######## block 1 ########
[config.mk]
export PLATFORM = sky130hd
export DESIGN_NAME = speed_tick_gen_flat
export DESIGN_NICKNAME = d
export VERILOG_FILES = /design/src/rtl/speed_pkg.sv /design/src/rtl/speed_tick_gen_if.sv /design/src/rtl/btn_debounce_fsm.sv /design/src/rtl/speed_tick_gen.sv /design/src/flat_wrapper.sv
export SDC_FILE = /design/constraint.sdc
export NUM_CORES = 1
export LEC_CHECK = 0
export CORE_MARGIN = 3
export CORE_UTILIZATION = 39
export CTS_CLUSTER_DIAMETER = 60
export DETAILED_ROUTE_END_ITERATION = 16
export SETUP_SLACK_MARGIN = 0.2
export SKIP_CTS_REPAIR_TIMING = 1
export SLEW_MARGIN = 15
export SYNTH_ARGS = -nofsm -noshare
export SYNTH_HDL_FRONTEND = slang
export SYNTH_SLANG_ARGS = --single-unit
[constraint.sdc]
create_clock -name clk -period 3.7 [get_ports clk]
set_input_delay 0.925 -clock clk [delete_from_list [all_inputs] [get_ports clk]]
set_output_delay 0.925 -clock clk [all_outputs]
set_load 0.02 [all_outputs]
[src/rtl/speed_pkg.sv]
// Shared definitions for the speed tick generator: speed codes, button FSM
// state encoding and the speed stepping helper.
package speed_pkg;

    typedef enum logic [1:0] {
        SPD_STOP = 2'd0,
        SPD_1    = 2'd1,
        SPD_2    = 2'd2,
        SPD_3    = 2'd3
    } spd_t;

    typedef enum logic [1:0] {
        IDLE      = 2'd0,
        PRESS_CHK = 2'd1,
        HELD      = 2'd2,
        REL_CHK   = 2'd3
    } btn_state_t;

    // Speed levels cycle 0 -> 1 -> 2 -> 3 -> 0 on each accepted press
    function automatic spd_t next_spd(input spd_t cur);
        return spd_t'(cur + 2'd1);
    endfunction

endpackage

[src/rtl/speed_tick_gen_if.sv]
// Control and status bundle between the speed tick generator and its user:
// run enable and raw button in, speed level and pulses out.
interface speed_tick_gen_if;

    logic       on_off;
    logic       btn_n;
    logic [1:0] spd;
    logic       act_tick;
    logic       spd_chg;

    modport master (
        output on_off,
        output btn_n,
        input  spd,
        input  act_tick,
        input  spd_chg
    );

    modport slave (
        input  on_off,
        input  btn_n,
        output spd,
        output act_tick,
        output spd_chg
    );

endinterface

[src/rtl/btn_debounce_fsm.sv]
// Speed button front end: two-flop synchronizer, press/release debounce FSM
// and debounce counter. Emits a single-cycle step per accepted press.
module btn_debounce_fsm
    import speed_pkg::*;
#(
    parameter int DEB_CYCLES = 1_000_000
) (
    input  logic clk,
    input  logic rst_n,
    input  logic en,
    input  logic btn_n,
    output logic step
);

    localparam int CNT_W = (DEB_CYCLES > 1) ? $clog2(DEB_CYCLES) : 1;
    localparam logic [CNT_W-1:0] CNT_LAST = CNT_W'(DEB_CYCLES - 1);

    logic [1:0]       sync_q;
    logic             pressed;
    logic             cnt_done;
    btn_state_t       state_q;
    btn_state_t       state_d;
    logic [CNT_W-1:0] cnt_q;
    logic [CNT_W-1:0] cnt_d;

    assign pressed  = ~sync_q[1];
    assign cnt_done = (cnt_q == CNT_LAST);

    // Bring the asynchronous button into the clock domain; idle level is released
    always_ff @(posedge clk or negedge rst_n) begin
        if (!rst_n) begin
            sync_q <= 2'b11;
        end else begin
            sync_q <= {sync_q[0], btn_n};
        end
    end

    // State and debounce count advance only while the block is enabled
    always_ff @(posedge clk or negedge rst_n) begin
        if (!rst_n) begin
            state_q <= IDLE;
            cnt_q   <= '0;
        end else if (en) begin
            state_q <= state_d;
            cnt_q   <= cnt_d;
        end
    end

    // A level must stay stable for DEB_CYCLES checks before the FSM accepts it
    always_comb begin
        state_d = state_q;
        cnt_d   = cnt_q;
        case (state_q)
            IDLE: begin
                if (pressed) begin
                    state_d = PRESS_CHK;
                    cnt_d   = '0;
                end
            end
            PRESS_CHK: begin
                if (!pressed) begin
                    state_d = IDLE;
                end else if (cnt_done) begin
                    state_d = HELD;
                end else begin
                    cnt_d = cnt_q + CNT_W'(1);
                end
            end
            HELD: begin
                if (!pressed) begin
                    state_d = REL_CHK;
                    cnt_d   = '0;
                end
            end
            REL_CHK: begin
                if (pressed) begin
                    state_d = HELD;
                end else if (cnt_done) begin
                    state_d = IDLE;
                end else begin
                    cnt_d = cnt_q + CNT_W'(1);
                end
            end
            default: begin
                state_d = IDLE;
                cnt_d   = '0;
            end
        endcase
    end

    // Step fires once, on the cycle the press check completes
    always_comb begin
        step = en && (state_q == PRESS_CHK) && pressed && cnt_done;
    end

endmodule

[src/rtl/speed_tick_gen.sv]
// Speed tick generator: debounced speed button steps a 2-bit speed level,
// and a prescaler emits a one-cycle action tick at the selected period.
module speed_tick_gen
    import speed_pkg::*;
#(
    parameter int DEB_CYCLES = 1_000_000,
    parameter int PER_1      = 67_108_864,
    parameter int PER_2      = 134_217_728,
    parameter int PER_3      = 268_435_456,
    parameter int CW         = 28
) (
    input  logic              clk,
    input  logic              rst_but,
    speed_tick_gen_if.slave   bus
);

    logic [1:0]    rst_sync_q;
    logic          rst_n;
    logic          step;
    spd_t          spd_q;
    logic          spd_chg_q;
    logic [CW-1:0] per_last;
    logic [CW-1:0] presc_q;
    logic          wrap;
    logic          tick_q;

    assign rst_n = rst_sync_q[1];

    // Reset asserts immediately but releases only on a clock edge
    always_ff @(posedge clk or negedge rst_but) begin
        if (!rst_but) begin
            rst_sync_q <= 2'b00;
        end else begin
            rst_sync_q <= {rst_sync_q[0], 1'b1};
        end
    end

    btn_debounce_fsm #(
        .DEB_CYCLES (DEB_CYCLES)
    ) u_btn (
        .clk   (clk),
        .rst_n (rst_n),
        .en    (bus.on_off),
        .btn_n (bus.btn_n),
        .step  (step)
    );

    // Each accepted press moves to the next speed and flags the change next cycle
    always_ff @(posedge clk or negedge rst_n) begin
        if (!rst_n) begin
            spd_q     <= SPD_STOP;
            spd_chg_q <= 1'b0;
        end else begin
            spd_chg_q <= step;
            if (step) begin
                spd_q <= next_spd(spd_q);
            end
        end
    end

    // Terminal count of the prescaler for the current speed level
    always_comb begin
        per_last = '0;
        case (spd_q)
            SPD_1:   per_last = CW'(PER_1 - 1);
            SPD_2:   per_last = CW'(PER_2 - 1);
            SPD_3:   per_last = CW'(PER_3 - 1);
            default: per_last = '0;
        endcase
    end

    assign wrap = (presc_q == per_last);

    // Prescaler: frozen when disabled, parked at 0 when stopped, restarted on any speed change
    always_ff @(posedge clk or negedge rst_n) begin
        if (!rst_n) begin
            presc_q <= '0;
            tick_q  <= 1'b0;
        end else if (!bus.on_off) begin
            tick_q <= 1'b0;
        end else if (spd_q == SPD_STOP) begin
            presc_q <= '0;
            tick_q  <= 1'b0;
        end else begin
            tick_q  <= wrap;
            presc_q <= (wrap || step) ? '0 : presc_q + CW'(1);
        end
    end

    assign bus.spd      = spd_q;
    assign bus.act_tick = tick_q;
    assign bus.spd_chg  = spd_chg_q;

endmodule
[src/flat_wrapper.sv]
// flat-port wrapper written by rule: the top's interface ports become plain ports
module speed_tick_gen_flat import speed_pkg::*;
#(
    parameter int DEB_CYCLES = 1_000_000,
    parameter int PER_1      = 67_108_864,
    parameter int PER_2      = 134_217_728,
    parameter int PER_3      = 268_435_456,
    parameter int CW         = 28
)
  (clk, rst_but, bus_on_off, bus_btn_n, bus_spd, bus_act_tick, bus_spd_chg);
  speed_tick_gen_if bus_i ();
  input  logic clk;
  input  logic rst_but;
  input wire logic [$bits(bus_i.on_off)-1:0] bus_on_off;
  input wire logic [$bits(bus_i.btn_n)-1:0] bus_btn_n;
  output wire logic [$bits(bus_i.spd)-1:0] bus_spd;
  output wire logic [$bits(bus_i.act_tick)-1:0] bus_act_tick;
  output wire logic [$bits(bus_i.spd_chg)-1:0] bus_spd_chg;
  assign bus_i.on_off = bus_on_off;
  assign bus_i.btn_n = bus_btn_n;
  assign bus_spd = bus_i.spd;
  assign bus_act_tick = bus_i.act_tick;
  assign bus_spd_chg = bus_i.spd_chg;
  speed_tick_gen #(.DEB_CYCLES(DEB_CYCLES), .PER_1(PER_1), .PER_2(PER_2), .PER_3(PER_3), .CW(CW)) u_core (.clk(clk), .rst_but(rst_but), .bus(bus_i));
endmodule
######## block 2 ########
### src/rtl/brg_pkg.sv
// Shared helpers for the baud-rate generator: chunk arithmetic, selector
// width, oversample counter width, reset values and a parameter sanity check.
package brg_pkg;

  // Reset values of the architectural state.
  localparam int RST_DIV    = 0;
  localparam int RST_CNT    = 0;
  localparam int RST_OS_CNT = 0;
  localparam logic RST_TICK = 1'b0;

  // Number of BUS_W-wide chunks that make up the divisor.
  function automatic int nchunk(input int div_w, input int bus_w);
    return (bus_w > 0) ? (div_w / bus_w) : 1;
  endfunction

  // Width of the chunk selector; never narrower than one bit.
  function automatic int sel_w(input int div_w, input int bus_w);
    int n;
    n = nchunk(div_w, bus_w);
    return (n <= 1) ? 1 : $clog2(n);
  endfunction

  // Width of the oversample counter; never narrower than one bit.
  function automatic int os_w(input int oversample);
    return (oversample <= 1) ? 1 : $clog2(oversample);
  endfunction

  // Elaboration-time check that the divisor splits into whole bus chunks.
  function automatic bit chunking_ok(input int div_w, input int bus_w);
    if (bus_w <= 0) return 1'b0;
    if (div_w < bus_w) return 1'b0;
    return (div_w % bus_w) == 0;
  endfunction

endpackage

### src/rtl/brg_downcnt.sv
// Generic reloadable down counter. reload wins over dec; zero flags a count
// of zero. RST_VAL sets the value taken while rst_n is low.
module brg_downcnt
  import brg_pkg::*;
#(
  parameter int W = 8,
  parameter logic [W-1:0] RST_VAL = '0
) (
  input  logic         clk,
  input  logic         rst_n,
  input  logic         reload,
  input  logic [W-1:0] reload_val,
  input  logic         dec,
  output logic         zero
);

  logic [W-1:0] cnt;

  // Count register: reload has priority, otherwise decrement on request.
  always_ff @(posedge clk or negedge rst_n) begin
    if (!rst_n) begin
      cnt <= RST_VAL;
    end else if (reload) begin
      cnt <= reload_val;
    end else if (dec) begin
      cnt <= cnt - W'(1);
    end
  end

  assign zero = (cnt == '0);

endmodule

### src/rtl/baud_gen.sv
// Baud-rate generator: chunked divisor load with commit on the top chunk,
// a sampling-rate tick every div_q cycles and a bit-rate bit_tick on every
// OVERSAMPLE-th tick.
// Optional feature macro: BAUD_GEN_BIT_TICK_EN. When undefined the oversample
// counter is not built and bit_tick is tied low (OVERSAMPLE is then unused).
//
// Handshake: load is a single-cycle write strobe with no ready; every cycle
// load is high one chunk is accepted. A write to the top chunk (index
// NCHUNK-1) commits {div_in, lower shadow chunks} to the active divisor.
module baud_gen
  import brg_pkg::*;
#(
  parameter  int DIV_W      = 16,
  parameter  int BUS_W      = 8,
  parameter  int OVERSAMPLE = 16,
  localparam int SEL_W      = sel_w(DIV_W, BUS_W)
) (
  input  logic             clk,
  input  logic             rst_n,
  input  logic             load,
  input  logic [SEL_W-1:0] load_sel,
  input  logic [BUS_W-1:0] div_in,
  input  logic             run,
  output logic [DIV_W-1:0] div_out,
  output logic             tick,
  output logic             bit_tick
);

  localparam int NCHUNK = nchunk(DIV_W, BUS_W);

  if (!chunking_ok(DIV_W, BUS_W)) begin : g_bad_div_w
    $error("baud_gen: DIV_W must be a non-zero multiple of BUS_W");
  end
  if (OVERSAMPLE < 1) begin : g_bad_oversample
    $error("baud_gen: OVERSAMPLE must be at least 1");
  end

  logic [DIV_W-1:0] shadow;
  logic [DIV_W-1:0] div_q;
  logic [DIV_W-1:0] new_div;
  logic [DIV_W-1:0] cnt_reload_val;
  logic             commit;
  logic             active;
  logic             cnt_zero;
  logic             tick_now;
  logic             bit_now;

  // A single-chunk divisor has no meaningful selector: every load commits.
  if (NCHUNK == 1) begin : g_one_chunk
    assign commit = load;
  end else begin : g_multi_chunk
    assign commit = load && (load_sel == SEL_W'(NCHUNK - 1));
  end

  // Candidate divisor on a commit: top chunk from the bus, rest from shadow.
  always_comb begin
    new_div = shadow;
    new_div[DIV_W-1 -: BUS_W] = div_in;
  end

  // Shadow register collects the lower chunks; out-of-range selects are dropped.
  always_ff @(posedge clk or negedge rst_n) begin
    if (!rst_n) begin
      shadow <= DIV_W'(RST_DIV);
    end else if (load) begin
      for (int i = 0; i < NCHUNK - 1; i++) begin
        if (load_sel == SEL_W'(i)) begin
          shadow[i*BUS_W +: BUS_W] <= div_in;
        end
      end
    end
  end

  // Counting only happens with run high, a non-zero divisor and no commit;
  // any other cycle reloads the counters and discards the partial period.
  assign active   = run && (div_q != '0) && !commit;
  assign tick_now = active && cnt_zero;

  // Reload value is divisor-1, saturating at 0 for a zero divisor.
  always_comb begin
    cnt_reload_val = '0;
    if (commit) begin
      if (new_div != '0) cnt_reload_val = new_div - DIV_W'(1);
    end else if (div_q != '0) begin
      cnt_reload_val = div_q - DIV_W'(1);
    end
  end

  brg_downcnt #(
    .W       (DIV_W),
    .RST_VAL (DIV_W'(RST_CNT))
  ) u_div_cnt (
    .clk        (clk),
    .rst_n      (rst_n),
    .reload     (!active || cnt_zero),
    .reload_val (cnt_reload_val),
    .dec        (active),
    .zero       (cnt_zero)
  );

  // Active divisor and registered tick.
  always_ff @(posedge clk or negedge rst_n) begin
    if (!rst_n) begin
      div_q <= DIV_W'(RST_DIV);
      tick  <= RST_TICK;
    end else begin
      if (commit) div_q <= new_div;
      tick <= tick_now;
    end
  end

  assign div_out = div_q;

`ifdef BAUD_GEN_BIT_TICK_EN
  localparam int OS_W = os_w(OVERSAMPLE);
  localparam logic [OS_W-1:0] OS_LAST = OS_W'(OVERSAMPLE - 1);

  // The oversample counter holds ticks remaining in the bit
  // (OVERSAMPLE-1-os_cnt), so bit_tick falls on its zero.
  logic os_zero;

  brg_downcnt #(
    .W       (OS_W),
    .RST_VAL (OS_W'(OVERSAMPLE - 1 - RST_OS_CNT))
  ) u_os_cnt (
    .clk        (clk),
    .rst_n      (rst_n),
    .reload     (!active || (tick_now && os_zero)),
    .reload_val (OS_LAST),
    .dec        (tick_now),
    .zero       (os_zero)
  );

  assign bit_now = tick_now && os_zero;

  // Registered bit-rate pulse, aligned with its tick.
  always_ff @(posedge clk or negedge rst_n) begin
    if (!rst_n) begin
      bit_tick <= RST_TICK;
    end else begin
      bit_tick <= bit_now;
    end
  end
`else
  assign bit_now  = 1'b0;
  assign bit_tick = bit_now;
`endif

endmodule

### config.mk
export PLATFORM = sky130hd
export DESIGN_NAME = baud_gen
export DESIGN_NICKNAME = d
export VERILOG_FILES = /design/src/rtl/brg_pkg.sv /design/src/rtl/brg_downcnt.sv /design/src/rtl/baud_gen.sv
export SDC_FILE = /design/constraint.sdc
export NUM_CORES = 1
export LEC_CHECK = 0
export CAP_MARGIN = 30
export CORE_ASPECT_RATIO = 1.25
export CORE_UTILIZATION = 40
export CTS_BUF_LIST = sky130_fd_sc_hd__clkbuf_16
export DETAILED_ROUTE_END_ITERATION = 10
export PLACE_DENSITY_LB_ADDON = 0.08
export SYNTH_ARGS = -nofsm -noshare
export SYNTH_HDL_FRONTEND = slang
export SYNTH_SLANG_ARGS = --single-unit
### constraint.sdc
create_clock -name clk -period 2.6 [get_ports clk]
set_clock_uncertainty 0.15 [all_clocks]
set_input_delay 0.26 -clock clk [delete_from_list [all_inputs] [get_ports clk]]
set_output_delay 0.26 -clock clk [all_outputs]
set_load 0.05 [all_outputs]
######## block 3 ########
--- config.mk ---
export PLATFORM = sky130hd
export DESIGN_NAME = cfg_serial_tx
export DESIGN_NICKNAME = d
export VERILOG_FILES = /design/src/rtl/cfg_serial_tx.sv
export SDC_FILE = /design/constraint.sdc
export NUM_CORES = 1
export LEC_CHECK = 0
export ABC_AREA = 1
export CAP_MARGIN = 20
export CORE_MARGIN = 2
export CORE_UTILIZATION = 54
export DETAILED_ROUTE_END_ITERATION = 12
export PLACE_DENSITY = 0.79
export SLEW_MARGIN = 20
export SYNTH_ARGS = -nofsm -noshare
export SYNTH_HDL_FRONTEND = slang
export SYNTH_SLANG_ARGS = --single-unit
export TNS_END_PERCENT = 100
--- constraint.sdc ---
create_clock -name i_mainclk -period 1.97 [get_ports i_mainclk]
set_clock_uncertainty 0.15 [all_clocks]
set_input_delay 0.197 -clock i_mainclk [delete_from_list [all_inputs] [get_ports i_mainclk]]
set_output_delay 0.197 -clock i_mainclk [all_outputs]
set_load 0.005 [all_outputs]
--- src/rtl/cfg_serial_tx.sv ---
// cfg_serial_tx: FPGA-side initiator of the backend configuration link.
// It holds the backend in reset for a fixed number of cycles after the FPGA
// leaves reset, then waits for the backend to report ready. Once the backend is
// ready, it shifts configuration frames out MSB-first on a slow serial clock
// and data pair. It also brings the backend's asynchronous VCO status flag
// into the i_mainclk domain.
//
// Ports:
//   i_mainclk        - single clock, all logic on the rising edge
//   i_resetbFPGA     - asynchronous active-low reset
//   i_start          - one-cycle request to send i_data (taken only when idle)
//   i_data           - frame payload, captured on the accepting edge
//   i_ready          - backend ready (same clock domain)
//   i_vco1_fast      - backend VCO status (asynchronous)
//   o_resetbAll      - active-low reset to the backend
//   o_sclk           - serial clock, idles low
//   o_sdout          - serial data, updated only on the edge that drives o_sclk low
//   o_busy           - high in every state except IDLE
//   o_done           - one-cycle pulse when a frame completes
//   o_err            - one-cycle pulse when a frame is aborted
//   o_vco1_fast_sync - i_vco1_fast after a two-flop synchroniser
//
// Parameters: DATA_W >= 2, SCLK_DIV >= 1, GAP_CYCLES >= 1, RST_HOLD >= 1.
module cfg_serial_tx #(
  parameter int DATA_W     = 8,
  parameter int SCLK_DIV   = 2,
  parameter int GAP_CYCLES = 4,
  parameter int RST_HOLD   = 4
) (
  input  logic              i_mainclk,
  input  logic              i_resetbFPGA,
  input  logic              i_start,
  input  logic [DATA_W-1:0] i_data,
  input  logic              i_ready,
  input  logic              i_vco1_fast,
  output logic              o_resetbAll,
  output logic              o_sclk,
  output logic              o_sdout,
  output logic              o_busy,
  output logic              o_done,
  output logic              o_err,
  output logic              o_vco1_fast_sync
);

  localparam int DIV_W = $clog2(2 * SCLK_DIV);
  localparam int BIT_W = (DATA_W > 1) ? $clog2(DATA_W) : 1;
  localparam int GAP_W = (GAP_CYCLES > 1) ? $clog2(GAP_CYCLES) : 1;
  localparam int RST_W = (RST_HOLD > 1) ? $clog2(RST_HOLD) : 1;

  localparam logic [DIV_W-1:0] DIV_LAST = DIV_W'(2 * SCLK_DIV - 1);
  localparam logic [DIV_W-1:0] DIV_HALF = DIV_W'(SCLK_DIV);
  localparam logic [BIT_W-1:0] BIT_LAST = BIT_W'(DATA_W - 1);
  localparam logic [GAP_W-1:0] GAP_LAST = GAP_W'(GAP_CYCLES - 1);
  localparam logic [RST_W-1:0] RST_LAST = RST_W'(RST_HOLD - 1);

  typedef enum logic [2:0] {
    RST_WAIT,
    WAIT_READY,
    IDLE,
    SHIFT,
    GAP
  } state_t;

  state_t            state, state_nxt;
  logic [DIV_W-1:0]  div_cnt, div_nxt, div_inc;
  logic [BIT_W-1:0]  bit_cnt, bit_nxt;
  logic [GAP_W-1:0]  gap_cnt, gap_nxt;
  logic [RST_W-1:0]  rst_cnt, rst_nxt;
  logic [DATA_W-1:0] shreg, shreg_nxt;
  logic              resetb_nxt, sclk_nxt, sdout_nxt, busy_nxt, done_nxt, err_nxt;
  logic              vco_meta;

  // State, counters and every output are registered together so that the
  // outputs are glitch-free and change in step with the state.
  always_ff @(posedge i_mainclk or negedge i_resetbFPGA) begin
    if (!i_resetbFPGA) begin
      state       <= RST_WAIT;
      div_cnt     <= '0;
      bit_cnt     <= '0;
      gap_cnt     <= '0;
      rst_cnt     <= '0;
      shreg       <= '0;
      o_resetbAll <= 1'b0;
      o_sclk      <= 1'b0;
      o_sdout     <= 1'b0;
      o_busy      <= 1'b1;
      o_done      <= 1'b0;
      o_err       <= 1'b0;
    end else begin
      state       <= state_nxt;
      div_cnt     <= div_nxt;
      bit_cnt     <= bit_nxt;
      gap_cnt     <= gap_nxt;
      rst_cnt     <= rst_nxt;
      shreg       <= shreg_nxt;
      o_resetbAll <= resetb_nxt;
      o_sclk      <= sclk_nxt;
      o_sdout     <= sdout_nxt;
      o_busy      <= busy_nxt;
      o_done      <= done_nxt;
      o_err       <= err_nxt;
    end
  end

  // Next-state and next-output logic. The shift register holds the bits still
  // to be sent, left-aligned, so its MSB is always the next bit for o_sdout.
  // The first bit goes straight from i_data to o_sdout on the accepting edge.
  // Losing i_ready during a frame takes priority over all other activity,
  // including a GAP that would otherwise finish on the same edge.
  always_comb begin
    state_nxt  = state;
    div_nxt    = div_cnt;
    bit_nxt    = bit_cnt;
    gap_nxt    = gap_cnt;
    rst_nxt    = rst_cnt;
    shreg_nxt  = shreg;
    resetb_nxt = o_resetbAll;
    sclk_nxt   = o_sclk;
    sdout_nxt  = o_sdout;
    busy_nxt   = o_busy;
    done_nxt   = 1'b0;
    err_nxt    = 1'b0;
    div_inc    = (div_cnt == DIV_LAST) ? '0 : div_cnt + 1'b1;

    if ((state == SHIFT || state == GAP) && !i_ready) begin
      state_nxt = WAIT_READY;
      sclk_nxt  = 1'b0;
      sdout_nxt = 1'b0;
      err_nxt   = 1'b1;
    end else begin
      case (state)
        RST_WAIT: begin
          if (rst_cnt == RST_LAST) begin
            resetb_nxt = 1'b1;
            state_nxt  = WAIT_READY;
          end else begin
            rst_nxt = rst_cnt + 1'b1;
          end
        end
        WAIT_READY: begin
          if (i_ready) begin
            state_nxt = IDLE;
            busy_nxt  = 1'b0;
          end
        end
        IDLE: begin
          if (!i_ready) begin
            state_nxt = WAIT_READY;
            busy_nxt  = 1'b1;
          end else if (i_start) begin
            state_nxt = SHIFT;
            busy_nxt  = 1'b1;
            div_nxt   = '0;
            bit_nxt   = '0;
            sclk_nxt  = 1'b0;
            sdout_nxt = i_data[DATA_W-1];
            shreg_nxt = {i_data[DATA_W-2:0], 1'b0};
          end
        end
        SHIFT: begin
          div_nxt = div_inc;
          if (div_cnt == DIV_LAST) begin
            sclk_nxt = 1'b0;
            if (bit_cnt == BIT_LAST) begin
              sdout_nxt = 1'b0;
              gap_nxt   = '0;
              state_nxt = GAP;
            end else begin
              bit_nxt   = bit_cnt + 1'b1;
              sdout_nxt = shreg[DATA_W-1];
              shreg_nxt = {shreg[DATA_W-2:0], 1'b0};
            end
          end else begin
            sclk_nxt = (div_inc >= DIV_HALF);
          end
        end
        GAP: begin
          if (gap_cnt == GAP_LAST) begin
            done_nxt  = 1'b1;
            busy_nxt  = 1'b0;
            state_nxt = IDLE;
          end else begin
            gap_nxt = gap_cnt + 1'b1;
          end
        end
        default: state_nxt = RST_WAIT;
      endcase
    end
  end

  // Two-flop synchroniser for the asynchronous VCO status flag.
  always_ff @(posedge i_mainclk or negedge i_resetbFPGA) begin
    if (!i_resetbFPGA) begin
      vco_meta         <= 1'b0;
      o_vco1_fast_sync <= 1'b0;
    end else begin
      vco_meta         <= i_vco1_fast;
      o_vco1_fast_sync <= vco_meta;
    end
  end

endmodule

######## block 4 ########
File: src/rtl/adc_max_readout_ctrl_pkg.sv
// adc_max_readout_ctrl_pkg: shared FSM encoding, counter width and index-width helper
package adc_max_readout_ctrl_pkg;
  localparam logic [0:0] ST_IDLE = 1'b0;
  localparam logic [0:0] ST_SCAN = 1'b1;
  localparam int WIN_CNT_W = 16;
  function automatic int idx_w(input int n);
    return (n > 1) ? $clog2(n) : 1;
  endfunction
endpackage

File: src/rtl/adc_max_readout_ctrl_if.sv
// adc_max_readout_ctrl_if: {core, max} record valid/ready port (rec_ovr only with ADC_MAX_OVR_FLAG_EN)
interface adc_max_readout_ctrl_if
  import adc_max_readout_ctrl_pkg::*;
#(
  parameter int ADC_DATA_WIDTH = 8,
  parameter int NUM_CORES = 4
);
  logic rec_valid;
  logic rec_ready;
  logic [idx_w(NUM_CORES)-1:0] rec_core;
  logic [ADC_DATA_WIDTH-1:0] rec_max;
  logic rec_last;
`ifdef ADC_MAX_OVR_FLAG_EN
  logic rec_ovr;
  modport master(output rec_valid, rec_core, rec_max, rec_last, rec_ovr, input rec_ready);
  modport slave(input rec_valid, rec_core, rec_max, rec_last, rec_ovr, output rec_ready);
`else
  modport master(output rec_valid, rec_core, rec_max, rec_last, input rec_ready);
  modport slave(input rec_valid, rec_core, rec_max, rec_last, output rec_ready);
`endif
endinterface

File: src/rtl/adc_max_win_timer.sv
// adc_max_win_timer: detection-window counter, window strobe and first-window suppression
module adc_max_win_timer #(
  parameter int WINDOW_CYCLES = 150000
) (
  input  logic clk,
  input  logic rst_n,
  input  logic en_i,
  output logic win_start_o,
  output logic arm_o
);
  localparam int CW = $clog2(WINDOW_CYCLES);
  logic [CW-1:0] cnt;
  logic first;
  assign win_start_o = en_i && cnt == '0;
  assign arm_o = win_start_o && !first;
  // count while enabled; a disabled window re-arms the partial-window flag
  always_ff @(posedge clk or negedge rst_n) begin
    if (!rst_n) begin
      cnt <= '0;
      first <= 1'b1;
    end else begin
      cnt <= (!en_i || cnt == CW'(WINDOW_CYCLES - 1)) ? '0 : cnt + 1'b1;
      first <= !en_i ? 1'b1 : (win_start_o ? 1'b0 : first);
    end
  end
endmodule

File: src/rtl/delay_line.sv
// delay_line: fixed-depth register pipeline
module delay_line #(
  parameter int DATA_WIDTH = 1,
  parameter int PIPELINE_DEPTH = 1
) (
  input  logic clk,
  input  logic rst_n,
  input  logic [DATA_WIDTH-1:0] din,
  output logic [DATA_WIDTH-1:0] dout
);
  logic [DATA_WIDTH-1:0] pipe [PIPELINE_DEPTH];
  assign dout = pipe[PIPELINE_DEPTH-1];
  // shift din through PIPELINE_DEPTH stages
  always_ff @(posedge clk or negedge rst_n) begin
    if (!rst_n) begin
      for (int i = 0; i < PIPELINE_DEPTH; i++) pipe[i] <= '0;
    end else begin
      pipe[0] <= din;
      for (int i = 1; i < PIPELINE_DEPTH; i++) pipe[i] <= pipe[i-1];
    end
  end
endmodule

File: src/rtl/adc_max_readout_ctrl.sv
// adc_max_readout_ctrl: window sequencer, snapshot bank and record drain (option ADC_MAX_OVR_FLAG_EN)
module adc_max_readout_ctrl
  import adc_max_readout_ctrl_pkg::*;
#(
  parameter int ADC_DATA_WIDTH = 8,
  parameter int NUM_CORES = 4,
  parameter int WINDOW_CYCLES = 150000,
  parameter int CAP_DELAY = 5
) (
  input  logic clk,
  input  logic rst_n,
  input  logic en_i,
  input  logic clr_i,
  input  logic [NUM_CORES*ADC_DATA_WIDTH-1:0] adc_max_i,
  input  logic [ADC_DATA_WIDTH-1:0] ovr_thresh_i,
  output logic win_start_o,
  adc_max_readout_ctrl_if.master rec,
  output logic [ADC_DATA_WIDTH-1:0] peak_o,
  output logic [WIN_CNT_W-1:0] win_cnt_o,
`ifdef ADC_MAX_OVR_FLAG_EN
  output logic [WIN_CNT_W-1:0] ovr_win_cnt_o,
`endif
  output logic overrun_o
);
  localparam int IW = idx_w(NUM_CORES);
  logic arm, dly, snap, take, accept;
  logic [0:0] state;
  logic [IW-1:0] idx;
  logic [ADC_DATA_WIDTH-1:0] bank [NUM_CORES];
  logic [ADC_DATA_WIDTH-1:0] run_peak, nxt_peak;
  adc_max_win_timer #(.WINDOW_CYCLES(WINDOW_CYCLES)) u_timer (
    .clk(clk), .rst_n(rst_n), .en_i(en_i), .win_start_o(win_start_o), .arm_o(arm)
  );
  delay_line #(.DATA_WIDTH(1), .PIPELINE_DEPTH(CAP_DELAY)) u_dly (
    .clk(clk), .rst_n(rst_n), .din(arm), .dout(dly)
  );
  assign snap = dly && en_i;
  assign take = snap && state == ST_IDLE;
  assign rec.rec_valid = state == ST_SCAN;
  assign rec.rec_core = idx;
  assign rec.rec_max = bank[idx];
  assign rec.rec_last = idx == IW'(NUM_CORES - 1);
  assign accept = rec.rec_valid && rec.rec_ready;
  assign nxt_peak = rec.rec_max > run_peak ? rec.rec_max : run_peak;
  // snapshot on the delayed strobe, drain one record per accept, publish peak on the last one
  always_ff @(posedge clk or negedge rst_n) begin
    if (!rst_n) begin
      state <= ST_IDLE;
      idx <= '0;
      run_peak <= '0;
      peak_o <= '0;
      win_cnt_o <= '0;
      overrun_o <= 1'b0;
      for (int k = 0; k < NUM_CORES; k++) bank[k] <= '0;
    end else begin
      if (snap) win_cnt_o <= win_cnt_o + 1'b1;
      overrun_o <= (snap && state == ST_SCAN) ? 1'b1 : (clr_i ? 1'b0 : overrun_o);
      if (take) begin
        state <= ST_SCAN;
        idx <= '0;
        run_peak <= '0;
        for (int k = 0; k < NUM_CORES; k++) bank[k] <= adc_max_i[k*ADC_DATA_WIDTH +: ADC_DATA_WIDTH];
      end else if (accept) begin
        idx <= idx + 1'b1;
        run_peak <= nxt_peak;
        if (rec.rec_last) begin
          state <= ST_IDLE;
          peak_o <= nxt_peak;
        end
      end
    end
  end
`ifdef ADC_MAX_OVR_FLAG_EN
  logic any_ovr;
  assign rec.rec_ovr = rec.rec_max >= ovr_thresh_i;
  // count drained snapshots that held at least one over-range record, saturating
  always_ff @(posedge clk or negedge rst_n) begin
    if (!rst_n) begin
      any_ovr <= 1'b0;
      ovr_win_cnt_o <= '0;
    end else begin
      any_ovr <= take ? 1'b0 : (accept && rec.rec_ovr) ? 1'b1 : any_ovr;
      if (accept && rec.rec_last && (any_ovr || rec.rec_ovr) && ovr_win_cnt_o != '1)
        ovr_win_cnt_o <= ovr_win_cnt_o + 1'b1;
      else if (clr_i)
        ovr_win_cnt_o <= '0;
    end
  end
`else
  logic unused_thresh;
  assign unused_thresh = ^ovr_thresh_i;
`endif
endmodule

File: src/flat_wrapper.sv
// flat-port wrapper written by rule: the top's interface ports become plain ports
module adc_max_readout_ctrl_flat import adc_max_readout_ctrl_pkg::*;
#(
  parameter int ADC_DATA_WIDTH = 8,
  parameter int NUM_CORES = 4,
  parameter int WINDOW_CYCLES = 150000,
  parameter int CAP_DELAY = 5
)
  (clk, rst_n, en_i, clr_i, adc_max_i, ovr_thresh_i, win_start_o, peak_o, win_cnt_o, overrun_o, rec_rec_valid, rec_rec_core, rec_rec_max, rec_rec_last, rec_rec_ready);
  adc_max_readout_ctrl_if #(.ADC_DATA_WIDTH(ADC_DATA_WIDTH), .NUM_CORES(NUM_CORES)) rec_i ();
  input  logic clk;
  input  logic rst_n;
  input  logic en_i;
  input  logic clr_i;
  input  logic [NUM_CORES*ADC_DATA_WIDTH-1:0] adc_max_i;
  input  logic [ADC_DATA_WIDTH-1:0] ovr_thresh_i;
  output logic win_start_o;
  output logic [ADC_DATA_WIDTH-1:0] peak_o;
  output logic [WIN_CNT_W-1:0] win_cnt_o;
  output logic overrun_o;
  output wire logic [$bits(rec_i.rec_valid)-1:0] rec_rec_valid;
  output wire logic [$bits(rec_i.rec_core)-1:0] rec_rec_core;
  output wire logic [$bits(rec_i.rec_max)-1:0] rec_rec_max;
  output wire logic [$bits(rec_i.rec_last)-1:0] rec_rec_last;
  input wire logic [$bits(rec_i.rec_ready)-1:0] rec_rec_ready;
  assign rec_rec_valid = rec_i.rec_valid;
  assign rec_rec_core = rec_i.rec_core;
  assign rec_rec_max = rec_i.rec_max;
  assign rec_rec_last = rec_i.rec_last;
  assign rec_i.rec_ready = rec_rec_ready;
  adc_max_readout_ctrl #(.ADC_DATA_WIDTH(ADC_DATA_WIDTH), .NUM_CORES(NUM_CORES), .WINDOW_CYCLES(WINDOW_CYCLES), .CAP_DELAY(CAP_DELAY)) u_core (.clk(clk), .rst_n(rst_n), .en_i(en_i), .clr_i(clr_i), .adc_max_i(adc_max_i), .ovr_thresh_i(ovr_thresh_i), .win_start_o(win_start_o), .rec(rec_i), .peak_o(peak_o), .win_cnt_o(win_cnt_o), .overrun_o(overrun_o));
endmodule
File: config.mk
export PLATFORM = sky130hd
export DESIGN_NAME = adc_max_readout_ctrl_flat
export DESIGN_NICKNAME = d
export VERILOG_FILES = /design/src/rtl/adc_max_readout_ctrl_pkg.sv /design/src/rtl/adc_max_readout_ctrl_if.sv /design/src/rtl/adc_max_win_timer.sv /design/src/rtl/delay_line.sv /design/src/rtl/adc_max_readout_ctrl.sv /design/src/flat_wrapper.sv
export SDC_FILE = /design/constraint.sdc
export NUM_CORES = 1
export LEC_CHECK = 0
export CAP_MARGIN = 10
export CELL_PAD_IN_SITES_DETAIL_PLACEMENT = 0
export CELL_PAD_IN_SITES_GLOBAL_PLACEMENT = 1
export CORE_MARGIN = 2
export CORE_UTILIZATION = 45
export CTS_BUF_LIST = sky130_fd_sc_hd__clkbuf_4 sky130_fd_sc_hd__clkbuf_8
export CTS_CLUSTER_DIAMETER = 60
export DETAILED_ROUTE_END_ITERATION = 12
export PLACE_DENSITY = 0.94
export SETUP_SLACK_MARGIN = 0.2
export SYNTH_ARGS = -nofsm -noshare
export SYNTH_HDL_FRONTEND = slang
export SYNTH_HIERARCHICAL = 1
export SYNTH_SLANG_ARGS = --single-unit
export TNS_END_PERCENT = 1
File: constraint.sdc
create_clock -name clk -period 4.9 [get_ports clk]
set_input_delay 0.98 -clock clk [delete_from_list [all_inputs] [get_ports clk]]
set_output_delay 0.98 -clock clk [all_outputs]
set_load 0.02 [all_outputs]

==> screenshots <==
Local utilization.
(a)
Bar = 20 um. 11 x 11 tiles, from dark purple (low) to yellow (high), 0 to 100% covered.
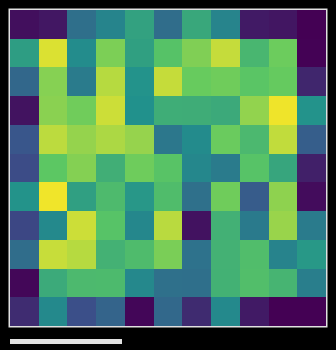
(b)
Bar = 20 um. 10 x 10 tiles, from dark purple (low) to yellow (high), 0 to 100% covered.
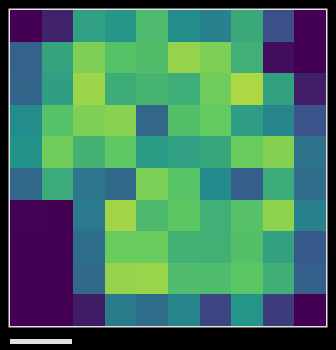
(c)
Bar = 20 um. 7 x 9 tiles, from dark purple (low) to yellow (high), 0 to 100% covered.
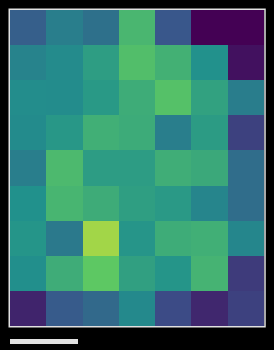
(d)
Bar = 20 um. 10 x 10 tiles, from dark purple (low) to yellow (high), 0 to 100% covered.
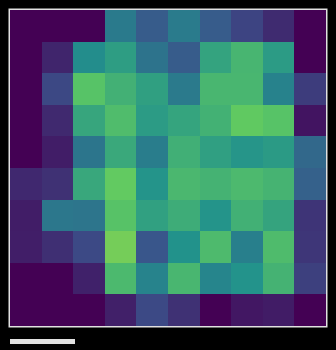
block 4: (b)
block 2: (c)
block 3: (a)
block 1: (d)
- smallest die: (a)

Key to (b):
mean over tiles: 50%
emptiest ninth of the die: bottom left
nearly empty tiles: 12%
fullest tile: 87%

Figure 1. Wiring by layer (block 2).
Two of the layers only.
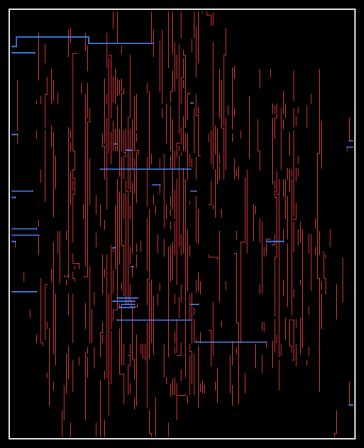
legend:
  blue:
    layer: metal 3
    wire_length: 140 um
  red:
    layer: metal 2
    wire_length: 3020 um
WL final: 6303 um
gr usage total: 20.91%
wire per inst: 15.92 um

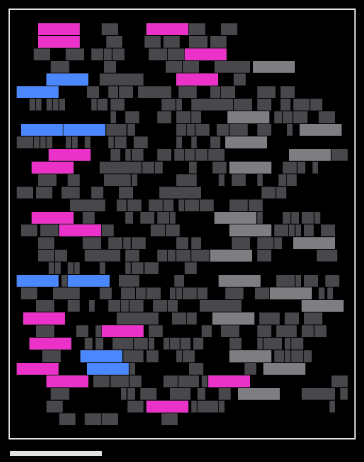
Figure 2: block 2, sequential cells colored by netlist name.
Bar = 20 um. Other sequential cells in the stronger gray, the rest of the logic in the fainter gray.
legend:
  blue:
    netlist_name: `new_div`
    placed_flops: 8
  magenta:
    netlist_name: `div_out`
    placed_flops: 16
not colored: 17
seq pwr: 961 uW
area occupied by registers: 1026 sq um
Post-Route Utilization: 53.59%
Seq/total area: 30.65%

==> flow_summary.ini, block 2 <==
; physical design summary
[sta]
tightest_slew_ns = 0.7779
worst_slack_ns = 0.1454
relSlewSlack_pct = 48.14
finalMaxSlewViolations = 0
finalCriticalPeriod_ns = 2.455

[placement]
gp_congestion = 0.7613
port_buffers = 29

[clock_network]
holdBufCountCts = 1
ctsResizeCount = 0
cts_sinks = 41
cts.clk_slew.worst_paths_ns = 0.06

[power_and_ir_drop]
ir_drop_uv = 333.2
p_per_area_nw_per_um2 = 734.8
seqPwrFrac_pct = 39.1
swShare_pct = 37.30
p_clk_uw = 578

[die]
row_count = 32
dieArea_sq_um = 6889

[grt]
grt_max_degree = 31

[logic_synthesis]
yosysTopAreaCell = dfrtp_1
netlist_top_cells_count = dfrtp_1, nand2_1, xor2_1, mux2_2, xnor2_1
ys.flop_type = dfrtp_1
ys_async_sr_fraction_pct = 100.0
yosysWarnings = 0

[final_layout]
clk_share_pct = 3.963

[status]
status = completed

[setup_path]
ff2ff_path_depth = 6
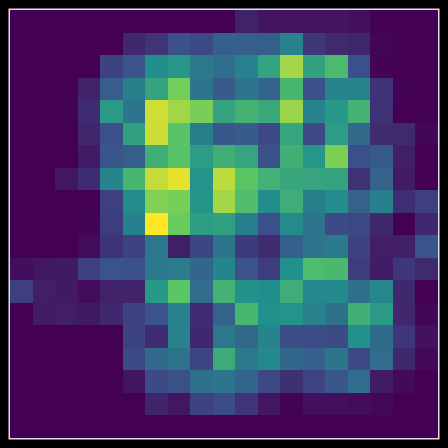
Figure 3: block 1, routed metal per tile.
19 x 19 tiles, from dark purple (low) to yellow (high), scaled to the fullest tile. Values are wire area over tile area, all layers added.
emptiest ninth of the die: bottom left
fullest tile: 0.46
nearly empty tiles: 30%
mean over tiles: 0.11
densest ninth of the die: middle
tiles over half the peak: 18%

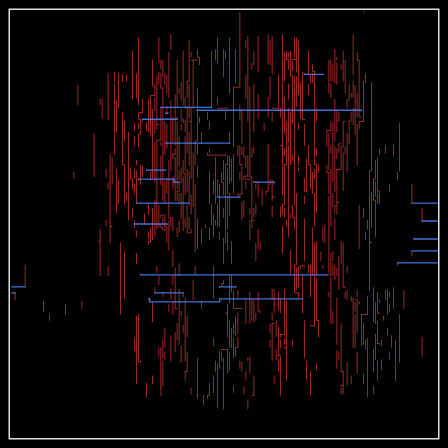
Figure 4: block 1, wiring by layer.
Two of the layers only.
legend:
  red:
    layer: metal 2
    wire_length: 2990 um
  blue:
    layer: metal 3
    wire_length: 240 um

==> flow_summary.ini, block 1 <==
; physical design summary
[power_and_ir_drop]
powerComb_uw = 147
power_frac_clock_pct = 37.4
fin_total_pwr_uw = 1437

[grt]
grtUsageMet3_pct = 2.728

[logic_synthesis]
synth_flops = 58
ys_async_sr_fraction_pct = 100.0
yosysTopAreaCell = dfrtp_1
syn_nets = 354
synth-xor-area-share_pct = 5.395

[final_layout]
n_sequential_cell = 58
seq_share_pct = 40.47
top_register = u_core.presc_q
logic_gates = 260
logic_area_sq_um = 1674
largest_reg_flops = 28

[hold_path]
hold_class = reg -> async

[sta]
period_used_pct = 70.93
tightest_slew_ns = 0.6870
fin_worst_skew_ns = 0.01724
setup_tns_ns = 0

[drt]
wl_um = 6920
drc_errors = 0
wl_met1_um = 3650
routed-wl-met2_um = 2986

[flow_run]
drv_cap = 0

[die]
fp_util_pct = 41.16
row_count = 32

[clock_network]
cts_tree = built
ctsHtreeMaxLevel = 3

[setup_path]
crit_fanout = 17
slowest_delay_ns = 0.43

[placement]
port_buffers = 7
placedCellCount = 445

[status]
status = completed
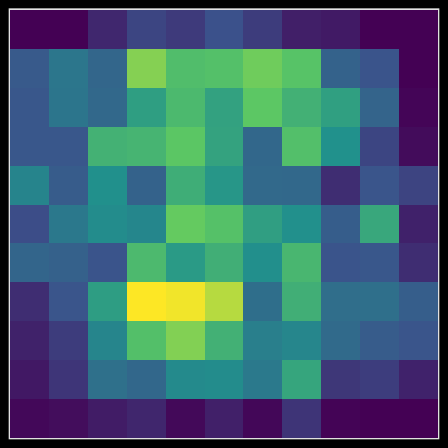
Figure 5: block 3, routed metal per tile.
11 x 11 tiles, from dark purple (low) to yellow (high), scaled to the fullest tile. Values are wire area over tile area, all layers added.
tiles over half the peak: 30%
nearly empty tiles: 8.3%
densest ninth of the die: middle
mean over tiles: 0.14
fullest tile: 0.39
wire per inst: 11.62 um
via count: 1255

==> flow_summary.ini, block 3 <==
; physical design summary
[status]
status = completed

[sta]
setup_tns_ns = 0
max_freq_mhz = 576.4
worst_slack_ns = 0.2351
tightest_slew_ns = 0.3537

[grt]
use_met2_pct = 31.73
grt_max_degree = 28
met1_usage_pct = 29.64
busiest_layer = met2
grt_antenna_before_repair = 0

[clock_network]
cts_sinks = 27
cts_buffers = 3
cts_setup_buffers = 0

[logic_synthesis]
netlist_instances = 196
syn_avg_cell_area_sq_um = 7.571
yosysTopAreaCell = dfrtp_1
syn_nets = 214

[placement]
port_buffers = 19
placedCellCount = 246

[setup_path]
critPathKind = reg -> reg
reg2reg_to = o_sdout$_DFFE_PN0P_
worstSetupEndpointType = flip-flop
crit_fanout = 10
critPathLaunch = state[1]$_DFFE_PN0P_
crit_buf_inv = 2
ff2ff_path_depth = 7

[final_layout]
utilization_pct = 65.11
largest_reg_flops = 7
n_sequential_cell = 27
nNetsFinal = 238
largest_class = multi-input combinational cells
logic_gates = 145
seq_share_pct = 38.77

[hold_path]
hold_class = in -> async

[power_and_ir_drop]
p_sw_uw = 949.9
fin_total_pwr_uw = 2231

[drt]
wl_um = 2904
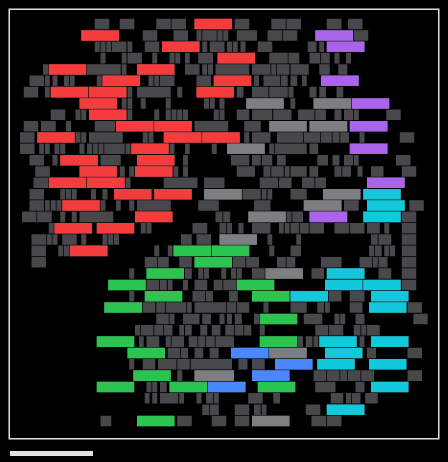
Figure 6: block 4, sequential cells colored by netlist name.
Bar = 20 um. Other sequential cells in the stronger gray, the rest of the logic in the fainter gray.
legend:
  purple:
    netlist_name: `u_core/peak_o`
    placed_flops: 8
  red:
    netlist_name: `u_core/bank`
    placed_flops: 32
  blue:
    netlist_name: `u_core/u_dly/pipe`
    placed_flops: 4
    where: bottom middle
  green:
    netlist_name: `u_core/u_timer/cnt`
    placed_flops: 18
  cyan:
    netlist_name: `u_core/win_cnt_o`
    placed_flops: 16
seq pwr: 1130 uW
area occupied by registers: 2303 sq um
Seq/total area: 42.79%
Post-Route Utilization: 56.10%

==> flow_summary.ini, block 4 <==
; physical design summary
[flow_run]
drv_cap = 0

[logic_synthesis]
synth_cell_types = 46
syn_nets = 486
ys_area_sq_um = 4380
most_common_cell = nand2_1
synth_flops = 92
topCellsByArea = dfrtp_1, nand2_1, xnor2_1
aoi_share_pct = 8.026
yosysTopAreaCell = dfrtp_1
top_area_share_pct = 51.99

[die]
fp_util_pct = 45.66
tap_cells = 133

[sta]
hold_ws_ns = 0.3552
tightest_slew_ns = 0.9657
setup_viol = 0
max_freq_mhz = 281.9

[setup_path]
path_delay_family = buffers and inverters
reg2reg_to = u_core/run_peak[3]$_DFFE_PN0P_
r2r-start = u_core/rec.rec_core[0]$_DFFE_PN0P_
crit_fanout = 6
r2r_slack_ns = 1.63
worstSetupEndpointType = output pin

[drt]
wl_per_cell_um = 14.25
routed-wl-met2_um = 4170
wl_met3_um = 289

[clock_network]
ctsResizeCount = 0
ctsHtreeMaxLevel = 3
clock_latency_ns = 0.36

[placement]
port_buffers = 74

[power_and_ir_drop]
power_frac_clock_pct = 15.0
p_int_uw = 1777

[final_layout]
fill_cells = 828
buffers = 76
comb_share_pct = 35.87
logic_gates = 303

[status]
status = completed

[grt]
grt_antenna_before_repair = 0
grtUsageMet3_pct = 3.051

[hold_path]
holdPathEnd = u_core/u_dly/pipe[1]$_DFF_PN0_

######## block 5 ########
--- config.mk ---
export PLATFORM = sky130hd
export DESIGN_NAME = seq_chunk_adder
export DESIGN_NICKNAME = d
export VERILOG_FILES = /design/src/rtl/seq_chunk_adder.sv
export SDC_FILE = /design/constraint.sdc
export NUM_CORES = 1
export LEC_CHECK = 0
export CAP_MARGIN = 0
export CORE_MARGIN = 4
export CORE_UTILIZATION = 54
export CTS_BUF_LIST = sky130_fd_sc_hd__clkbuf_16
export DETAILED_ROUTE_END_ITERATION = 7
export DONT_BUFFER_PORTS = 1
export GPL_ROUTABILITY_DRIVEN = 1
export PLACE_DENSITY = 0.69
export SLEW_MARGIN = 20
export SYNTH_ARGS = -nofsm -noshare
export SYNTH_HDL_FRONTEND = slang
export SYNTH_SLANG_ARGS = --single-unit
--- constraint.sdc ---
create_clock -name clk -period 3.4 [get_ports clk]
set_input_delay 0.68 -clock clk [delete_from_list [all_inputs] [get_ports clk]]
set_output_delay 0.68 -clock clk [all_outputs]
set_load 0.01 [all_outputs]
--- src/rtl/seq_chunk_adder.sv ---
// Multi-cycle adder: sum = a + b + c_in, one CHUNK-bit ripple slice per clock, carry held between slices.
// Define SCA_OVERFLOW_EN to add a registered two's-complement overflow output.
module seq_chunk_adder #(
  parameter int WIDTH = 16,
  parameter int CHUNK = 4
) (
  input  logic             clk,
  input  logic             rst,
  input  logic             start,
  input  logic [WIDTH-1:0] a,
  input  logic [WIDTH-1:0] b,
  input  logic             c_in,
  output logic             busy,
  output logic             done,
  output logic [WIDTH-1:0] sum,
  output logic             carry
`ifdef SCA_OVERFLOW_EN
  ,
  output logic             overflow
`endif
);

  localparam int NCH = WIDTH / CHUNK;
  localparam int CW  = (NCH > 1) ? $clog2(NCH) : 1;
  localparam logic [CW-1:0] LAST = CW'(NCH - 1);

  if (CHUNK < 1 || CHUNK > WIDTH || (WIDTH % CHUNK) != 0) begin : g_bad_params
    $error("seq_chunk_adder: WIDTH must be a non-zero multiple of CHUNK");
  end

  typedef enum logic {IDLE, RUN} state_t;

  state_t           state_q, state_d;
  logic [CW-1:0]    cnt_q, cnt_d;
  logic [WIDTH-1:0] a_q, a_d, b_q, b_d, res_q, res_d, sum_q, sum_d;
  logic             cy_q, cy_d, carry_q, carry_d, busy_q, busy_d, done_q, done_d;
  logic [CHUNK-1:0] ch_a, ch_b, ch_s;
  logic             chain_c;
`ifdef SCA_OVERFLOW_EN
  logic             ch_cm;
  logic             ovf_q, ovf_d;
`endif

  // One CHUNK-bit ripple chain of full adders on the current slice.
  always_comb begin
    ch_a    = a_q[cnt_q*CHUNK +: CHUNK];
    ch_b    = b_q[cnt_q*CHUNK +: CHUNK];
    ch_s    = '0;
    chain_c = cy_q;
`ifdef SCA_OVERFLOW_EN
    ch_cm   = cy_q;
`endif
    for (int i = 0; i < CHUNK; i++) begin
`ifdef SCA_OVERFLOW_EN
      ch_cm   = chain_c;
`endif
      ch_s[i] = ch_a[i] ^ ch_b[i] ^ chain_c;
      chain_c = (ch_a[i] & ch_b[i]) | (chain_c & (ch_a[i] ^ ch_b[i]));
    end
  end

  always_comb begin
    state_d = state_q;
    cnt_d   = cnt_q;
    a_d     = a_q;
    b_d     = b_q;
    cy_d    = cy_q;
    res_d   = res_q;
    sum_d   = sum_q;
    carry_d = carry_q;
    busy_d  = busy_q;
    done_d  = 1'b0;
`ifdef SCA_OVERFLOW_EN
    ovf_d   = ovf_q;
`endif
    case (state_q)
      IDLE: begin
        if (start) begin
          a_d     = a;
          b_d     = b;
          cy_d    = c_in;
          cnt_d   = '0;
          busy_d  = 1'b1;
          state_d = RUN;
        end
      end
      RUN: begin
        res_d[cnt_q*CHUNK +: CHUNK] = ch_s;
        cy_d = chain_c;
        if (cnt_q == LAST) begin
          // Outputs change only here, so partial sums are never visible.
          sum_d   = res_d;
          carry_d = chain_c;
`ifdef SCA_OVERFLOW_EN
          ovf_d   = ch_cm ^ chain_c;
`endif
          done_d  = 1'b1;
          busy_d  = 1'b0;
          cnt_d   = '0;
          state_d = IDLE;
        end else begin
          cnt_d = cnt_q + CW'(1);
        end
      end
      default: state_d = IDLE;
    endcase
  end

  always_ff @(posedge clk or posedge rst) begin
    if (rst) begin
      state_q <= IDLE;
      cnt_q   <= '0;
      a_q     <= '0;
      b_q     <= '0;
      cy_q    <= 1'b0;
      res_q   <= '0;
      sum_q   <= '0;
      carry_q <= 1'b0;
      busy_q  <= 1'b0;
      done_q  <= 1'b0;
`ifdef SCA_OVERFLOW_EN
      ovf_q   <= 1'b0;
`endif
    end else begin
      state_q <= state_d;
      cnt_q   <= cnt_d;
      a_q     <= a_d;
      b_q     <= b_d;
      cy_q    <= cy_d;
      res_q   <= res_d;
      sum_q   <= sum_d;
      carry_q <= carry_d;
      busy_q  <= busy_d;
      done_q  <= done_d;
`ifdef SCA_OVERFLOW_EN
      ovf_q   <= ovf_d;
`endif
    end
  end

  assign busy  = busy_q;
  assign done  = done_q;
  assign sum   = sum_q;
  assign carry = carry_q;
`ifdef SCA_OVERFLOW_EN
  assign overflow = ovf_q;
`endif

endmodule
######## block 6 ########
File: src/rtl/sum_uart_formatter.sv
// sum_uart_formatter
// Watches the 5-bit adder sum and waits until it has settled. Each new settled
// value is sent to uart_tx as a 4-byte ASCII frame: tens digit, ones digit,
// CR, LF. One frame is also sent after reset, once the input settles.
//
// Ports:
//   clk          system clock
//   reset_n      asynchronous active-low reset (aborts any frame in progress)
//   sum_in       sum from the adder (SUM_W bits, maximum value must be <= 99)
//   tx_busy      uart_tx busy flag
//   tx_en        one-cycle byte-start pulse to uart_tx
//   tx_data      byte to uart_tx, held from issue until the next issue
//   frame_busy   high while a frame is in progress
//   frames_sent  count of completed frames, wraps 255 -> 0
//
// Optional build macro SUM_UART_RESEND_EN adds parameter RESEND_CYCLES. With
// it, the last sent frame is sent again after RESEND_CYCLES idle cycles even
// if the sum has not changed.
module sum_uart_formatter #(
    parameter int SUM_W         = 5,
    parameter int STABLE_CYCLES = 16,
    parameter int ACK_WAIT      = 4
`ifdef SUM_UART_RESEND_EN
    ,
    parameter int RESEND_CYCLES = 1_000_000
`endif
) (
    input  logic             clk,
    input  logic             reset_n,
    input  logic [SUM_W-1:0] sum_in,
    input  logic             tx_busy,
    output logic             tx_en,
    output logic [7:0]       tx_data,
    output logic             frame_busy,
    output logic [7:0]       frames_sent
);

    localparam int CNT_W = $clog2(STABLE_CYCLES + 1);
    localparam int ACK_W = $clog2(ACK_WAIT + 1);
    localparam logic [CNT_W-1:0] STABLE_MAX = CNT_W'(STABLE_CYCLES);
    localparam logic [ACK_W-1:0] ACK_MAX    = ACK_W'(ACK_WAIT);

    typedef enum logic [1:0] {
        IDLE      = 2'd0,
        LOAD      = 2'd1,
        WAIT_ACK  = 2'd2,
        WAIT_DONE = 2'd3
    } state_t;

    // ASCII byte at position idx of the frame for a value 0..99.
    function automatic logic [7:0] frame_byte(input logic [7:0] value, input logic [1:0] idx);
        logic [7:0] byte_v;
        case (idx)
            2'd0:    byte_v = 8'h30 + (value / 8'd10);
            2'd1:    byte_v = 8'h30 + (value % 8'd10);
            2'd2:    byte_v = 8'h0D;
            2'd3:    byte_v = 8'h0A;
            default: byte_v = 8'h0A;
        endcase
        return byte_v;
    endfunction

    logic [SUM_W-1:0] sum_q_r;
    logic [CNT_W-1:0] stab_cnt_r;
    logic             settled_s;
    logic             new_value_s;
    logic             resend_s;
    logic             start_s;

    state_t           state_r, state_nx;
    logic [1:0]       idx_r, idx_nx;
    logic [SUM_W-1:0] snap_r, snap_nx;
    logic [SUM_W-1:0] last_sent_r, last_sent_nx;
    logic             init_pend_r, init_pend_nx;
    logic [ACK_W-1:0] ack_cnt_r, ack_cnt_nx;
    logic             tx_en_r, tx_en_nx;
    logic [7:0]       tx_data_r, tx_data_nx;
    logic             frame_busy_r, frame_busy_nx;
    logic [7:0]       frames_sent_r, frames_sent_nx;
    logic [7:0]       snap8_s;

    // Settling filter: counts consecutive cycles sum_in matched its registered copy.
    always_ff @(posedge clk or negedge reset_n) begin
        if (!reset_n) begin
            sum_q_r    <= '0;
            stab_cnt_r <= '0;
        end else begin
            sum_q_r <= sum_in;
            if (sum_in != sum_q_r) begin
                stab_cnt_r <= '0;
            end else if (stab_cnt_r != STABLE_MAX) begin
                stab_cnt_r <= stab_cnt_r + CNT_W'(1);
            end else begin
                stab_cnt_r <= stab_cnt_r;
            end
        end
    end

    assign settled_s   = (stab_cnt_r == STABLE_MAX);
    assign new_value_s = settled_s && ((sum_q_r != last_sent_r) || init_pend_r);
    assign start_s     = (state_r == IDLE) && (new_value_s || resend_s);
    assign snap8_s     = {{(8-SUM_W){1'b0}}, snap_r};

`ifdef SUM_UART_RESEND_EN
    logic [31:0] idle_cnt_r;

    // Idle timer: counts cycles spent in IDLE since the last frame start.
    always_ff @(posedge clk or negedge reset_n) begin
        if (!reset_n) begin
            idle_cnt_r <= 32'd0;
        end else if (start_s) begin
            idle_cnt_r <= 32'd0;
        end else if (state_r == IDLE) begin
            idle_cnt_r <= idle_cnt_r + 32'd1;
        end else begin
            idle_cnt_r <= idle_cnt_r;
        end
    end

    assign resend_s = (idle_cnt_r == 32'(RESEND_CYCLES));
`else
    assign resend_s = 1'b0;
`endif

    // Frame sequencer next-state and registered-output values.
    always_comb begin
        state_nx       = state_r;
        idx_nx         = idx_r;
        snap_nx        = snap_r;
        last_sent_nx   = last_sent_r;
        init_pend_nx   = init_pend_r;
        ack_cnt_nx     = ack_cnt_r;
        tx_en_nx       = 1'b0;
        tx_data_nx     = tx_data_r;
        frame_busy_nx  = frame_busy_r;
        frames_sent_nx = frames_sent_r;
        case (state_r)
            IDLE: begin
                if (start_s) begin
                    // A timed resend repeats the last frame, not a possibly unsettled input.
                    if (new_value_s) begin
                        snap_nx = sum_q_r;
                    end else begin
                        snap_nx = last_sent_r;
                    end
                    idx_nx        = 2'd0;
                    frame_busy_nx = 1'b1;
                    state_nx      = LOAD;
                end else begin
                    state_nx = IDLE;
                end
            end
            LOAD: begin
                if (!tx_busy) begin
                    tx_data_nx = frame_byte(snap8_s, idx_r);
                    tx_en_nx   = 1'b1;
                    ack_cnt_nx = '0;
                    state_nx   = WAIT_ACK;
                end else begin
                    state_nx = LOAD;
                end
            end
            WAIT_ACK: begin
                // Proceed anyway after ACK_WAIT cycles in case the start was lost.
                if (tx_busy || ((ack_cnt_r + ACK_W'(1)) == ACK_MAX)) begin
                    state_nx = WAIT_DONE;
                end else begin
                    ack_cnt_nx = ack_cnt_r + ACK_W'(1);
                end
            end
            WAIT_DONE: begin
                if (!tx_busy) begin
                    if (idx_r == 2'd3) begin
                        last_sent_nx   = snap_r;
                        init_pend_nx   = 1'b0;
                        frames_sent_nx = frames_sent_r + 8'd1;
                        frame_busy_nx  = 1'b0;
                        state_nx       = IDLE;
                    end else begin
                        idx_nx   = idx_r + 2'd1;
                        state_nx = LOAD;
                    end
                end else begin
                    state_nx = WAIT_DONE;
                end
            end
            default: begin
                state_nx = IDLE;
            end
        endcase
    end

    // Sequencer state and output registers.
    always_ff @(posedge clk or negedge reset_n) begin
        if (!reset_n) begin
            state_r       <= IDLE;
            idx_r         <= 2'd0;
            snap_r        <= '0;
            last_sent_r   <= '0;
            init_pend_r   <= 1'b1;
            ack_cnt_r     <= '0;
            tx_en_r       <= 1'b0;
            tx_data_r     <= 8'h00;
            frame_busy_r  <= 1'b0;
            frames_sent_r <= 8'd0;
        end else begin
            state_r       <= state_nx;
            idx_r         <= idx_nx;
            snap_r        <= snap_nx;
            last_sent_r   <= last_sent_nx;
            init_pend_r   <= init_pend_nx;
            ack_cnt_r     <= ack_cnt_nx;
            tx_en_r       <= tx_en_nx;
            tx_data_r     <= tx_data_nx;
            frame_busy_r  <= frame_busy_nx;
            frames_sent_r <= frames_sent_nx;
        end
    end

    assign tx_en       = tx_en_r;
    assign tx_data     = tx_data_r;
    assign frame_busy  = frame_busy_r;
    assign frames_sent = frames_sent_r;

endmodule

File: config.mk
export PLATFORM = sky130hd
export DESIGN_NAME = sum_uart_formatter
export DESIGN_NICKNAME = d
export VERILOG_FILES = /design/src/rtl/sum_uart_formatter.sv
export SDC_FILE = /design/constraint.sdc
export NUM_CORES = 1
export LEC_CHECK = 0
export ABC_AREA = 1
export CORE_ASPECT_RATIO = 1.5
export CORE_MARGIN = 2
export CORE_UTILIZATION = 45
export DETAILED_ROUTE_END_ITERATION = 7
export GPL_TIMING_DRIVEN = 0
export PLACE_DENSITY = 0.79
export RECOVER_POWER = 25
export SYNTH_ARGS = -nofsm -noshare
export SYNTH_HDL_FRONTEND = slang
export SYNTH_SLANG_ARGS = --single-unit
File: constraint.sdc
create_clock -name clk -period 1.6 [get_ports clk]
set_input_delay 0.48 -clock clk [delete_from_list [all_inputs] [get_ports clk]]
set_output_delay 0.48 -clock clk [all_outputs]
set_load 0.02 [all_outputs]
######## block 7 ########
==> src/rtl/score_pkg.sv <==
// Shared types and the BCD digit adder for the score engine.
package score_pkg;

  typedef enum logic [1:0] {
    IDLE,
    ADD,
    COMMIT
  } state_t;

  typedef logic [3:0] bcd_digit_t;

  typedef struct packed {
    logic       carry;
    bcd_digit_t digit;
  } bcd_add_t;

  // One decimal digit of addition: a + b + cin, wrapped at 10 with carry out.
  function automatic bcd_add_t bcd_digit_add(input bcd_digit_t a,
                                             input bcd_digit_t b,
                                             input logic       cin);
    bcd_add_t   r;
    logic [4:0] s;
    s = {1'b0, a} + {1'b0, b} + {4'b0000, cin};
    if (s > 5'd9) begin
      r.carry = 1'b1;
      r.digit = bcd_digit_t'(s - 5'd10);
    end else begin
      r.carry = 1'b0;
      r.digit = s[3:0];
    end
    return r;
  endfunction

endpackage

==> src/rtl/score_edge_gate.sv <==
// Per-channel event qualifier: rising-edge detect, optional once-per-gate-window
// lockout, and the single pending flag consumed by the arbiter.
module score_edge_gate #(
  parameter bit ONCE = 1'b0
) (
  input  logic clk,
  input  logic resetN,
  input  logic game_on,
  input  logic ev_in,
  input  logic ev_gate,
  input  logic grant,
  output logic pending
);

  logic prev;
  logic used;
  logic hit;

  assign hit = ev_in & ~prev & ev_gate & game_on & ~(ONCE & used);

  // Previous ev_in level for edge detection.
  always_ff @(posedge clk or negedge resetN) begin
    if (!resetN) prev <= 1'b0;
    else         prev <= ev_in;
  end

  // Once-per-window lockout; released when the gate drops or the game stops.
  always_ff @(posedge clk or negedge resetN) begin
    if (!resetN)                  used <= 1'b0;
    else if (!game_on || !ev_gate) used <= 1'b0;
    else if (ONCE && hit)         used <= 1'b1;
  end

  // Pending flag: set by an accepted edge, cleared by grant or game end.
  always_ff @(posedge clk or negedge resetN) begin
    if (!resetN)       pending <= 1'b0;
    else if (!game_on) pending <= 1'b0;
    else if (grant)    pending <= 1'b0;
    else if (hit)      pending <= 1'b1;
  end

endmodule

==> src/rtl/score_engine.sv <==
// BCD score accumulator: per-channel event gates, lowest-index arbiter and a
// digit-serial BCD adder with saturation at all 9s.
// Optional feature macro: SCORE_HISCORE_EN (adds hiscore_bcd / new_hiscore).
module score_engine
  import score_pkg::*;
#(
  parameter int unsigned                    NUM_EV    = 4,
  parameter int unsigned                    DIGITS    = 4,
  parameter logic [NUM_EV*DIGITS*4-1:0]     POINTS    = {16'h0100, 16'h0005, 16'h0050, 16'h0020},
  parameter logic [NUM_EV-1:0]              ONCE_MASK = 4'b0100
) (
  input  logic                  clk,
  input  logic                  resetN,
  input  logic                  game_on,
  input  logic                  score_reset,
  input  logic [NUM_EV-1:0]     ev_in,
  input  logic [NUM_EV-1:0]     ev_gate,
  output logic [DIGITS*4-1:0]   score_bcd,
  output logic                  busy,
  output logic                  overflow
`ifdef SCORE_HISCORE_EN
  ,
  output logic [DIGITS*4-1:0]   hiscore_bcd,
  output logic                  new_hiscore
`endif
);

  localparam int unsigned DW = DIGITS * 4;
  localparam int unsigned CW = $clog2(DIGITS);
  localparam logic [DW-1:0] NINES = {DIGITS{4'h9}};

  state_t            state;
  state_t            state_nx;
  logic [NUM_EV-1:0] pend;
  logic [NUM_EV-1:0] grant;
  logic [DW-1:0]     pick_pts;
  logic              any_pend;
  logic              start;
  logic [DW-1:0]     acc;
  logic [DW-1:0]     addend;
  logic              carry;
  logic [CW-1:0]     dig_cnt;
  logic              last_digit;
  bcd_add_t          dsum;

  for (genvar g = 0; g < NUM_EV; g++) begin : g_ch
    score_edge_gate #(.ONCE(ONCE_MASK[g])) u_gate (
      .clk     (clk),
      .resetN  (resetN),
      .game_on (game_on),
      .ev_in   (ev_in[g]),
      .ev_gate (ev_gate[g]),
      .grant   (grant[g]),
      .pending (pend[g])
    );
  end

  assign any_pend   = |pend;
  assign start      = (state == IDLE) && game_on && any_pend;
  assign last_digit = (dig_cnt == CW'(DIGITS - 1));
  assign busy       = (state != IDLE) || any_pend;
  assign dsum       = bcd_digit_add(acc[3:0], addend[3:0], carry);

  // Lowest-index pending channel wins; its point value is muxed out alongside.
  always_comb begin
    logic found;
    found    = 1'b0;
    grant    = '0;
    pick_pts = '0;
    for (int unsigned i = 0; i < NUM_EV; i++) begin
      if (pend[i] && !found) begin
        found    = 1'b1;
        grant[i] = start;
        pick_pts = POINTS[i*DW +: DW];
      end
    end
  end

  // FSM state register.
  always_ff @(posedge clk or negedge resetN) begin
    if (!resetN) state <= IDLE;
    else         state <= state_nx;
  end

  // FSM next state: ADD runs exactly DIGITS cycles, then one COMMIT cycle.
  always_comb begin
    state_nx = state;
    case (state)
      IDLE:    if (start) state_nx = ADD;
      ADD:     if (last_digit) state_nx = COMMIT;
      COMMIT:  state_nx = IDLE;
      default: state_nx = IDLE;
    endcase
  end

  // Digit-serial adder: operands shift right, sum digits enter at the top, so
  // after DIGITS shifts acc holds the full sum in its original digit order.
  always_ff @(posedge clk or negedge resetN) begin
    if (!resetN) begin
      acc     <= '0;
      addend  <= '0;
      carry   <= 1'b0;
      dig_cnt <= '0;
    end else begin
      case (state)
        IDLE: if (start) begin
          acc     <= score_bcd;
          addend  <= pick_pts;
          carry   <= 1'b0;
          dig_cnt <= '0;
        end
        ADD: begin
          acc     <= {dsum.digit, acc[DW-1:4]};
          addend  <= {4'h0, addend[DW-1:4]};
          carry   <= dsum.carry;
          dig_cnt <= dig_cnt + CW'(1);
        end
        default: ;
      endcase
    end
  end

  // Score register: cleared by score_reset while stopped, else written on COMMIT
  // with saturation when the MSD carried out.
  always_ff @(posedge clk or negedge resetN) begin
    if (!resetN) begin
      score_bcd <= '0;
      overflow  <= 1'b0;
    end else if (!game_on && score_reset) begin
      score_bcd <= '0;
      overflow  <= 1'b0;
    end else if (state == COMMIT) begin
      if (carry) begin
        score_bcd <= NINES;
        overflow  <= 1'b1;
      end else begin
        score_bcd <= acc;
      end
    end
  end

`ifdef SCORE_HISCORE_EN
  logic game_on_q;

  // High score capture on the game_on falling edge; packed BCD compares as binary.
  always_ff @(posedge clk or negedge resetN) begin
    if (!resetN) begin
      game_on_q   <= 1'b0;
      hiscore_bcd <= '0;
      new_hiscore <= 1'b0;
    end else begin
      game_on_q <= game_on;
      if (game_on_q && !game_on && (score_bcd > hiscore_bcd)) begin
        hiscore_bcd <= score_bcd;
        new_hiscore <= 1'b1;
      end else begin
        new_hiscore <= 1'b0;
      end
    end
  end
`endif

endmodule
==> config.mk <==
export PLATFORM = sky130hd
export DESIGN_NAME = score_engine
export DESIGN_NICKNAME = d
export VERILOG_FILES = /design/src/rtl/score_pkg.sv /design/src/rtl/score_edge_gate.sv /design/src/rtl/score_engine.sv
export SDC_FILE = /design/constraint.sdc
export NUM_CORES = 1
export LEC_CHECK = 0
export CAP_MARGIN = 20
export CORE_ASPECT_RATIO = 0.75
export CORE_MARGIN = 5
export CORE_UTILIZATION = 34
export DETAILED_ROUTE_END_ITERATION = 7
export SETUP_SLACK_MARGIN = 0.1
export SYNTH_ARGS = -nofsm -noshare
export SYNTH_HDL_FRONTEND = slang
export SYNTH_HIERARCHICAL = 1
export SYNTH_SLANG_ARGS = --single-unit
==> constraint.sdc <==
create_clock -name clk -period 5.7 [get_ports clk]
set_clock_uncertainty 0.1 [all_clocks]
set_input_delay 1.14 -clock clk [delete_from_list [all_inputs] [get_ports clk]]
set_output_delay 1.14 -clock clk [all_outputs]
set_load 0.1 [all_outputs]
######## block 8 ########
### src/rtl/opll_bus_pkg.sv
// Shared definitions for the YM2413 host bus sequencer: FSM states, chip
// recovery times in phiM cycles, and the wait-counter load helpers.
package opll_bus_pkg;

   localparam int unsigned OPLL_ADDR_WAIT_PHIM = 12;
   localparam int unsigned OPLL_DATA_WAIT_PHIM = 84;

   typedef enum logic [2:0] {
      ST_INIT,
      ST_IDLE,
      ST_ADDR_SETUP,
      ST_ADDR_STROBE,
      ST_ADDR_WAIT,
      ST_DATA_SETUP,
      ST_DATA_STROBE,
      ST_DATA_WAIT
   } opll_state_e;

   // A state lasting n cycles loads n-1; a wait of 0 still occupies one cycle.
   function automatic int unsigned wait_load(input int unsigned n);
      return (n == 0) ? 0 : n - 1;
   endfunction

   function automatic int unsigned max4(input int unsigned a, input int unsigned b,
                                        input int unsigned c, input int unsigned d);
      int unsigned m;
      m = a;
      if (b > m) m = b;
      if (c > m) m = c;
      if (d > m) m = d;
      return m;
   endfunction

endpackage

### src/rtl/opll_req_fifo.sv
// Synchronous request FIFO holding {addr, data} write requests; the head entry
// is presented combinationally and pointers wrap modulo DEPTH (power of two).
module opll_req_fifo #(
   parameter int unsigned DEPTH = 4,
   parameter int unsigned WIDTH = 16
) (
   input  logic                     clk,
   input  logic                     rst_n,
   input  logic                     push_i,
   input  logic                     pop_i,
   input  logic [WIDTH-1:0]         wdata_i,
   output logic [WIDTH-1:0]         rdata_o,
   output logic [$clog2(DEPTH):0]   count_o,
   output logic [$clog2(DEPTH):0]   count_next_o,
   output logic                     full_o,
   output logic                     empty_o
);

   localparam int unsigned AW = $clog2(DEPTH);
   localparam logic [AW:0] FULL_C = (AW+1)'(DEPTH);

   logic [WIDTH-1:0] mem_q [DEPTH];
   logic [AW-1:0]    wr_ptr_q, wr_ptr_d;
   logic [AW-1:0]    rd_ptr_q, rd_ptr_d;
   logic [AW:0]      count_q, count_d;
   logic             do_push, do_pop;

   assign full_o  = (count_q == FULL_C);
   assign empty_o = (count_q == '0);
   assign do_push = push_i & ~full_o;
   assign do_pop  = pop_i & ~empty_o;
   assign rdata_o = mem_q[rd_ptr_q];
   assign count_o = count_q;
   assign count_next_o = count_d;

   always_comb begin
      wr_ptr_d = wr_ptr_q;
      rd_ptr_d = rd_ptr_q;
      count_d  = count_q;
      if (do_push) wr_ptr_d = wr_ptr_q + 1'b1;
      if (do_pop)  rd_ptr_d = rd_ptr_q + 1'b1;
      unique case ({do_push, do_pop})
         2'b10:   count_d = count_q + 1'b1;
         2'b01:   count_d = count_q - 1'b1;
         default: count_d = count_q;
      endcase
   end

   always_ff @(posedge clk) begin
      if (!rst_n) begin
         wr_ptr_q <= '0;
         rd_ptr_q <= '0;
         count_q  <= '0;
      end else begin
         wr_ptr_q <= wr_ptr_d;
         rd_ptr_q <= rd_ptr_d;
         count_q  <= count_d;
      end
   end

   always_ff @(posedge clk) begin
      if (do_push) mem_q[wr_ptr_q] <= wdata_i;
   end

endmodule

### src/rtl/opll_write_sequencer.sv
// Host-side write sequencer for the YM2413 core: buffers register writes and
// drives CS_n/WR_n/A0/D with strobe widths and recovery waits in phiM cycles.
module opll_write_sequencer
   import opll_bus_pkg::*;
#(
   parameter int unsigned FIFO_DEPTH = 4,
   parameter int unsigned STROBE_LEN = 4,
   parameter int unsigned ADDR_WAIT  = OPLL_ADDR_WAIT_PHIM,
   parameter int unsigned DATA_WAIT  = OPLL_DATA_WAIT_PHIM,
   parameter int unsigned INIT_WAIT  = 288,
   parameter int unsigned ADDR_CACHE = 1
) (
   input  logic                          clk,
   input  logic                          rst_n,
   input  logic                          req_valid,
   output logic                          req_ready,
   input  logic [7:0]                    req_addr,
   input  logic [7:0]                    req_data,
   output logic                          o_CS_n,
   output logic                          o_WR_n,
   output logic                          o_A0,
   output logic [7:0]                    o_D,
   output logic                          busy,
   output logic [$clog2(FIFO_DEPTH):0]   fifo_count
);

   localparam int unsigned CW   = $clog2(max4(INIT_WAIT, DATA_WAIT, ADDR_WAIT, STROBE_LEN) + 1);
   localparam int unsigned CNTW = $clog2(FIFO_DEPTH) + 1;

   typedef logic [CW-1:0] cnt_t;

   localparam cnt_t LD_INIT   = cnt_t'(wait_load(INIT_WAIT));
   localparam cnt_t LD_STROBE = cnt_t'(wait_load(STROBE_LEN));
   localparam cnt_t LD_AWAIT  = cnt_t'(wait_load(ADDR_WAIT));
   localparam cnt_t LD_DWAIT  = cnt_t'(wait_load(DATA_WAIT));
   localparam logic [CNTW-1:0] DEPTH_C = CNTW'(FIFO_DEPTH);

   opll_state_e state_q, state_d;
   cnt_t        cnt_q, cnt_d;
   logic [7:0]  addr_q, addr_d, data_q, data_d;
   logic [7:0]  cache_q, cache_d;
   logic        cache_vld_q, cache_vld_d;
   logic        cs_n_q, cs_n_d, wr_n_q, wr_n_d, a0_q, a0_d;
   logic [7:0]  d_q, d_d;
   logic        ready_q, ready_d, busy_q, busy_d;

   logic            push, pop;
   logic [15:0]     head;
   logic [CNTW-1:0] cnt_fifo, cnt_fifo_next;
   logic            fifo_full, fifo_empty;

   assign push = req_valid & ready_q & ~fifo_full;

   opll_req_fifo #(
      .DEPTH (FIFO_DEPTH),
      .WIDTH (16)
   ) u_fifo (
      .clk          (clk),
      .rst_n        (rst_n),
      .push_i       (push),
      .pop_i        (pop),
      .wdata_i      ({req_addr, req_data}),
      .rdata_o      (head),
      .count_o      (cnt_fifo),
      .count_next_o (cnt_fifo_next),
      .full_o       (fifo_full),
      .empty_o      (fifo_empty)
   );

   always_comb begin
      state_d     = state_q;
      cnt_d       = (cnt_q == '0) ? cnt_q : cnt_q - cnt_t'(1);
      pop         = 1'b0;
      addr_d      = addr_q;
      data_d      = data_q;
      cache_d     = cache_q;
      cache_vld_d = cache_vld_q;
      unique case (state_q)
         ST_INIT: if (cnt_q == '0) state_d = ST_IDLE;
         ST_IDLE: if (!fifo_empty) begin
            pop    = 1'b1;
            addr_d = head[15:8];
            data_d = head[7:0];
            cnt_d  = '0;
            if ((ADDR_CACHE != 0) && cache_vld_q && (cache_q == head[15:8]))
               state_d = ST_DATA_SETUP;
            else
               state_d = ST_ADDR_SETUP;
         end
         ST_ADDR_SETUP: begin
            state_d = ST_ADDR_STROBE;
            cnt_d   = LD_STROBE;
         end
         ST_ADDR_STROBE: if (cnt_q == '0) begin
            state_d     = ST_ADDR_WAIT;
            cnt_d       = LD_AWAIT;
            cache_d     = addr_q;
            cache_vld_d = 1'b1;
         end
         ST_ADDR_WAIT: if (cnt_q == '0) begin
            state_d = ST_DATA_SETUP;
            cnt_d   = '0;
         end
         ST_DATA_SETUP: begin
            state_d = ST_DATA_STROBE;
            cnt_d   = LD_STROBE;
         end
         ST_DATA_STROBE: if (cnt_q == '0) begin
            state_d = ST_DATA_WAIT;
            cnt_d   = LD_DWAIT;
         end
         ST_DATA_WAIT: if (cnt_q == '0) state_d = ST_IDLE;
         default: state_d = ST_INIT;
      endcase

      // Bus pins are decoded from the state being entered so the registered
      // outputs line up with the state register rather than lagging it.
      cs_n_d = !(state_d inside {ST_ADDR_SETUP, ST_ADDR_STROBE, ST_DATA_SETUP, ST_DATA_STROBE});
      wr_n_d = !(state_d inside {ST_ADDR_STROBE, ST_DATA_STROBE});
      a0_d   = a0_q;
      d_d    = d_q;
      if (state_d == ST_ADDR_SETUP) begin
         a0_d = 1'b0;
         d_d  = addr_d;
      end else if (state_d == ST_DATA_SETUP) begin
         a0_d = 1'b1;
         d_d  = data_d;
      end
      ready_d = (state_d != ST_INIT) && (cnt_fifo_next < DEPTH_C);
      busy_d  = (state_d != ST_IDLE) || (cnt_fifo_next != '0);
   end

   always_ff @(posedge clk) begin
      if (!rst_n) begin
         state_q     <= ST_INIT;
         cnt_q       <= LD_INIT;
         addr_q      <= '0;
         data_q      <= '0;
         cache_q     <= '0;
         cache_vld_q <= 1'b0;
         cs_n_q      <= 1'b1;
         wr_n_q      <= 1'b1;
         a0_q        <= 1'b0;
         d_q         <= '0;
         ready_q     <= 1'b0;
         busy_q      <= 1'b1;
      end else begin
         state_q     <= state_d;
         cnt_q       <= cnt_d;
         addr_q      <= addr_d;
         data_q      <= data_d;
         cache_q     <= cache_d;
         cache_vld_q <= cache_vld_d;
         cs_n_q      <= cs_n_d;
         wr_n_q      <= wr_n_d;
         a0_q        <= a0_d;
         d_q         <= d_d;
         ready_q     <= ready_d;
         busy_q      <= busy_d;
      end
   end

   assign req_ready  = ready_q;
   assign o_CS_n     = cs_n_q;
   assign o_WR_n     = wr_n_q;
   assign o_A0       = a0_q;
   assign o_D        = d_q;
   assign busy       = busy_q;
   assign fifo_count = cnt_fifo;

endmodule
### config.mk
export PLATFORM = sky130hd
export DESIGN_NAME = opll_write_sequencer
export DESIGN_NICKNAME = d
export VERILOG_FILES = /design/src/rtl/opll_bus_pkg.sv /design/src/rtl/opll_req_fifo.sv /design/src/rtl/opll_write_sequencer.sv
export SDC_FILE = /design/constraint.sdc
export NUM_CORES = 1
export LEC_CHECK = 0
export CAP_MARGIN = 0
export CORE_UTILIZATION = 23
export DETAILED_ROUTE_END_ITERATION = 8
export PLACE_DENSITY_LB_ADDON = 0.15
export SYNTH_ARGS = -nofsm -noshare
export SYNTH_HDL_FRONTEND = slang
export SYNTH_SLANG_ARGS = --single-unit
export TNS_END_PERCENT = 1
### constraint.sdc
create_clock -name clk -period 2.5 [get_ports clk]
set_input_delay 0.625 -clock clk [delete_from_list [all_inputs] [get_ports clk]]
set_output_delay 0.625 -clock clk [all_outputs]
set_load 0.05 [all_outputs]
Figure 7. The clock network (block 7).
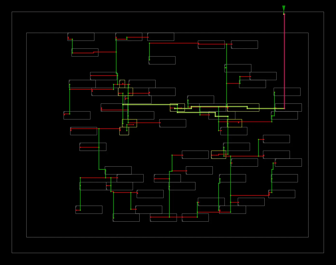
Num Clock Sinks: 54
total CTS buffers: 5
registers: 54
Clock net power: 262 uW
Skew-Pair Late Insertion Delay: 0.31 ns

==> flow_summary.ini, block 7 <==
; physical design summary
[hold_path]
hold_class = reg -> reg
hold_depth = 1

[power_and_ir_drop]
fin_total_pwr_uw = 1776
p_per_area_nw_per_um2 = 600.0
p_seq_uw = 614

[setup_path]
critPathLaunch = g_ch[0].u_gate/pending$_DFFE_PN0P_
cp.depth = 3
ff2ff_path_depth = 9
crit_arrival_ns = 2.46
path_delay_family = buffers and inverters
r2r-start = carry$_DFFE_PN0P_
cp-endpoint = busy
slowest_delay_ns = 0.97

[final_layout]
seq_share_pct = 45.65
final_cell_area_sq_um = 2960
seq_area_sq_um = 1351
fill_cells = 691
nNetsFinal = 294
utilization_pct = 42.92
logic_gates = 176

[clock_network]
cts.clk_slew.worst_paths_ns = 0.10

[logic_synthesis]
ys_async_sr_fraction_pct = 100.0
yosysWarnings = 6
synth-adder-area-share_pct = 3.685
ys.flop_type = dfrtp_1
ys_area_sq_um = 2445
synth_flops = 54

[drt]
wl_per_cell_um = 14.19
viasPerCell = 4.843
wl_met3_um = 161
drc_errors = 0
ant_nets = 0

[status]
status = completed

[sta]
setup_viol = 0
finalMaxSlewViolations = 0
setup_tns_ns = 0

[die]
ioPinCount = 30
row_count = 26
core_sq_um = 6897

[placement]
hpwl_um = 3613
placedCellCount = 367
placed_area_sq_um = 2848

[grt]
busiest_layer = met1
grt_pass1_vias = 1822
grt_overflow_total = 0
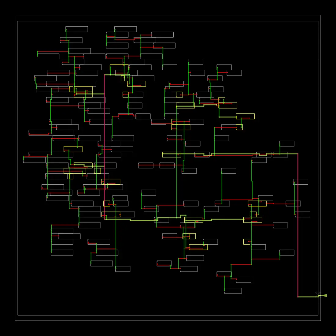
Figure 8: block 8, the clock network.
registers: 123
total CTS buffers: 17

==> flow_summary.ini, block 8 <==
; physical design summary
[power_and_ir_drop]
swShare_pct = 21.94
top_power_group = clock

[hold_path]
timing.hold.worst.start = data_q[7]$_SDFF_PN0_

[die]
fp_util_pct = 23.69

[final_layout]
utilization_pct = 30.67
nonClockInverterCount = 13
insertedDiodeCount = 0
final_layout_size_suffix_gt1_share_pct = 21.02
seq_share_pct = 46.11

[sta]
fin_worst_skew_ns = 0.01219
tightest_slew_ns = 0.5020
finalMaxSlewViolations = 0
setup_tns_ns = 0

[clock_network]
ctsHtreeMaxLevel = 4

[drt]
wl_per_cell_um = 15.37
drc_errors = 1

[logic_synthesis]
topCellsByArea = edfxtp_1, dfxtp_1, mux4_2
synth-xor-area-share_pct = 3.118
ys_async_sr_fraction_pct = 0

[status]
status = complete, but fails checks
violations = design-rule violations

[grt]
grt_antenna_before_repair = 0

[placement]
placedCellCount = 738
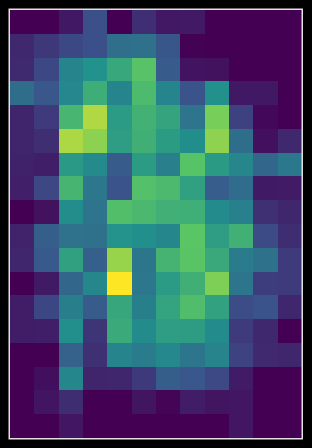
Figure 9: block 6, routed metal per tile.
12 x 18 tiles, from dark purple (low) to yellow (high), scaled to the fullest tile. Values are wire area over tile area, all layers added.
nearly empty tiles: 19%
mean over tiles: 0.11
tiles over half the peak: 23%
densest ninth of the die: middle
fullest tile: 0.39

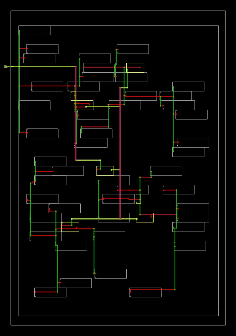
Figure 10: block 6, the clock network.
Worst Clk Skew: 0.006652 ns
clock buf count: 7
Num Clock Sinks: 46
total CTS buffers: 5

==> flow_summary.ini, block 6 <==
; physical design summary
[logic_synthesis]
topCellsByArea = dfrtp_1, nand2_1, ha_1
synth_cell_types = 29
edf_count = 0
top_area_share_pct = 49.15
ys_cells = 270
ys_async_sr_fraction_pct = 100.0

[hold_path]
hold_class = in -> async

[setup_path]
cp-endpoint = frames_sent[6]$_DFFE_PN0P_
ff2ff_path_depth = 8

[grt]
grt_max_degree = 29

[power_and_ir_drop]
p_int_uw = 2128

[status]
status = completed

[sta]
period_used_pct = 97.22
hold_ws_ns = 0.3199
worst_slack_ns = 0.04444
finalMaxSlewViolations = 0

[drt]
wl_met3_um = 114

[final_layout]
logic_area_sq_um = 1032

[die]
core_sq_um = 4887
tap_cells = 66

[clock_network]
holdBufCountCts = 0
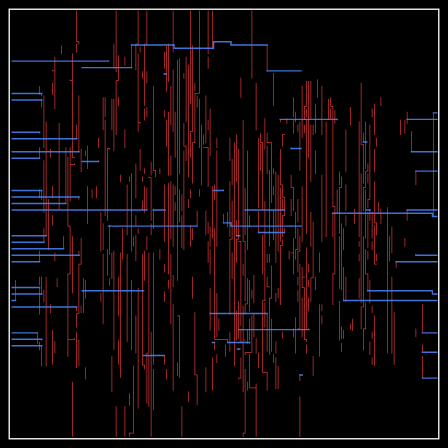
Figure 11: block 5, wiring by layer.
Two of the layers only.
legend:
  blue:
    layer: metal 3
    wire_length: 494 um
  red:
    layer: metal 2
    wire_length: 3300 um

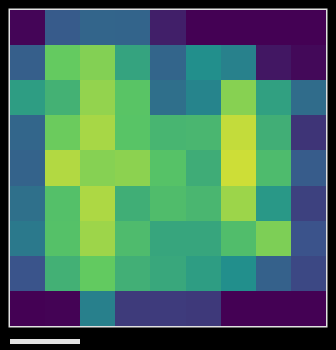
Figure 12: block 5, local utilization.
Bar = 20 um. 9 x 9 tiles, from dark purple (low) to yellow (high), 0 to 100% covered.
emptiest ninth of the die: top right
nearly empty tiles: 12%
tiles over 75% full: 20%
mean over tiles: 48%

==> flow_summary.ini, block 5 <==
; physical design summary
[status]
status = completed

[clock_network]
ctsResizeCount = 0
cts_tree = built

[drt]
drtIter0Drc = 155

[logic_synthesis]
synth_flops = 71
netlist_instances = 246
topCellsByArea = dfrtp_1, mux2_4, mux4_2
ys_top_logic_family = multiplexers
synth-adder-area-share_pct = 4.276

[grt]
use_met2_pct = 27.63
grtUsageMet3_pct = 6.093

[final_layout]
clock_buffers = 9
logic_gates = 147

[sta]
max_freq_mhz = 341.1

[die]
fp.dieH_um = 89.97

==> gallery <==
Sequential cells colored by netlist name.
shot_01.png
Bar = 20 um. Other sequential cells in the stronger gray, the rest of the logic in the fainter gray.
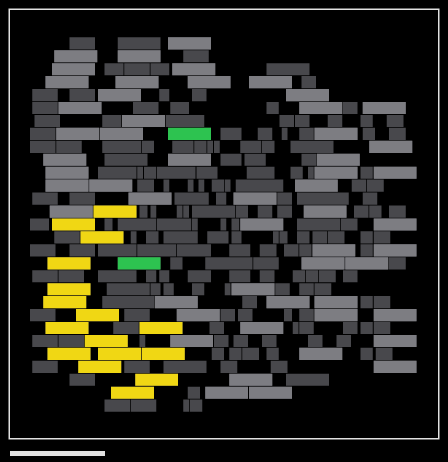
shot_02.png
Bar = 20 um. Other sequential cells in the stronger gray, the rest of the logic in the fainter gray.
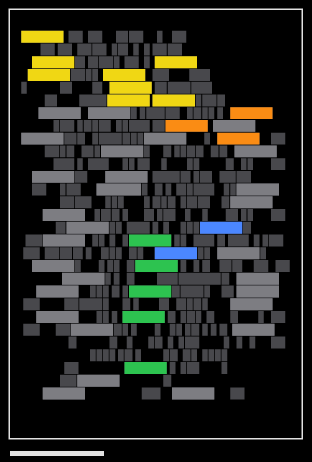
shot_03.png
Bar = 50 um. Other sequential cells in the stronger gray, the rest of the logic in the fainter gray.
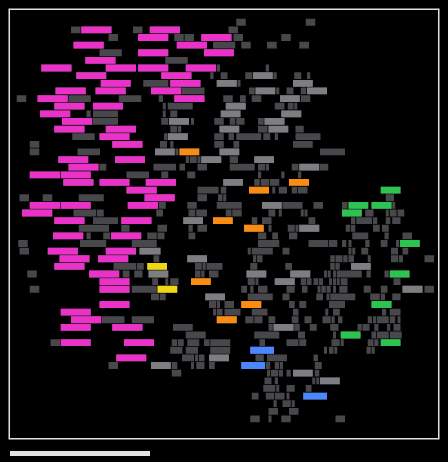
shot_04.png
Bar = 20 um. Other sequential cells in the stronger gray, the rest of the logic in the fainter gray.
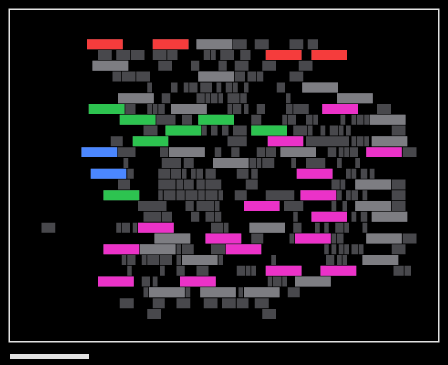
block 6 -> shot_02.png
block 8 -> shot_03.png
block 7 -> shot_04.png
block 5 -> shot_01.png
The one with the most cells is shot_03.png.


######## block 9 ########
Figure 13. Sequential cells colored by netlist name (block 9).
Bar = 20 um. Other sequential cells in the stronger gray, the rest of the logic in the fainter gray.
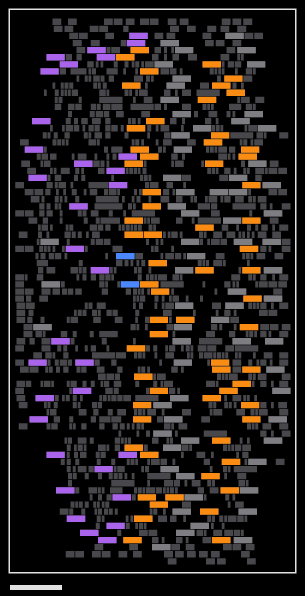

**config.mk**
```make
export PLATFORM = sky130hd
export DESIGN_NAME = instr_fetch_unit
export DESIGN_NICKNAME = d
export VERILOG_FILES = /design/src/rtl/rv_pkg.sv /design/src/rtl/fetch_buffer.sv /design/src/rtl/instr_fetch_unit.sv
export SDC_FILE = /design/constraint.sdc
export NUM_CORES = 1
export LEC_CHECK = 0
export CORE_ASPECT_RATIO = 2
export CORE_MARGIN = 1.5
export CORE_UTILIZATION = 35
export DETAILED_ROUTE_END_ITERATION = 6
export GPL_TIMING_DRIVEN = 0
export PLACE_DENSITY_LB_ADDON = 0.2
export SLEW_MARGIN = 20
export SYNTH_ARGS = -nofsm -noshare
export SYNTH_HDL_FRONTEND = slang
export SYNTH_SLANG_ARGS = --single-unit
export TNS_END_PERCENT = 30
```
**constraint.sdc**
```tcl
create_clock -name clk -period 5.9 [get_ports clk]
set_input_delay 0.59 -clock clk [delete_from_list [all_inputs] [get_ports clk]]
set_output_delay 0.59 -clock clk [all_outputs]
set_load 0.005 [all_outputs]
```
**src/rtl/rv_pkg.sv**
```systemverilog
// Shared fetch-side types and constants for the single-cycle RISC-V core.
// Holds the fetch FSM encoding and the {pc, instr} entry bundle.
package rv_pkg;

    localparam int          XLEN        = 32;
    localparam int          INSTR_BYTES = 4;
    localparam logic [31:0] NOP_INSTR   = 32'h00000013;

    typedef enum logic [1:0] {
        BOOT = 2'd0,
        RUN  = 2'd1,
        HALT = 2'd2
    } fetch_state_e;

    typedef struct packed {
        logic [XLEN-1:0] pc;
        logic [XLEN-1:0] instr;
    } fetch_entry_t;

endpackage

```
**src/rtl/fetch_buffer.sv**
```systemverilog
// Two-entry {pc, instr} FIFO between fetch and decode.
// Ports: clk/reset, push/push_data, pop, flush (wins over push/pop), count, head.
module fetch_buffer
    import rv_pkg::*;
(
    input  logic         clk,
    input  logic         reset,
    input  logic         push,
    input  fetch_entry_t push_data,
    input  logic         pop,
    input  logic         flush,
    output logic [1:0]   count,
    output fetch_entry_t head
);

    fetch_entry_t head_q, head_d;
    fetch_entry_t tail_q, tail_d;
    logic [1:0]   count_q, count_d;
    logic         pop_ok;
    logic         push_ok;

    always_comb begin
        head_d  = head_q;
        tail_d  = tail_q;
        count_d = count_q;
        pop_ok  = pop && (count_q != 2'd0);
        // A push into a full buffer is only legal when the head leaves now.
        push_ok = push && ((count_q != 2'd2) || pop_ok);
        if (flush) begin
            // Entries keep their data so the head output holds its last value.
            count_d = 2'd0;
        end else begin
            case ({push_ok, pop_ok})
                2'b10: begin
                    if (count_q == 2'd0) head_d = push_data;
                    else                 tail_d = push_data;
                    count_d = count_q + 2'd1;
                end
                2'b01: begin
                    if (count_q == 2'd2) head_d = tail_q;
                    count_d = count_q - 2'd1;
                end
                2'b11: begin
                    if (count_q == 2'd2) begin
                        head_d = tail_q;
                        tail_d = push_data;
                    end else begin
                        head_d = push_data;
                    end
                end
                default: ;
            endcase
        end
    end

    always_ff @(posedge clk) begin
        if (reset) begin
            head_q  <= '0;
            tail_q  <= '0;
            count_q <= 2'd0;
        end else begin
            head_q  <= head_d;
            tail_q  <= tail_d;
            count_q <= count_d;
        end
    end

    assign count = count_q;
    assign head  = head_q;

endmodule

```
**src/rtl/instr_fetch_unit.sv**
```systemverilog
// Fetch stage: owns the PC, reads instruction memory, feeds the decoder.
// Ports: clk/reset, imem_addr/imem_rdata, redirect_*, halt_req, dec_*, halted, misalign_err.
module instr_fetch_unit
    import rv_pkg::*;
#(
    parameter int unsigned IMEM_DEPTH = 64,
    parameter logic [31:0] RESET_PC   = 32'd0,
    parameter int          BUF_DEPTH  = 2
) (
    input  logic            clk,
    input  logic            reset,
    output logic [XLEN-1:0] imem_addr,
    input  logic [XLEN-1:0] imem_rdata,
    input  logic            redirect_valid,
    input  logic [XLEN-1:0] redirect_pc,
    input  logic            halt_req,
    output logic            dec_valid,
    input  logic            dec_ready,
    output logic [XLEN-1:0] dec_pc,
    output logic [XLEN-1:0] dec_instr,
    output logic            halted,
    output logic            misalign_err
);

    localparam logic [XLEN-1:0] LAST_PC = 32'(IMEM_DEPTH - INSTR_BYTES);
    localparam logic [1:0]      FULL    = 2'(BUF_DEPTH);

    fetch_state_e    state_q, state_d;
    logic [XLEN-1:0] pc_q, pc_d;
    logic            misalign_q, misalign_d;

    logic [XLEN-1:0] pc_next;
    logic            push, pop, flush;
    logic [1:0]      count;
    fetch_entry_t    head;
    fetch_entry_t    push_data;

    assign pop       = dec_valid & dec_ready;
    assign pc_next   = pc_q + 32'(INSTR_BYTES);
    assign push_data = '{pc: pc_q, instr: imem_rdata};

    always_comb begin
        state_d    = state_q;
        pc_d       = pc_q;
        misalign_d = misalign_q;
        push       = 1'b0;
        flush      = 1'b0;
        if (state_q == HALT) begin
            // Only reset leaves HALT; the buffer keeps draining.
        end else if (redirect_valid) begin
            flush = 1'b1;
            if (halt_req && (state_q == RUN)) begin
                state_d = HALT;
            end else if (redirect_pc[1:0] != 2'b00) begin
                misalign_d = 1'b1;
                state_d    = HALT;
            end else if (redirect_pc > LAST_PC) begin
                state_d = HALT;
            end else begin
                pc_d    = redirect_pc;
                state_d = RUN;
            end
        end else if (state_q == BOOT) begin
            state_d = RUN;
        end else if (halt_req) begin
            state_d = HALT;
        end else if ((count < FULL) || pop) begin
            push = 1'b1;
            pc_d = pc_next;
            // The word at LAST_PC is still pushed; stop right after it.
            if (pc_next > LAST_PC) state_d = HALT;
        end
    end

    always_ff @(posedge clk) begin
        if (reset) begin
            state_q    <= BOOT;
            pc_q       <= RESET_PC;
            misalign_q <= 1'b0;
        end else begin
            state_q    <= state_d;
            pc_q       <= pc_d;
            misalign_q <= misalign_d;
        end
    end

    fetch_buffer u_buf (
        .clk       (clk),
        .reset     (reset),
        .push      (push),
        .push_data (push_data),
        .pop       (pop),
        .flush     (flush),
        .count     (count),
        .head      (head)
    );

    assign imem_addr    = pc_q;
    assign dec_valid    = (count != 2'd0);
    assign dec_pc       = head.pc;
    assign dec_instr    = head.instr;
    assign halted       = (state_q == HALT);
    assign misalign_err = misalign_q;

endmodule

```
######## block 10 ########
[src/rtl/rram_pulse_seq_pkg.sv]
// rram_pkg: shared definitions for the RRAM pulse sequencer.
//   - op_e    : command opcodes as carried on cmd_op
//   - state_e : sequencer FSM states (ST_VERIFY exists only when
//               RRAM_PULSE_VERIFY_EN is defined)
//   - default setup/hold cycle counts
//   - onehot2 : 1-bit select to 2-bit one-hot enable
package rram_pkg;

   typedef enum logic [1:0] {
      OP_READ  = 2'd0,
      OP_SET   = 2'd1,
      OP_RESET = 2'd2,
      OP_FORM  = 2'd3
   } op_e;

   typedef enum logic [2:0] {
      ST_IDLE,
      ST_SETUP,
      ST_PULSE,
      ST_HOLD,
      ST_SAMPLE,
`ifdef RRAM_PULSE_VERIFY_EN
      ST_VERIFY,
`endif
      ST_DONE
   } state_e;

   localparam int SETUP_CYC_DEF = 4;
   localparam int HOLD_CYC_DEF  = 4;

   function automatic logic [1:0] onehot2(input logic sel);
      return sel ? 2'b10 : 2'b01;
   endfunction

endpackage

[src/rtl/rram_pulse_seq_if.sv]
// rram_pulse_seq_if: command/response bus between the register front end
// (master) and the pulse sequencer (slave).
//   cmd_valid/cmd_ready : command handshake, op/row/col/width payload
//   rsp_valid           : one-cycle response strobe with rsp_bit/rsp_err
//   busy                : sequencer is not idle
interface rram_pulse_seq_if #(
   parameter int CNT_W = 8
);
   logic             cmd_valid;
   logic             cmd_ready;
   logic [1:0]       cmd_op;
   logic             cmd_row;
   logic             cmd_col;
   logic [CNT_W-1:0] cmd_width;
   logic             rsp_valid;
   logic             rsp_bit;
   logic             rsp_err;
   logic             busy;

   modport master (
      output cmd_valid, cmd_op, cmd_row, cmd_col, cmd_width,
      input  cmd_ready, rsp_valid, rsp_bit, rsp_err, busy
   );

   modport slave (
      input  cmd_valid, cmd_op, cmd_row, cmd_col, cmd_width,
      output cmd_ready, rsp_valid, rsp_bit, rsp_err, busy
   );
endinterface

[src/rtl/rram_pulse_seq_sync2.sv]
// rram_sync2: two-flop synchronizer with asynchronous active-low clear.
//   clk, rst_n : clock / async clear
//   d_i        : asynchronous input
//   q_o        : synchronized output
module rram_sync2 (
   input  logic clk,
   input  logic rst_n,
   input  logic d_i,
   output logic q_o
);
   logic meta_q;
   logic sync_q;

   always_ff @(posedge clk or negedge rst_n) begin
      if (!rst_n) begin
         meta_q <= 1'b0;
         sync_q <= 1'b0;
      end else begin
         meta_q <= d_i;
         sync_q <= meta_q;
      end
   end

   assign q_o = sync_q;
endmodule

[src/rtl/rram_pulse_seq.sv]
// rram_pulse_seq: FORM/SET/RESET/READ pulse sequencer for the 1T1R test array.
//   clk, rst_n : clock, asynchronous active-low reset
//   bus        : command/response interface (slave side)
//   wl_en      : one-hot word-line enable
//   bl_en/br_en: one-hot bit-line / source-line drive enables by column
//   re_en      : read-path enable, form_en: forming supply select
//   sense_i    : asynchronous comparator output
// Optional macro RRAM_PULSE_VERIFY_EN adds a write-verify/retry loop and
// the MAX_RETRY parameter; without it rsp_err is tied low.
module rram_pulse_seq
   import rram_pkg::*;
#(
   parameter int CNT_W     = 8,
   parameter int SETUP_CYC = SETUP_CYC_DEF,
`ifdef RRAM_PULSE_VERIFY_EN
   parameter int MAX_RETRY = 7,
`endif
   parameter int HOLD_CYC  = HOLD_CYC_DEF
) (
   input  logic           clk,
   input  logic           rst_n,
   rram_pulse_seq_if.slave bus,
   output logic [1:0]     wl_en,
   output logic [1:0]     bl_en,
   output logic [1:0]     br_en,
   output logic           re_en,
   output logic           form_en,
   input  logic           sense_i
);
   state_e           state_q;
   op_e              op_q;
   logic             col_q;
   logic [CNT_W-1:0] width_q;
   logic [CNT_W-1:0] cnt_q;
   logic [1:0]       wl_q, bl_q, br_q;
   logic             re_q, form_q;
   logic             rdy_q, busy_q;
   logic             rsp_valid_q, rsp_bit_q;
   logic             smp_q;
   logic             sense_s;

   rram_sync2 u_sync (
      .clk   (clk),
      .rst_n (rst_n),
      .d_i   (sense_i),
      .q_o   (sense_s)
   );

`ifdef RRAM_PULSE_VERIFY_EN
   localparam int RTY_W = $clog2(MAX_RETRY + 1);
   logic [RTY_W-1:0] retry_q;
   logic             err_q;
   logic             vfy_ok;
   // RESET targets the high-resistance state, SET/FORM the low one.
   assign vfy_ok = (sense_s == (op_q != OP_RESET));
`endif

   // All enables are registered so async reset drops them immediately.
   always_ff @(posedge clk or negedge rst_n) begin
      if (!rst_n) begin
         state_q     <= ST_IDLE;
         op_q        <= OP_READ;
         col_q       <= 1'b0;
         width_q     <= '0;
         cnt_q       <= '0;
         wl_q        <= 2'b00;
         bl_q        <= 2'b00;
         br_q        <= 2'b00;
         re_q        <= 1'b0;
         form_q      <= 1'b0;
         rdy_q       <= 1'b1;
         busy_q      <= 1'b0;
         rsp_valid_q <= 1'b0;
         rsp_bit_q   <= 1'b0;
         smp_q       <= 1'b0;
`ifdef RRAM_PULSE_VERIFY_EN
         retry_q     <= '0;
         err_q       <= 1'b0;
`endif
      end else begin
         rsp_valid_q <= 1'b0;
         unique case (state_q)
            ST_IDLE: begin
               if (bus.cmd_valid) begin
                  op_q    <= op_e'(bus.cmd_op);
                  col_q   <= bus.cmd_col;
                  width_q <= (bus.cmd_width == '0) ? CNT_W'(1) : bus.cmd_width;
                  wl_q    <= onehot2(bus.cmd_row);
                  cnt_q   <= CNT_W'(SETUP_CYC);
                  rdy_q   <= 1'b0;
                  busy_q  <= 1'b1;
`ifdef RRAM_PULSE_VERIFY_EN
                  retry_q <= '0;
                  err_q   <= 1'b0;
`endif
                  state_q <= ST_SETUP;
               end
            end
            ST_SETUP: begin
               if (cnt_q == CNT_W'(1)) begin
                  cnt_q   <= width_q;
                  bl_q    <= (op_q != OP_RESET) ? onehot2(col_q) : 2'b00;
                  br_q    <= (op_q == OP_RESET) ? onehot2(col_q) : 2'b00;
                  re_q    <= (op_q == OP_READ);
                  form_q  <= (op_q == OP_FORM);
                  state_q <= ST_PULSE;
               end else begin
                  cnt_q <= cnt_q - CNT_W'(1);
               end
            end
            ST_PULSE: begin
               // re_en is left as-is: a READ keeps it through HOLD.
               if (cnt_q == CNT_W'(1)) begin
                  cnt_q   <= CNT_W'(HOLD_CYC);
                  bl_q    <= 2'b00;
                  br_q    <= 2'b00;
                  form_q  <= 1'b0;
                  state_q <= ST_HOLD;
               end else begin
                  cnt_q <= cnt_q - CNT_W'(1);
               end
            end
            ST_HOLD: begin
               if (cnt_q == CNT_W'(1)) begin
                  if (op_q == OP_READ) begin
                     smp_q   <= sense_s;
                     state_q <= ST_SAMPLE;
                  end else begin
`ifdef RRAM_PULSE_VERIFY_EN
                     // Internal one-cycle read of the same cell.
                     bl_q    <= onehot2(col_q);
                     re_q    <= 1'b1;
                     state_q <= ST_VERIFY;
`else
                     wl_q        <= 2'b00;
                     rsp_valid_q <= 1'b1;
                     rsp_bit_q   <= 1'b0;
                     state_q     <= ST_DONE;
`endif
                  end
               end else begin
                  cnt_q <= cnt_q - CNT_W'(1);
               end
            end
            ST_SAMPLE: begin
               wl_q        <= 2'b00;
               re_q        <= 1'b0;
               rsp_valid_q <= 1'b1;
               rsp_bit_q   <= smp_q;
               state_q     <= ST_DONE;
            end
`ifdef RRAM_PULSE_VERIFY_EN
            ST_VERIFY: begin
               bl_q <= 2'b00;
               re_q <= 1'b0;
               if (vfy_ok || retry_q == RTY_W'(MAX_RETRY)) begin
                  wl_q        <= 2'b00;
                  rsp_valid_q <= 1'b1;
                  rsp_bit_q   <= vfy_ok ? 1'b0 : sense_s;
                  err_q       <= !vfy_ok;
                  state_q     <= ST_DONE;
               end else begin
                  // Retry with WL kept asserted through the new SETUP.
                  retry_q <= retry_q + RTY_W'(1);
                  cnt_q   <= CNT_W'(SETUP_CYC);
                  state_q <= ST_SETUP;
               end
            end
`endif
            ST_DONE: begin
               rdy_q   <= 1'b1;
               busy_q  <= 1'b0;
               state_q <= ST_IDLE;
            end
            default: state_q <= ST_IDLE;
         endcase
      end
   end

   assign wl_en         = wl_q;
   assign bl_en         = bl_q;
   assign br_en         = br_q;
   assign re_en         = re_q;
   assign form_en       = form_q;
   assign bus.cmd_ready = rdy_q;
   assign bus.busy      = busy_q;
   assign bus.rsp_valid = rsp_valid_q;
   assign bus.rsp_bit   = rsp_bit_q;
`ifdef RRAM_PULSE_VERIFY_EN
   assign bus.rsp_err   = err_q;
`else
   assign bus.rsp_err   = 1'b0;
`endif
endmodule

[src/flat_wrapper.sv]
// flat-port wrapper written by rule: the top's interface ports become plain ports
module rram_pulse_seq_flat import rram_pkg::*;
#(
   parameter int CNT_W     = 8,
   parameter int SETUP_CYC = SETUP_CYC_DEF,

   parameter int HOLD_CYC  = HOLD_CYC_DEF
)
  (clk, rst_n, wl_en, bl_en, br_en, re_en, form_en, sense_i, bus_cmd_valid, bus_cmd_op, bus_cmd_row, bus_cmd_col, bus_cmd_width, bus_cmd_ready, bus_rsp_valid, bus_rsp_bit, bus_rsp_err, bus_busy);
  rram_pulse_seq_if #(.CNT_W(CNT_W)) bus_i ();
  input  logic clk;
  input  logic rst_n;
  output logic [1:0] wl_en;
  output logic [1:0] bl_en;
  output logic [1:0] br_en;
  output logic re_en;
  output logic form_en;
  input  logic sense_i;
  input wire logic [$bits(bus_i.cmd_valid)-1:0] bus_cmd_valid;
  input wire logic [$bits(bus_i.cmd_op)-1:0] bus_cmd_op;
  input wire logic [$bits(bus_i.cmd_row)-1:0] bus_cmd_row;
  input wire logic [$bits(bus_i.cmd_col)-1:0] bus_cmd_col;
  input wire logic [$bits(bus_i.cmd_width)-1:0] bus_cmd_width;
  output wire logic [$bits(bus_i.cmd_ready)-1:0] bus_cmd_ready;
  output wire logic [$bits(bus_i.rsp_valid)-1:0] bus_rsp_valid;
  output wire logic [$bits(bus_i.rsp_bit)-1:0] bus_rsp_bit;
  output wire logic [$bits(bus_i.rsp_err)-1:0] bus_rsp_err;
  output wire logic [$bits(bus_i.busy)-1:0] bus_busy;
  assign bus_i.cmd_valid = bus_cmd_valid;
  assign bus_i.cmd_op = bus_cmd_op;
  assign bus_i.cmd_row = bus_cmd_row;
  assign bus_i.cmd_col = bus_cmd_col;
  assign bus_i.cmd_width = bus_cmd_width;
  assign bus_cmd_ready = bus_i.cmd_ready;
  assign bus_rsp_valid = bus_i.rsp_valid;
  assign bus_rsp_bit = bus_i.rsp_bit;
  assign bus_rsp_err = bus_i.rsp_err;
  assign bus_busy = bus_i.busy;
  rram_pulse_seq #(.CNT_W(CNT_W), .SETUP_CYC(SETUP_CYC), .HOLD_CYC(HOLD_CYC)) u_core (.clk(clk), .rst_n(rst_n), .bus(bus_i), .wl_en(wl_en), .bl_en(bl_en), .br_en(br_en), .re_en(re_en), .form_en(form_en), .sense_i(sense_i));
endmodule
[config.mk]
export PLATFORM = sky130hd
export DESIGN_NAME = rram_pulse_seq_flat
export DESIGN_NICKNAME = d
export VERILOG_FILES = /design/src/rtl/rram_pulse_seq_pkg.sv /design/src/rtl/rram_pulse_seq_if.sv /design/src/rtl/rram_pulse_seq_sync2.sv /design/src/rtl/rram_pulse_seq.sv /design/src/flat_wrapper.sv
export SDC_FILE = /design/constraint.sdc
export NUM_CORES = 1
export LEC_CHECK = 0
export CORE_MARGIN = 2
export CORE_UTILIZATION = 40
export CTS_CLUSTER_SIZE = 28
export DETAILED_ROUTE_END_ITERATION = 6
export PLACE_DENSITY = 0.68
export SETUP_SLACK_MARGIN = 0.4
export SYNTH_ARGS = -nofsm -noshare
export SYNTH_HDL_FRONTEND = slang
export SYNTH_SLANG_ARGS = --single-unit
[constraint.sdc]
create_clock -name clk -period 2.33 [get_ports clk]
set_input_delay 0.233 -clock clk [delete_from_list [all_inputs] [get_ports clk]]
set_output_delay 0.233 -clock clk [all_outputs]
set_load 0.01 [all_outputs]
######## block 11 ########
**src/rtl/uart_rx.sv**
```systemverilog
// uart_rx: 16x-oversampled 8N1-style serial receiver.
// Emits each received word with a one-clock done strobe.
module uart_rx #(
  parameter int DBIT    = 8,
  parameter int SB_TICK = 16
) (
  input  logic            clk,
  input  logic            reset,
  input  logic            tick,
  input  logic            rx,
  output logic [DBIT-1:0] dout,
  output logic            rx_done_tick,
  output logic            frame_error
);

  localparam int SW_LOG = $clog2(SB_TICK);
  localparam int SW = (SW_LOG > 4) ? SW_LOG : 4;
  localparam int NW = (DBIT > 1) ? $clog2(DBIT) : 1;

  localparam logic [1:0] IDLE  = 2'd0;
  localparam logic [1:0] START = 2'd1;
  localparam logic [1:0] DATA  = 2'd2;
  localparam logic [1:0] STOP  = 2'd3;

  localparam logic [SW-1:0] S_MID  = SW'(7);
  localparam logic [SW-1:0] S_BIT  = SW'(15);
  localparam logic [SW-1:0] S_STOP = SW'(SB_TICK - 1);
  localparam logic [NW-1:0] N_LAST = NW'(DBIT - 1);

  logic [1:0]      state;
  logic [SW-1:0]   s;
  logic [NW-1:0]   n;
  logic [DBIT-1:0] b;
  logic [1:0]      sync;
  logic            rx_s;

  assign rx_s = sync[1];

  // Two-flop synchroniser; idles high like the line.
  always_ff @(posedge clk) begin
    if (reset) begin
      sync <= 2'b11;
    end else begin
      sync <= {sync[0], rx};
    end
  end

  // Frame FSM: start detect, bit-centre sampling, stop check.
  always_ff @(posedge clk) begin
    if (reset) begin
      state        <= IDLE;
      s            <= '0;
      n            <= '0;
      b            <= '0;
      dout         <= '0;
      rx_done_tick <= 1'b0;
      frame_error  <= 1'b0;
    end else begin
      rx_done_tick <= 1'b0;
      unique case (state)
        IDLE: begin
          if (!rx_s) begin
            state <= START;
            s     <= '0;
          end
        end
        START: begin
          if (tick) begin
            if (s == S_MID) begin
              if (!rx_s) begin
                state <= DATA;
                s     <= '0;
                n     <= '0;
              end else begin
                state <= IDLE;
              end
            end else begin
              s <= s + SW'(1);
            end
          end
        end
        DATA: begin
          if (tick) begin
            if (s == S_BIT) begin
              s <= '0;
              b <= {rx_s, b[DBIT-1:1]};
              if (n == N_LAST) begin
                state <= STOP;
              end else begin
                n <= n + NW'(1);
              end
            end else begin
              s <= s + SW'(1);
            end
          end
        end
        STOP: begin
          if (tick) begin
            if (s == S_STOP) begin
              dout         <= b;
              frame_error  <= ~rx_s;
              rx_done_tick <= 1'b1;
              state        <= IDLE;
            end else begin
              s <= s + SW'(1);
            end
          end
        end
        default: begin
          state <= IDLE;
        end
      endcase
    end
  end

endmodule
```
**config.mk**
```make
export PLATFORM = sky130hd
export DESIGN_NAME = uart_rx
export DESIGN_NICKNAME = d
export VERILOG_FILES = /design/src/rtl/uart_rx.sv
export SDC_FILE = /design/constraint.sdc
export NUM_CORES = 1
export LEC_CHECK = 0
export CELL_PAD_IN_SITES_DETAIL_PLACEMENT = 0
export CELL_PAD_IN_SITES_GLOBAL_PLACEMENT = 1
export CORE_UTILIZATION = 37
export CTS_CLUSTER_SIZE = 24
export DETAILED_ROUTE_END_ITERATION = 8
export GPL_TIMING_DRIVEN = 1
export PLACE_DENSITY = 0.81
export SYNTH_ARGS = -nofsm -noshare
export SYNTH_HDL_FRONTEND = slang
export SYNTH_SLANG_ARGS = --single-unit
```
**constraint.sdc**
```tcl
create_clock -name clk -period 1.8 [get_ports clk]
set_input_delay 0.36 -clock clk [delete_from_list [all_inputs] [get_ports clk]]
set_output_delay 0.36 -clock clk [all_outputs]
set_load 0.01 [all_outputs]
```
Figure 14. Local utilization (block 11).
Bar = 20 um. 6 x 6 tiles, from dark purple (low) to yellow (high), 0 to 100% covered.
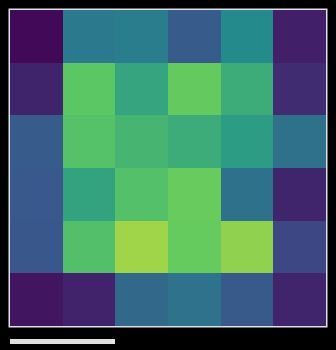
tiles over 75% full: 14%
mean over tiles: 43%
fullest tile: 85%
densest ninth of the die: middle
core area: 3153 sq um
Post-Route Utilization: 51.67%
Starting Density: 39.96%

==> flow_summary.ini, block 11 <==
; physical design summary
[hold_path]
hold_class = reg -> reg
holdPathEnd = sync[1]$_SDFF_PP1_

[die]
ioPinCount = 14
dieArea_sq_um = 3643

[grt]
busiest_layer = met1
grt_overflow_total = 0
grt_usage_pct = 16.94
grt_pass1_wl_um = 4402
use_met2_pct = 23.08

[final_layout]
seq_share_pct = 35.87
fill_cells = 301
final_layout_size_suffix_gt1_share_pct = 22.89
area_delta_synth_final_pct = 29.29
final_cell_mix = dfxtp_1, nand2_1, nor2_1

[setup_path]
critPathRequiredTime_ns = 2.07
crit_arrival_ns = 1.99
slowest_stage = or4b_4

[logic_synthesis]
top_area_share_pct = 46.08
synth-xor-area-share_pct = 0
topCellsByArea = dfxtp_1, mux2i_1, nand2_1
ys_sh_mux_pct = 7.944
synthSimpleGateAreaFrac_pct = 26.81
aoi_share_pct = 12.81
netlist_top_cells_count = dfxtp_1, nand2_1, nor2_1, a21oi_1, mux2i_1

[sta]
rsz0062_at_grt = false
tightest_slew_ns = 0.4088
hold_ws_ns = 0.4203
finalCriticalPeriod_ns = 1.724
fin_worst_skew_ns = 0.006323

[clock_network]
cts.clk_slew.worst_paths_ns = 0.09
ctsHtreeMaxLevel = 2
clock-root-buffer = clkbuf_4
clockBufferDepth = 2
cts_sinks = 29

[placement]
post-place-ws_ns = -0.09886
placed_area_sq_um = 1508
hpwl_um = 1742

[drt]
vias = 1028
drc_errors = 0

[power_and_ir_drop]
fin_total_pwr_uw = 1148
ir_drop_uv = 429.7

[status]
status = completed
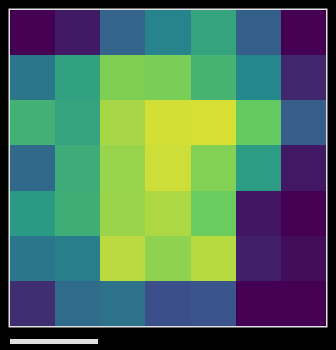
Figure 15: block 10, local utilization.
Bar = 20 um. 7 x 7 tiles, from dark purple (low) to yellow (high), 0 to 100% covered.
densest ninth of the die: middle
tiles over 75% full: 31%
emptiest ninth of the die: bottom right
fullest tile: 94%
mean over tiles: 48%
nearly empty tiles: 10%
core area: 4384 sq um
Post-Route Utilization: 57.08%
Starting Density: 41.64%

==> flow_summary.ini, block 10 <==
; physical design summary
[power_and_ir_drop]
swShare_pct = 37.37
ir_drop_uv = 544.5
p_per_area_nw_per_um2 = 1240
p_clk_uw = 461

[final_layout]
logic_area_sq_um = 949.7
final_cell_mix = dfrtp_1, clkdlybuf4s50_1, buf_4
top_regs = u_core.cnt_q (8), u_core.width_q (8), u_core.state_q (3)
final_cells = 268
insertedDiodeCount = 0
largest_class = multi-input combinational cells
logic_gates = 118
buffers = 47
nonClockInverterCount = 6

[setup_path]
ff2ff_path_depth = 6
slowest_delay_ns = 0.46
cp.depth = 6
crit_buf_inv = 1
worstSetupEndpointType = flip-flop
crit_arrival_ns = 2.34

[flow_run]
drv_cap = 0

[drt]
wl_um = 4606
wl_met3_um = 196

[grt]
busiest_layer = met2
grt_max_degree = 38

[die]
dieArea_sq_um = 5120
ioPinCount = 29

[clock_network]
cts_setup_buffers = 5
cts_tree = built

[logic_synthesis]
yosysTopAreaCell = dfrtp_1
topCellsByArea = dfrtp_1, mux2_2, a21oi_1
ys_async_sr_fraction_pct = 100.0
ys_sh_mux_pct = 10.62
ys.flop_type = dfrtp_1
synth-adder-area-share_pct = 1.371
synth_flops = 37

[status]
status = completed

[placement]
hpwl_um = 3106
port_buffers = 27
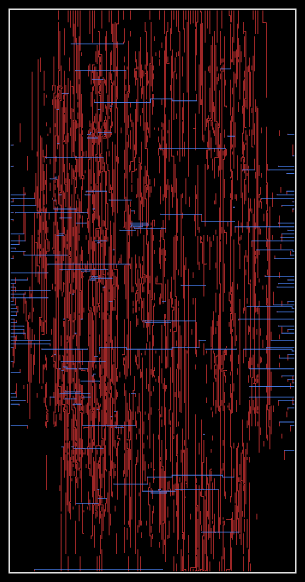
Figure 16: block 9, wiring by layer.
Two of the layers only.
legend:
  blue:
    layer: metal 3
    wire_length: 1300 um
  red:
    layer: metal 2
    wire_length: 14900 um
via count: 7862
WL final: 26990 um

About Figure 13:
legend:
  purple:
    netlist_name: `imem_addr`
    placed_flops: 32
  orange:
    netlist_name: `u_buf.tail_q`
    placed_flops: 64
  blue:
    netlist_name: `u_buf.count`
    placed_flops: 2
not colored: 67
Seq/total area: 31.66%
Post-Route Utilization: 47.09%
area occupied by registers: 3303 sq um
seq pwr: 1160 uW

==> flow_summary.ini, block 9 <==
; physical design summary
[final_layout]
final_cells = 1471
nonClockInverterCount = 10
fill_cells = 2298
n_sequential_cell = 165
clock_buffers = 23

[logic_synthesis]
ys_top_logic_family = simple AND/OR/NAND/NOR gates
topCellsByArea = dfxtp_1, nand2_1, mux2i_1
netlist_instances = 1000
synth-adder-area-share_pct = 0.3173
top_area_share_pct = 41.88
syn_avg_cell_area_sq_um = 7.888
ys_cells = 1000
synthSimpleGateAreaFrac_pct = 22.75
ys.flop_type = dfxtp_1
synth_flops = 165
aoi_share_pct = 20.48

[setup_path]
cp-endpoint = state_q[0]$_SDFFE_PP0P_
cp_cell_sequence = ha_1 > nand3_1 > nor4_1 > clkbuf_1 > and3_1 > a31oi_1 > or4_1 > a31oi_1
critPathRequiredTime_ns = 6.27
reg2reg_to = state_q[0]$_SDFFE_PP0P_
critPathLaunch = imem_addr[3]$_SDFFE_PP0P_

[placement]
hpwl_um = 21090

[grt]
grt_max_degree = 17
grt_pass1_wl_um = 41700
grt_pass1_vias = 7786
grtUsageMet3_pct = 4.489

[power_and_ir_drop]
top_power_group = registers
swShare_pct = 24.34
p_sw_uw = 604.9

[sta]
relSlewSlack_pct = 43.54
setup_tns_ns = 0
finalCriticalPeriod_ns = 3.552

[clock_network]
cts_setup_buffers = 0
cts_tree = built
clock-root-buffer = clkbuf_16
cts_buffers = 17

[drt]
wl_met3_um = 1296
ant_nets = 0
wl_met1_um = 9529

[die]
row_count = 77
fp.dieH_um = 215.3
dieArea_sq_um = 23500

[status]
status = completed


==> screenshots <==
Local utilization.
image #1
Bar = 20 um. 11 x 22 tiles, from dark purple (low) to yellow (high), 0 to 100% covered.
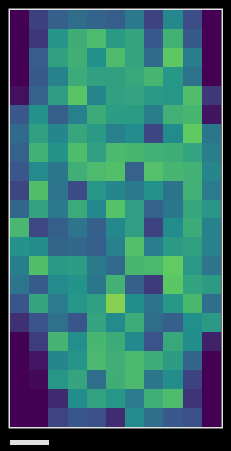
image #2
Bar = 20 um. 6 x 9 tiles, from dark purple (low) to yellow (high), 0 to 100% covered.
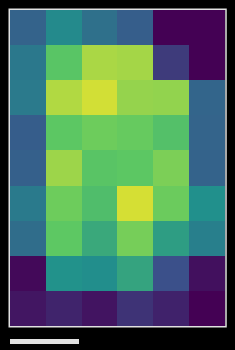
image #3
Bar = 20 um. 11 x 8 tiles, from dark purple (low) to yellow (high), 0 to 100% covered.
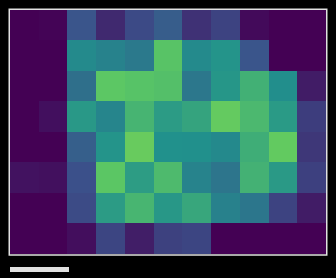
image #4
Bar = 50 um. 15 x 15 tiles, from dark purple (low) to yellow (high), 0 to 100% covered.
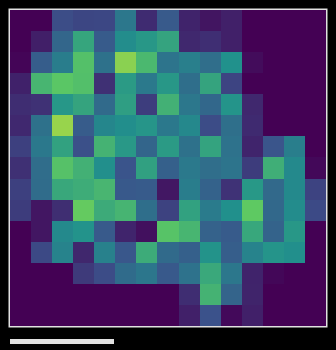
- block 8 = image #4
- block 9 = image #1
- block 6 = image #2
- block 7 = image #3
Of these, highest utilization: image #2
Of these, smallest die: image #2

Key to image #1:
emptiest ninth of the die: bottom left
mean over tiles: 43%
nearly empty tiles: 7.9%


==> notes/layouts.md <==
Pictures saved along the way, in no particular order.

The clock network.
Plate I
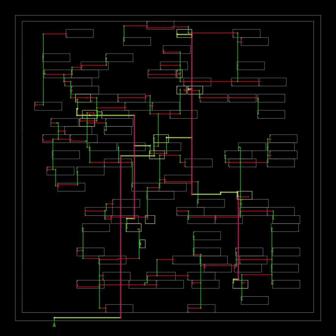
Plate II
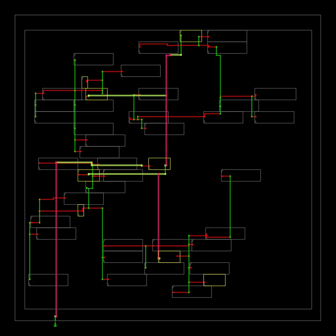
Plate III
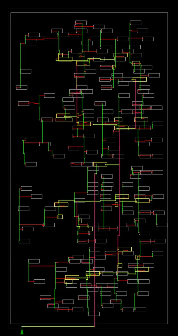
Plate IV
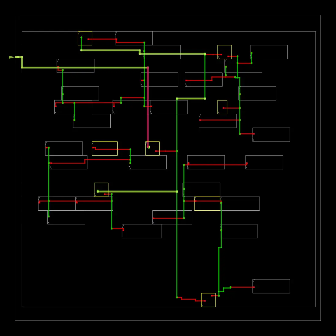
Plate V
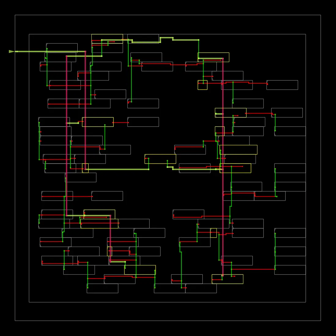
Plate VI
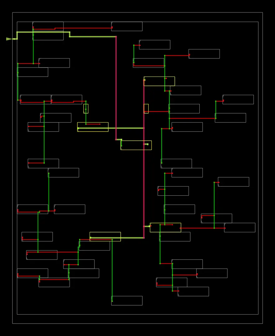
| from | picture |
|---|---|
| block 10 | Plate II |
| block 2 | Plate VI |
| block 4 | Plate I |
| block 5 | Plate V |
| block 9 | Plate III |
| block 11 | Plate IV |

Power and IR drop assume default switching activity.
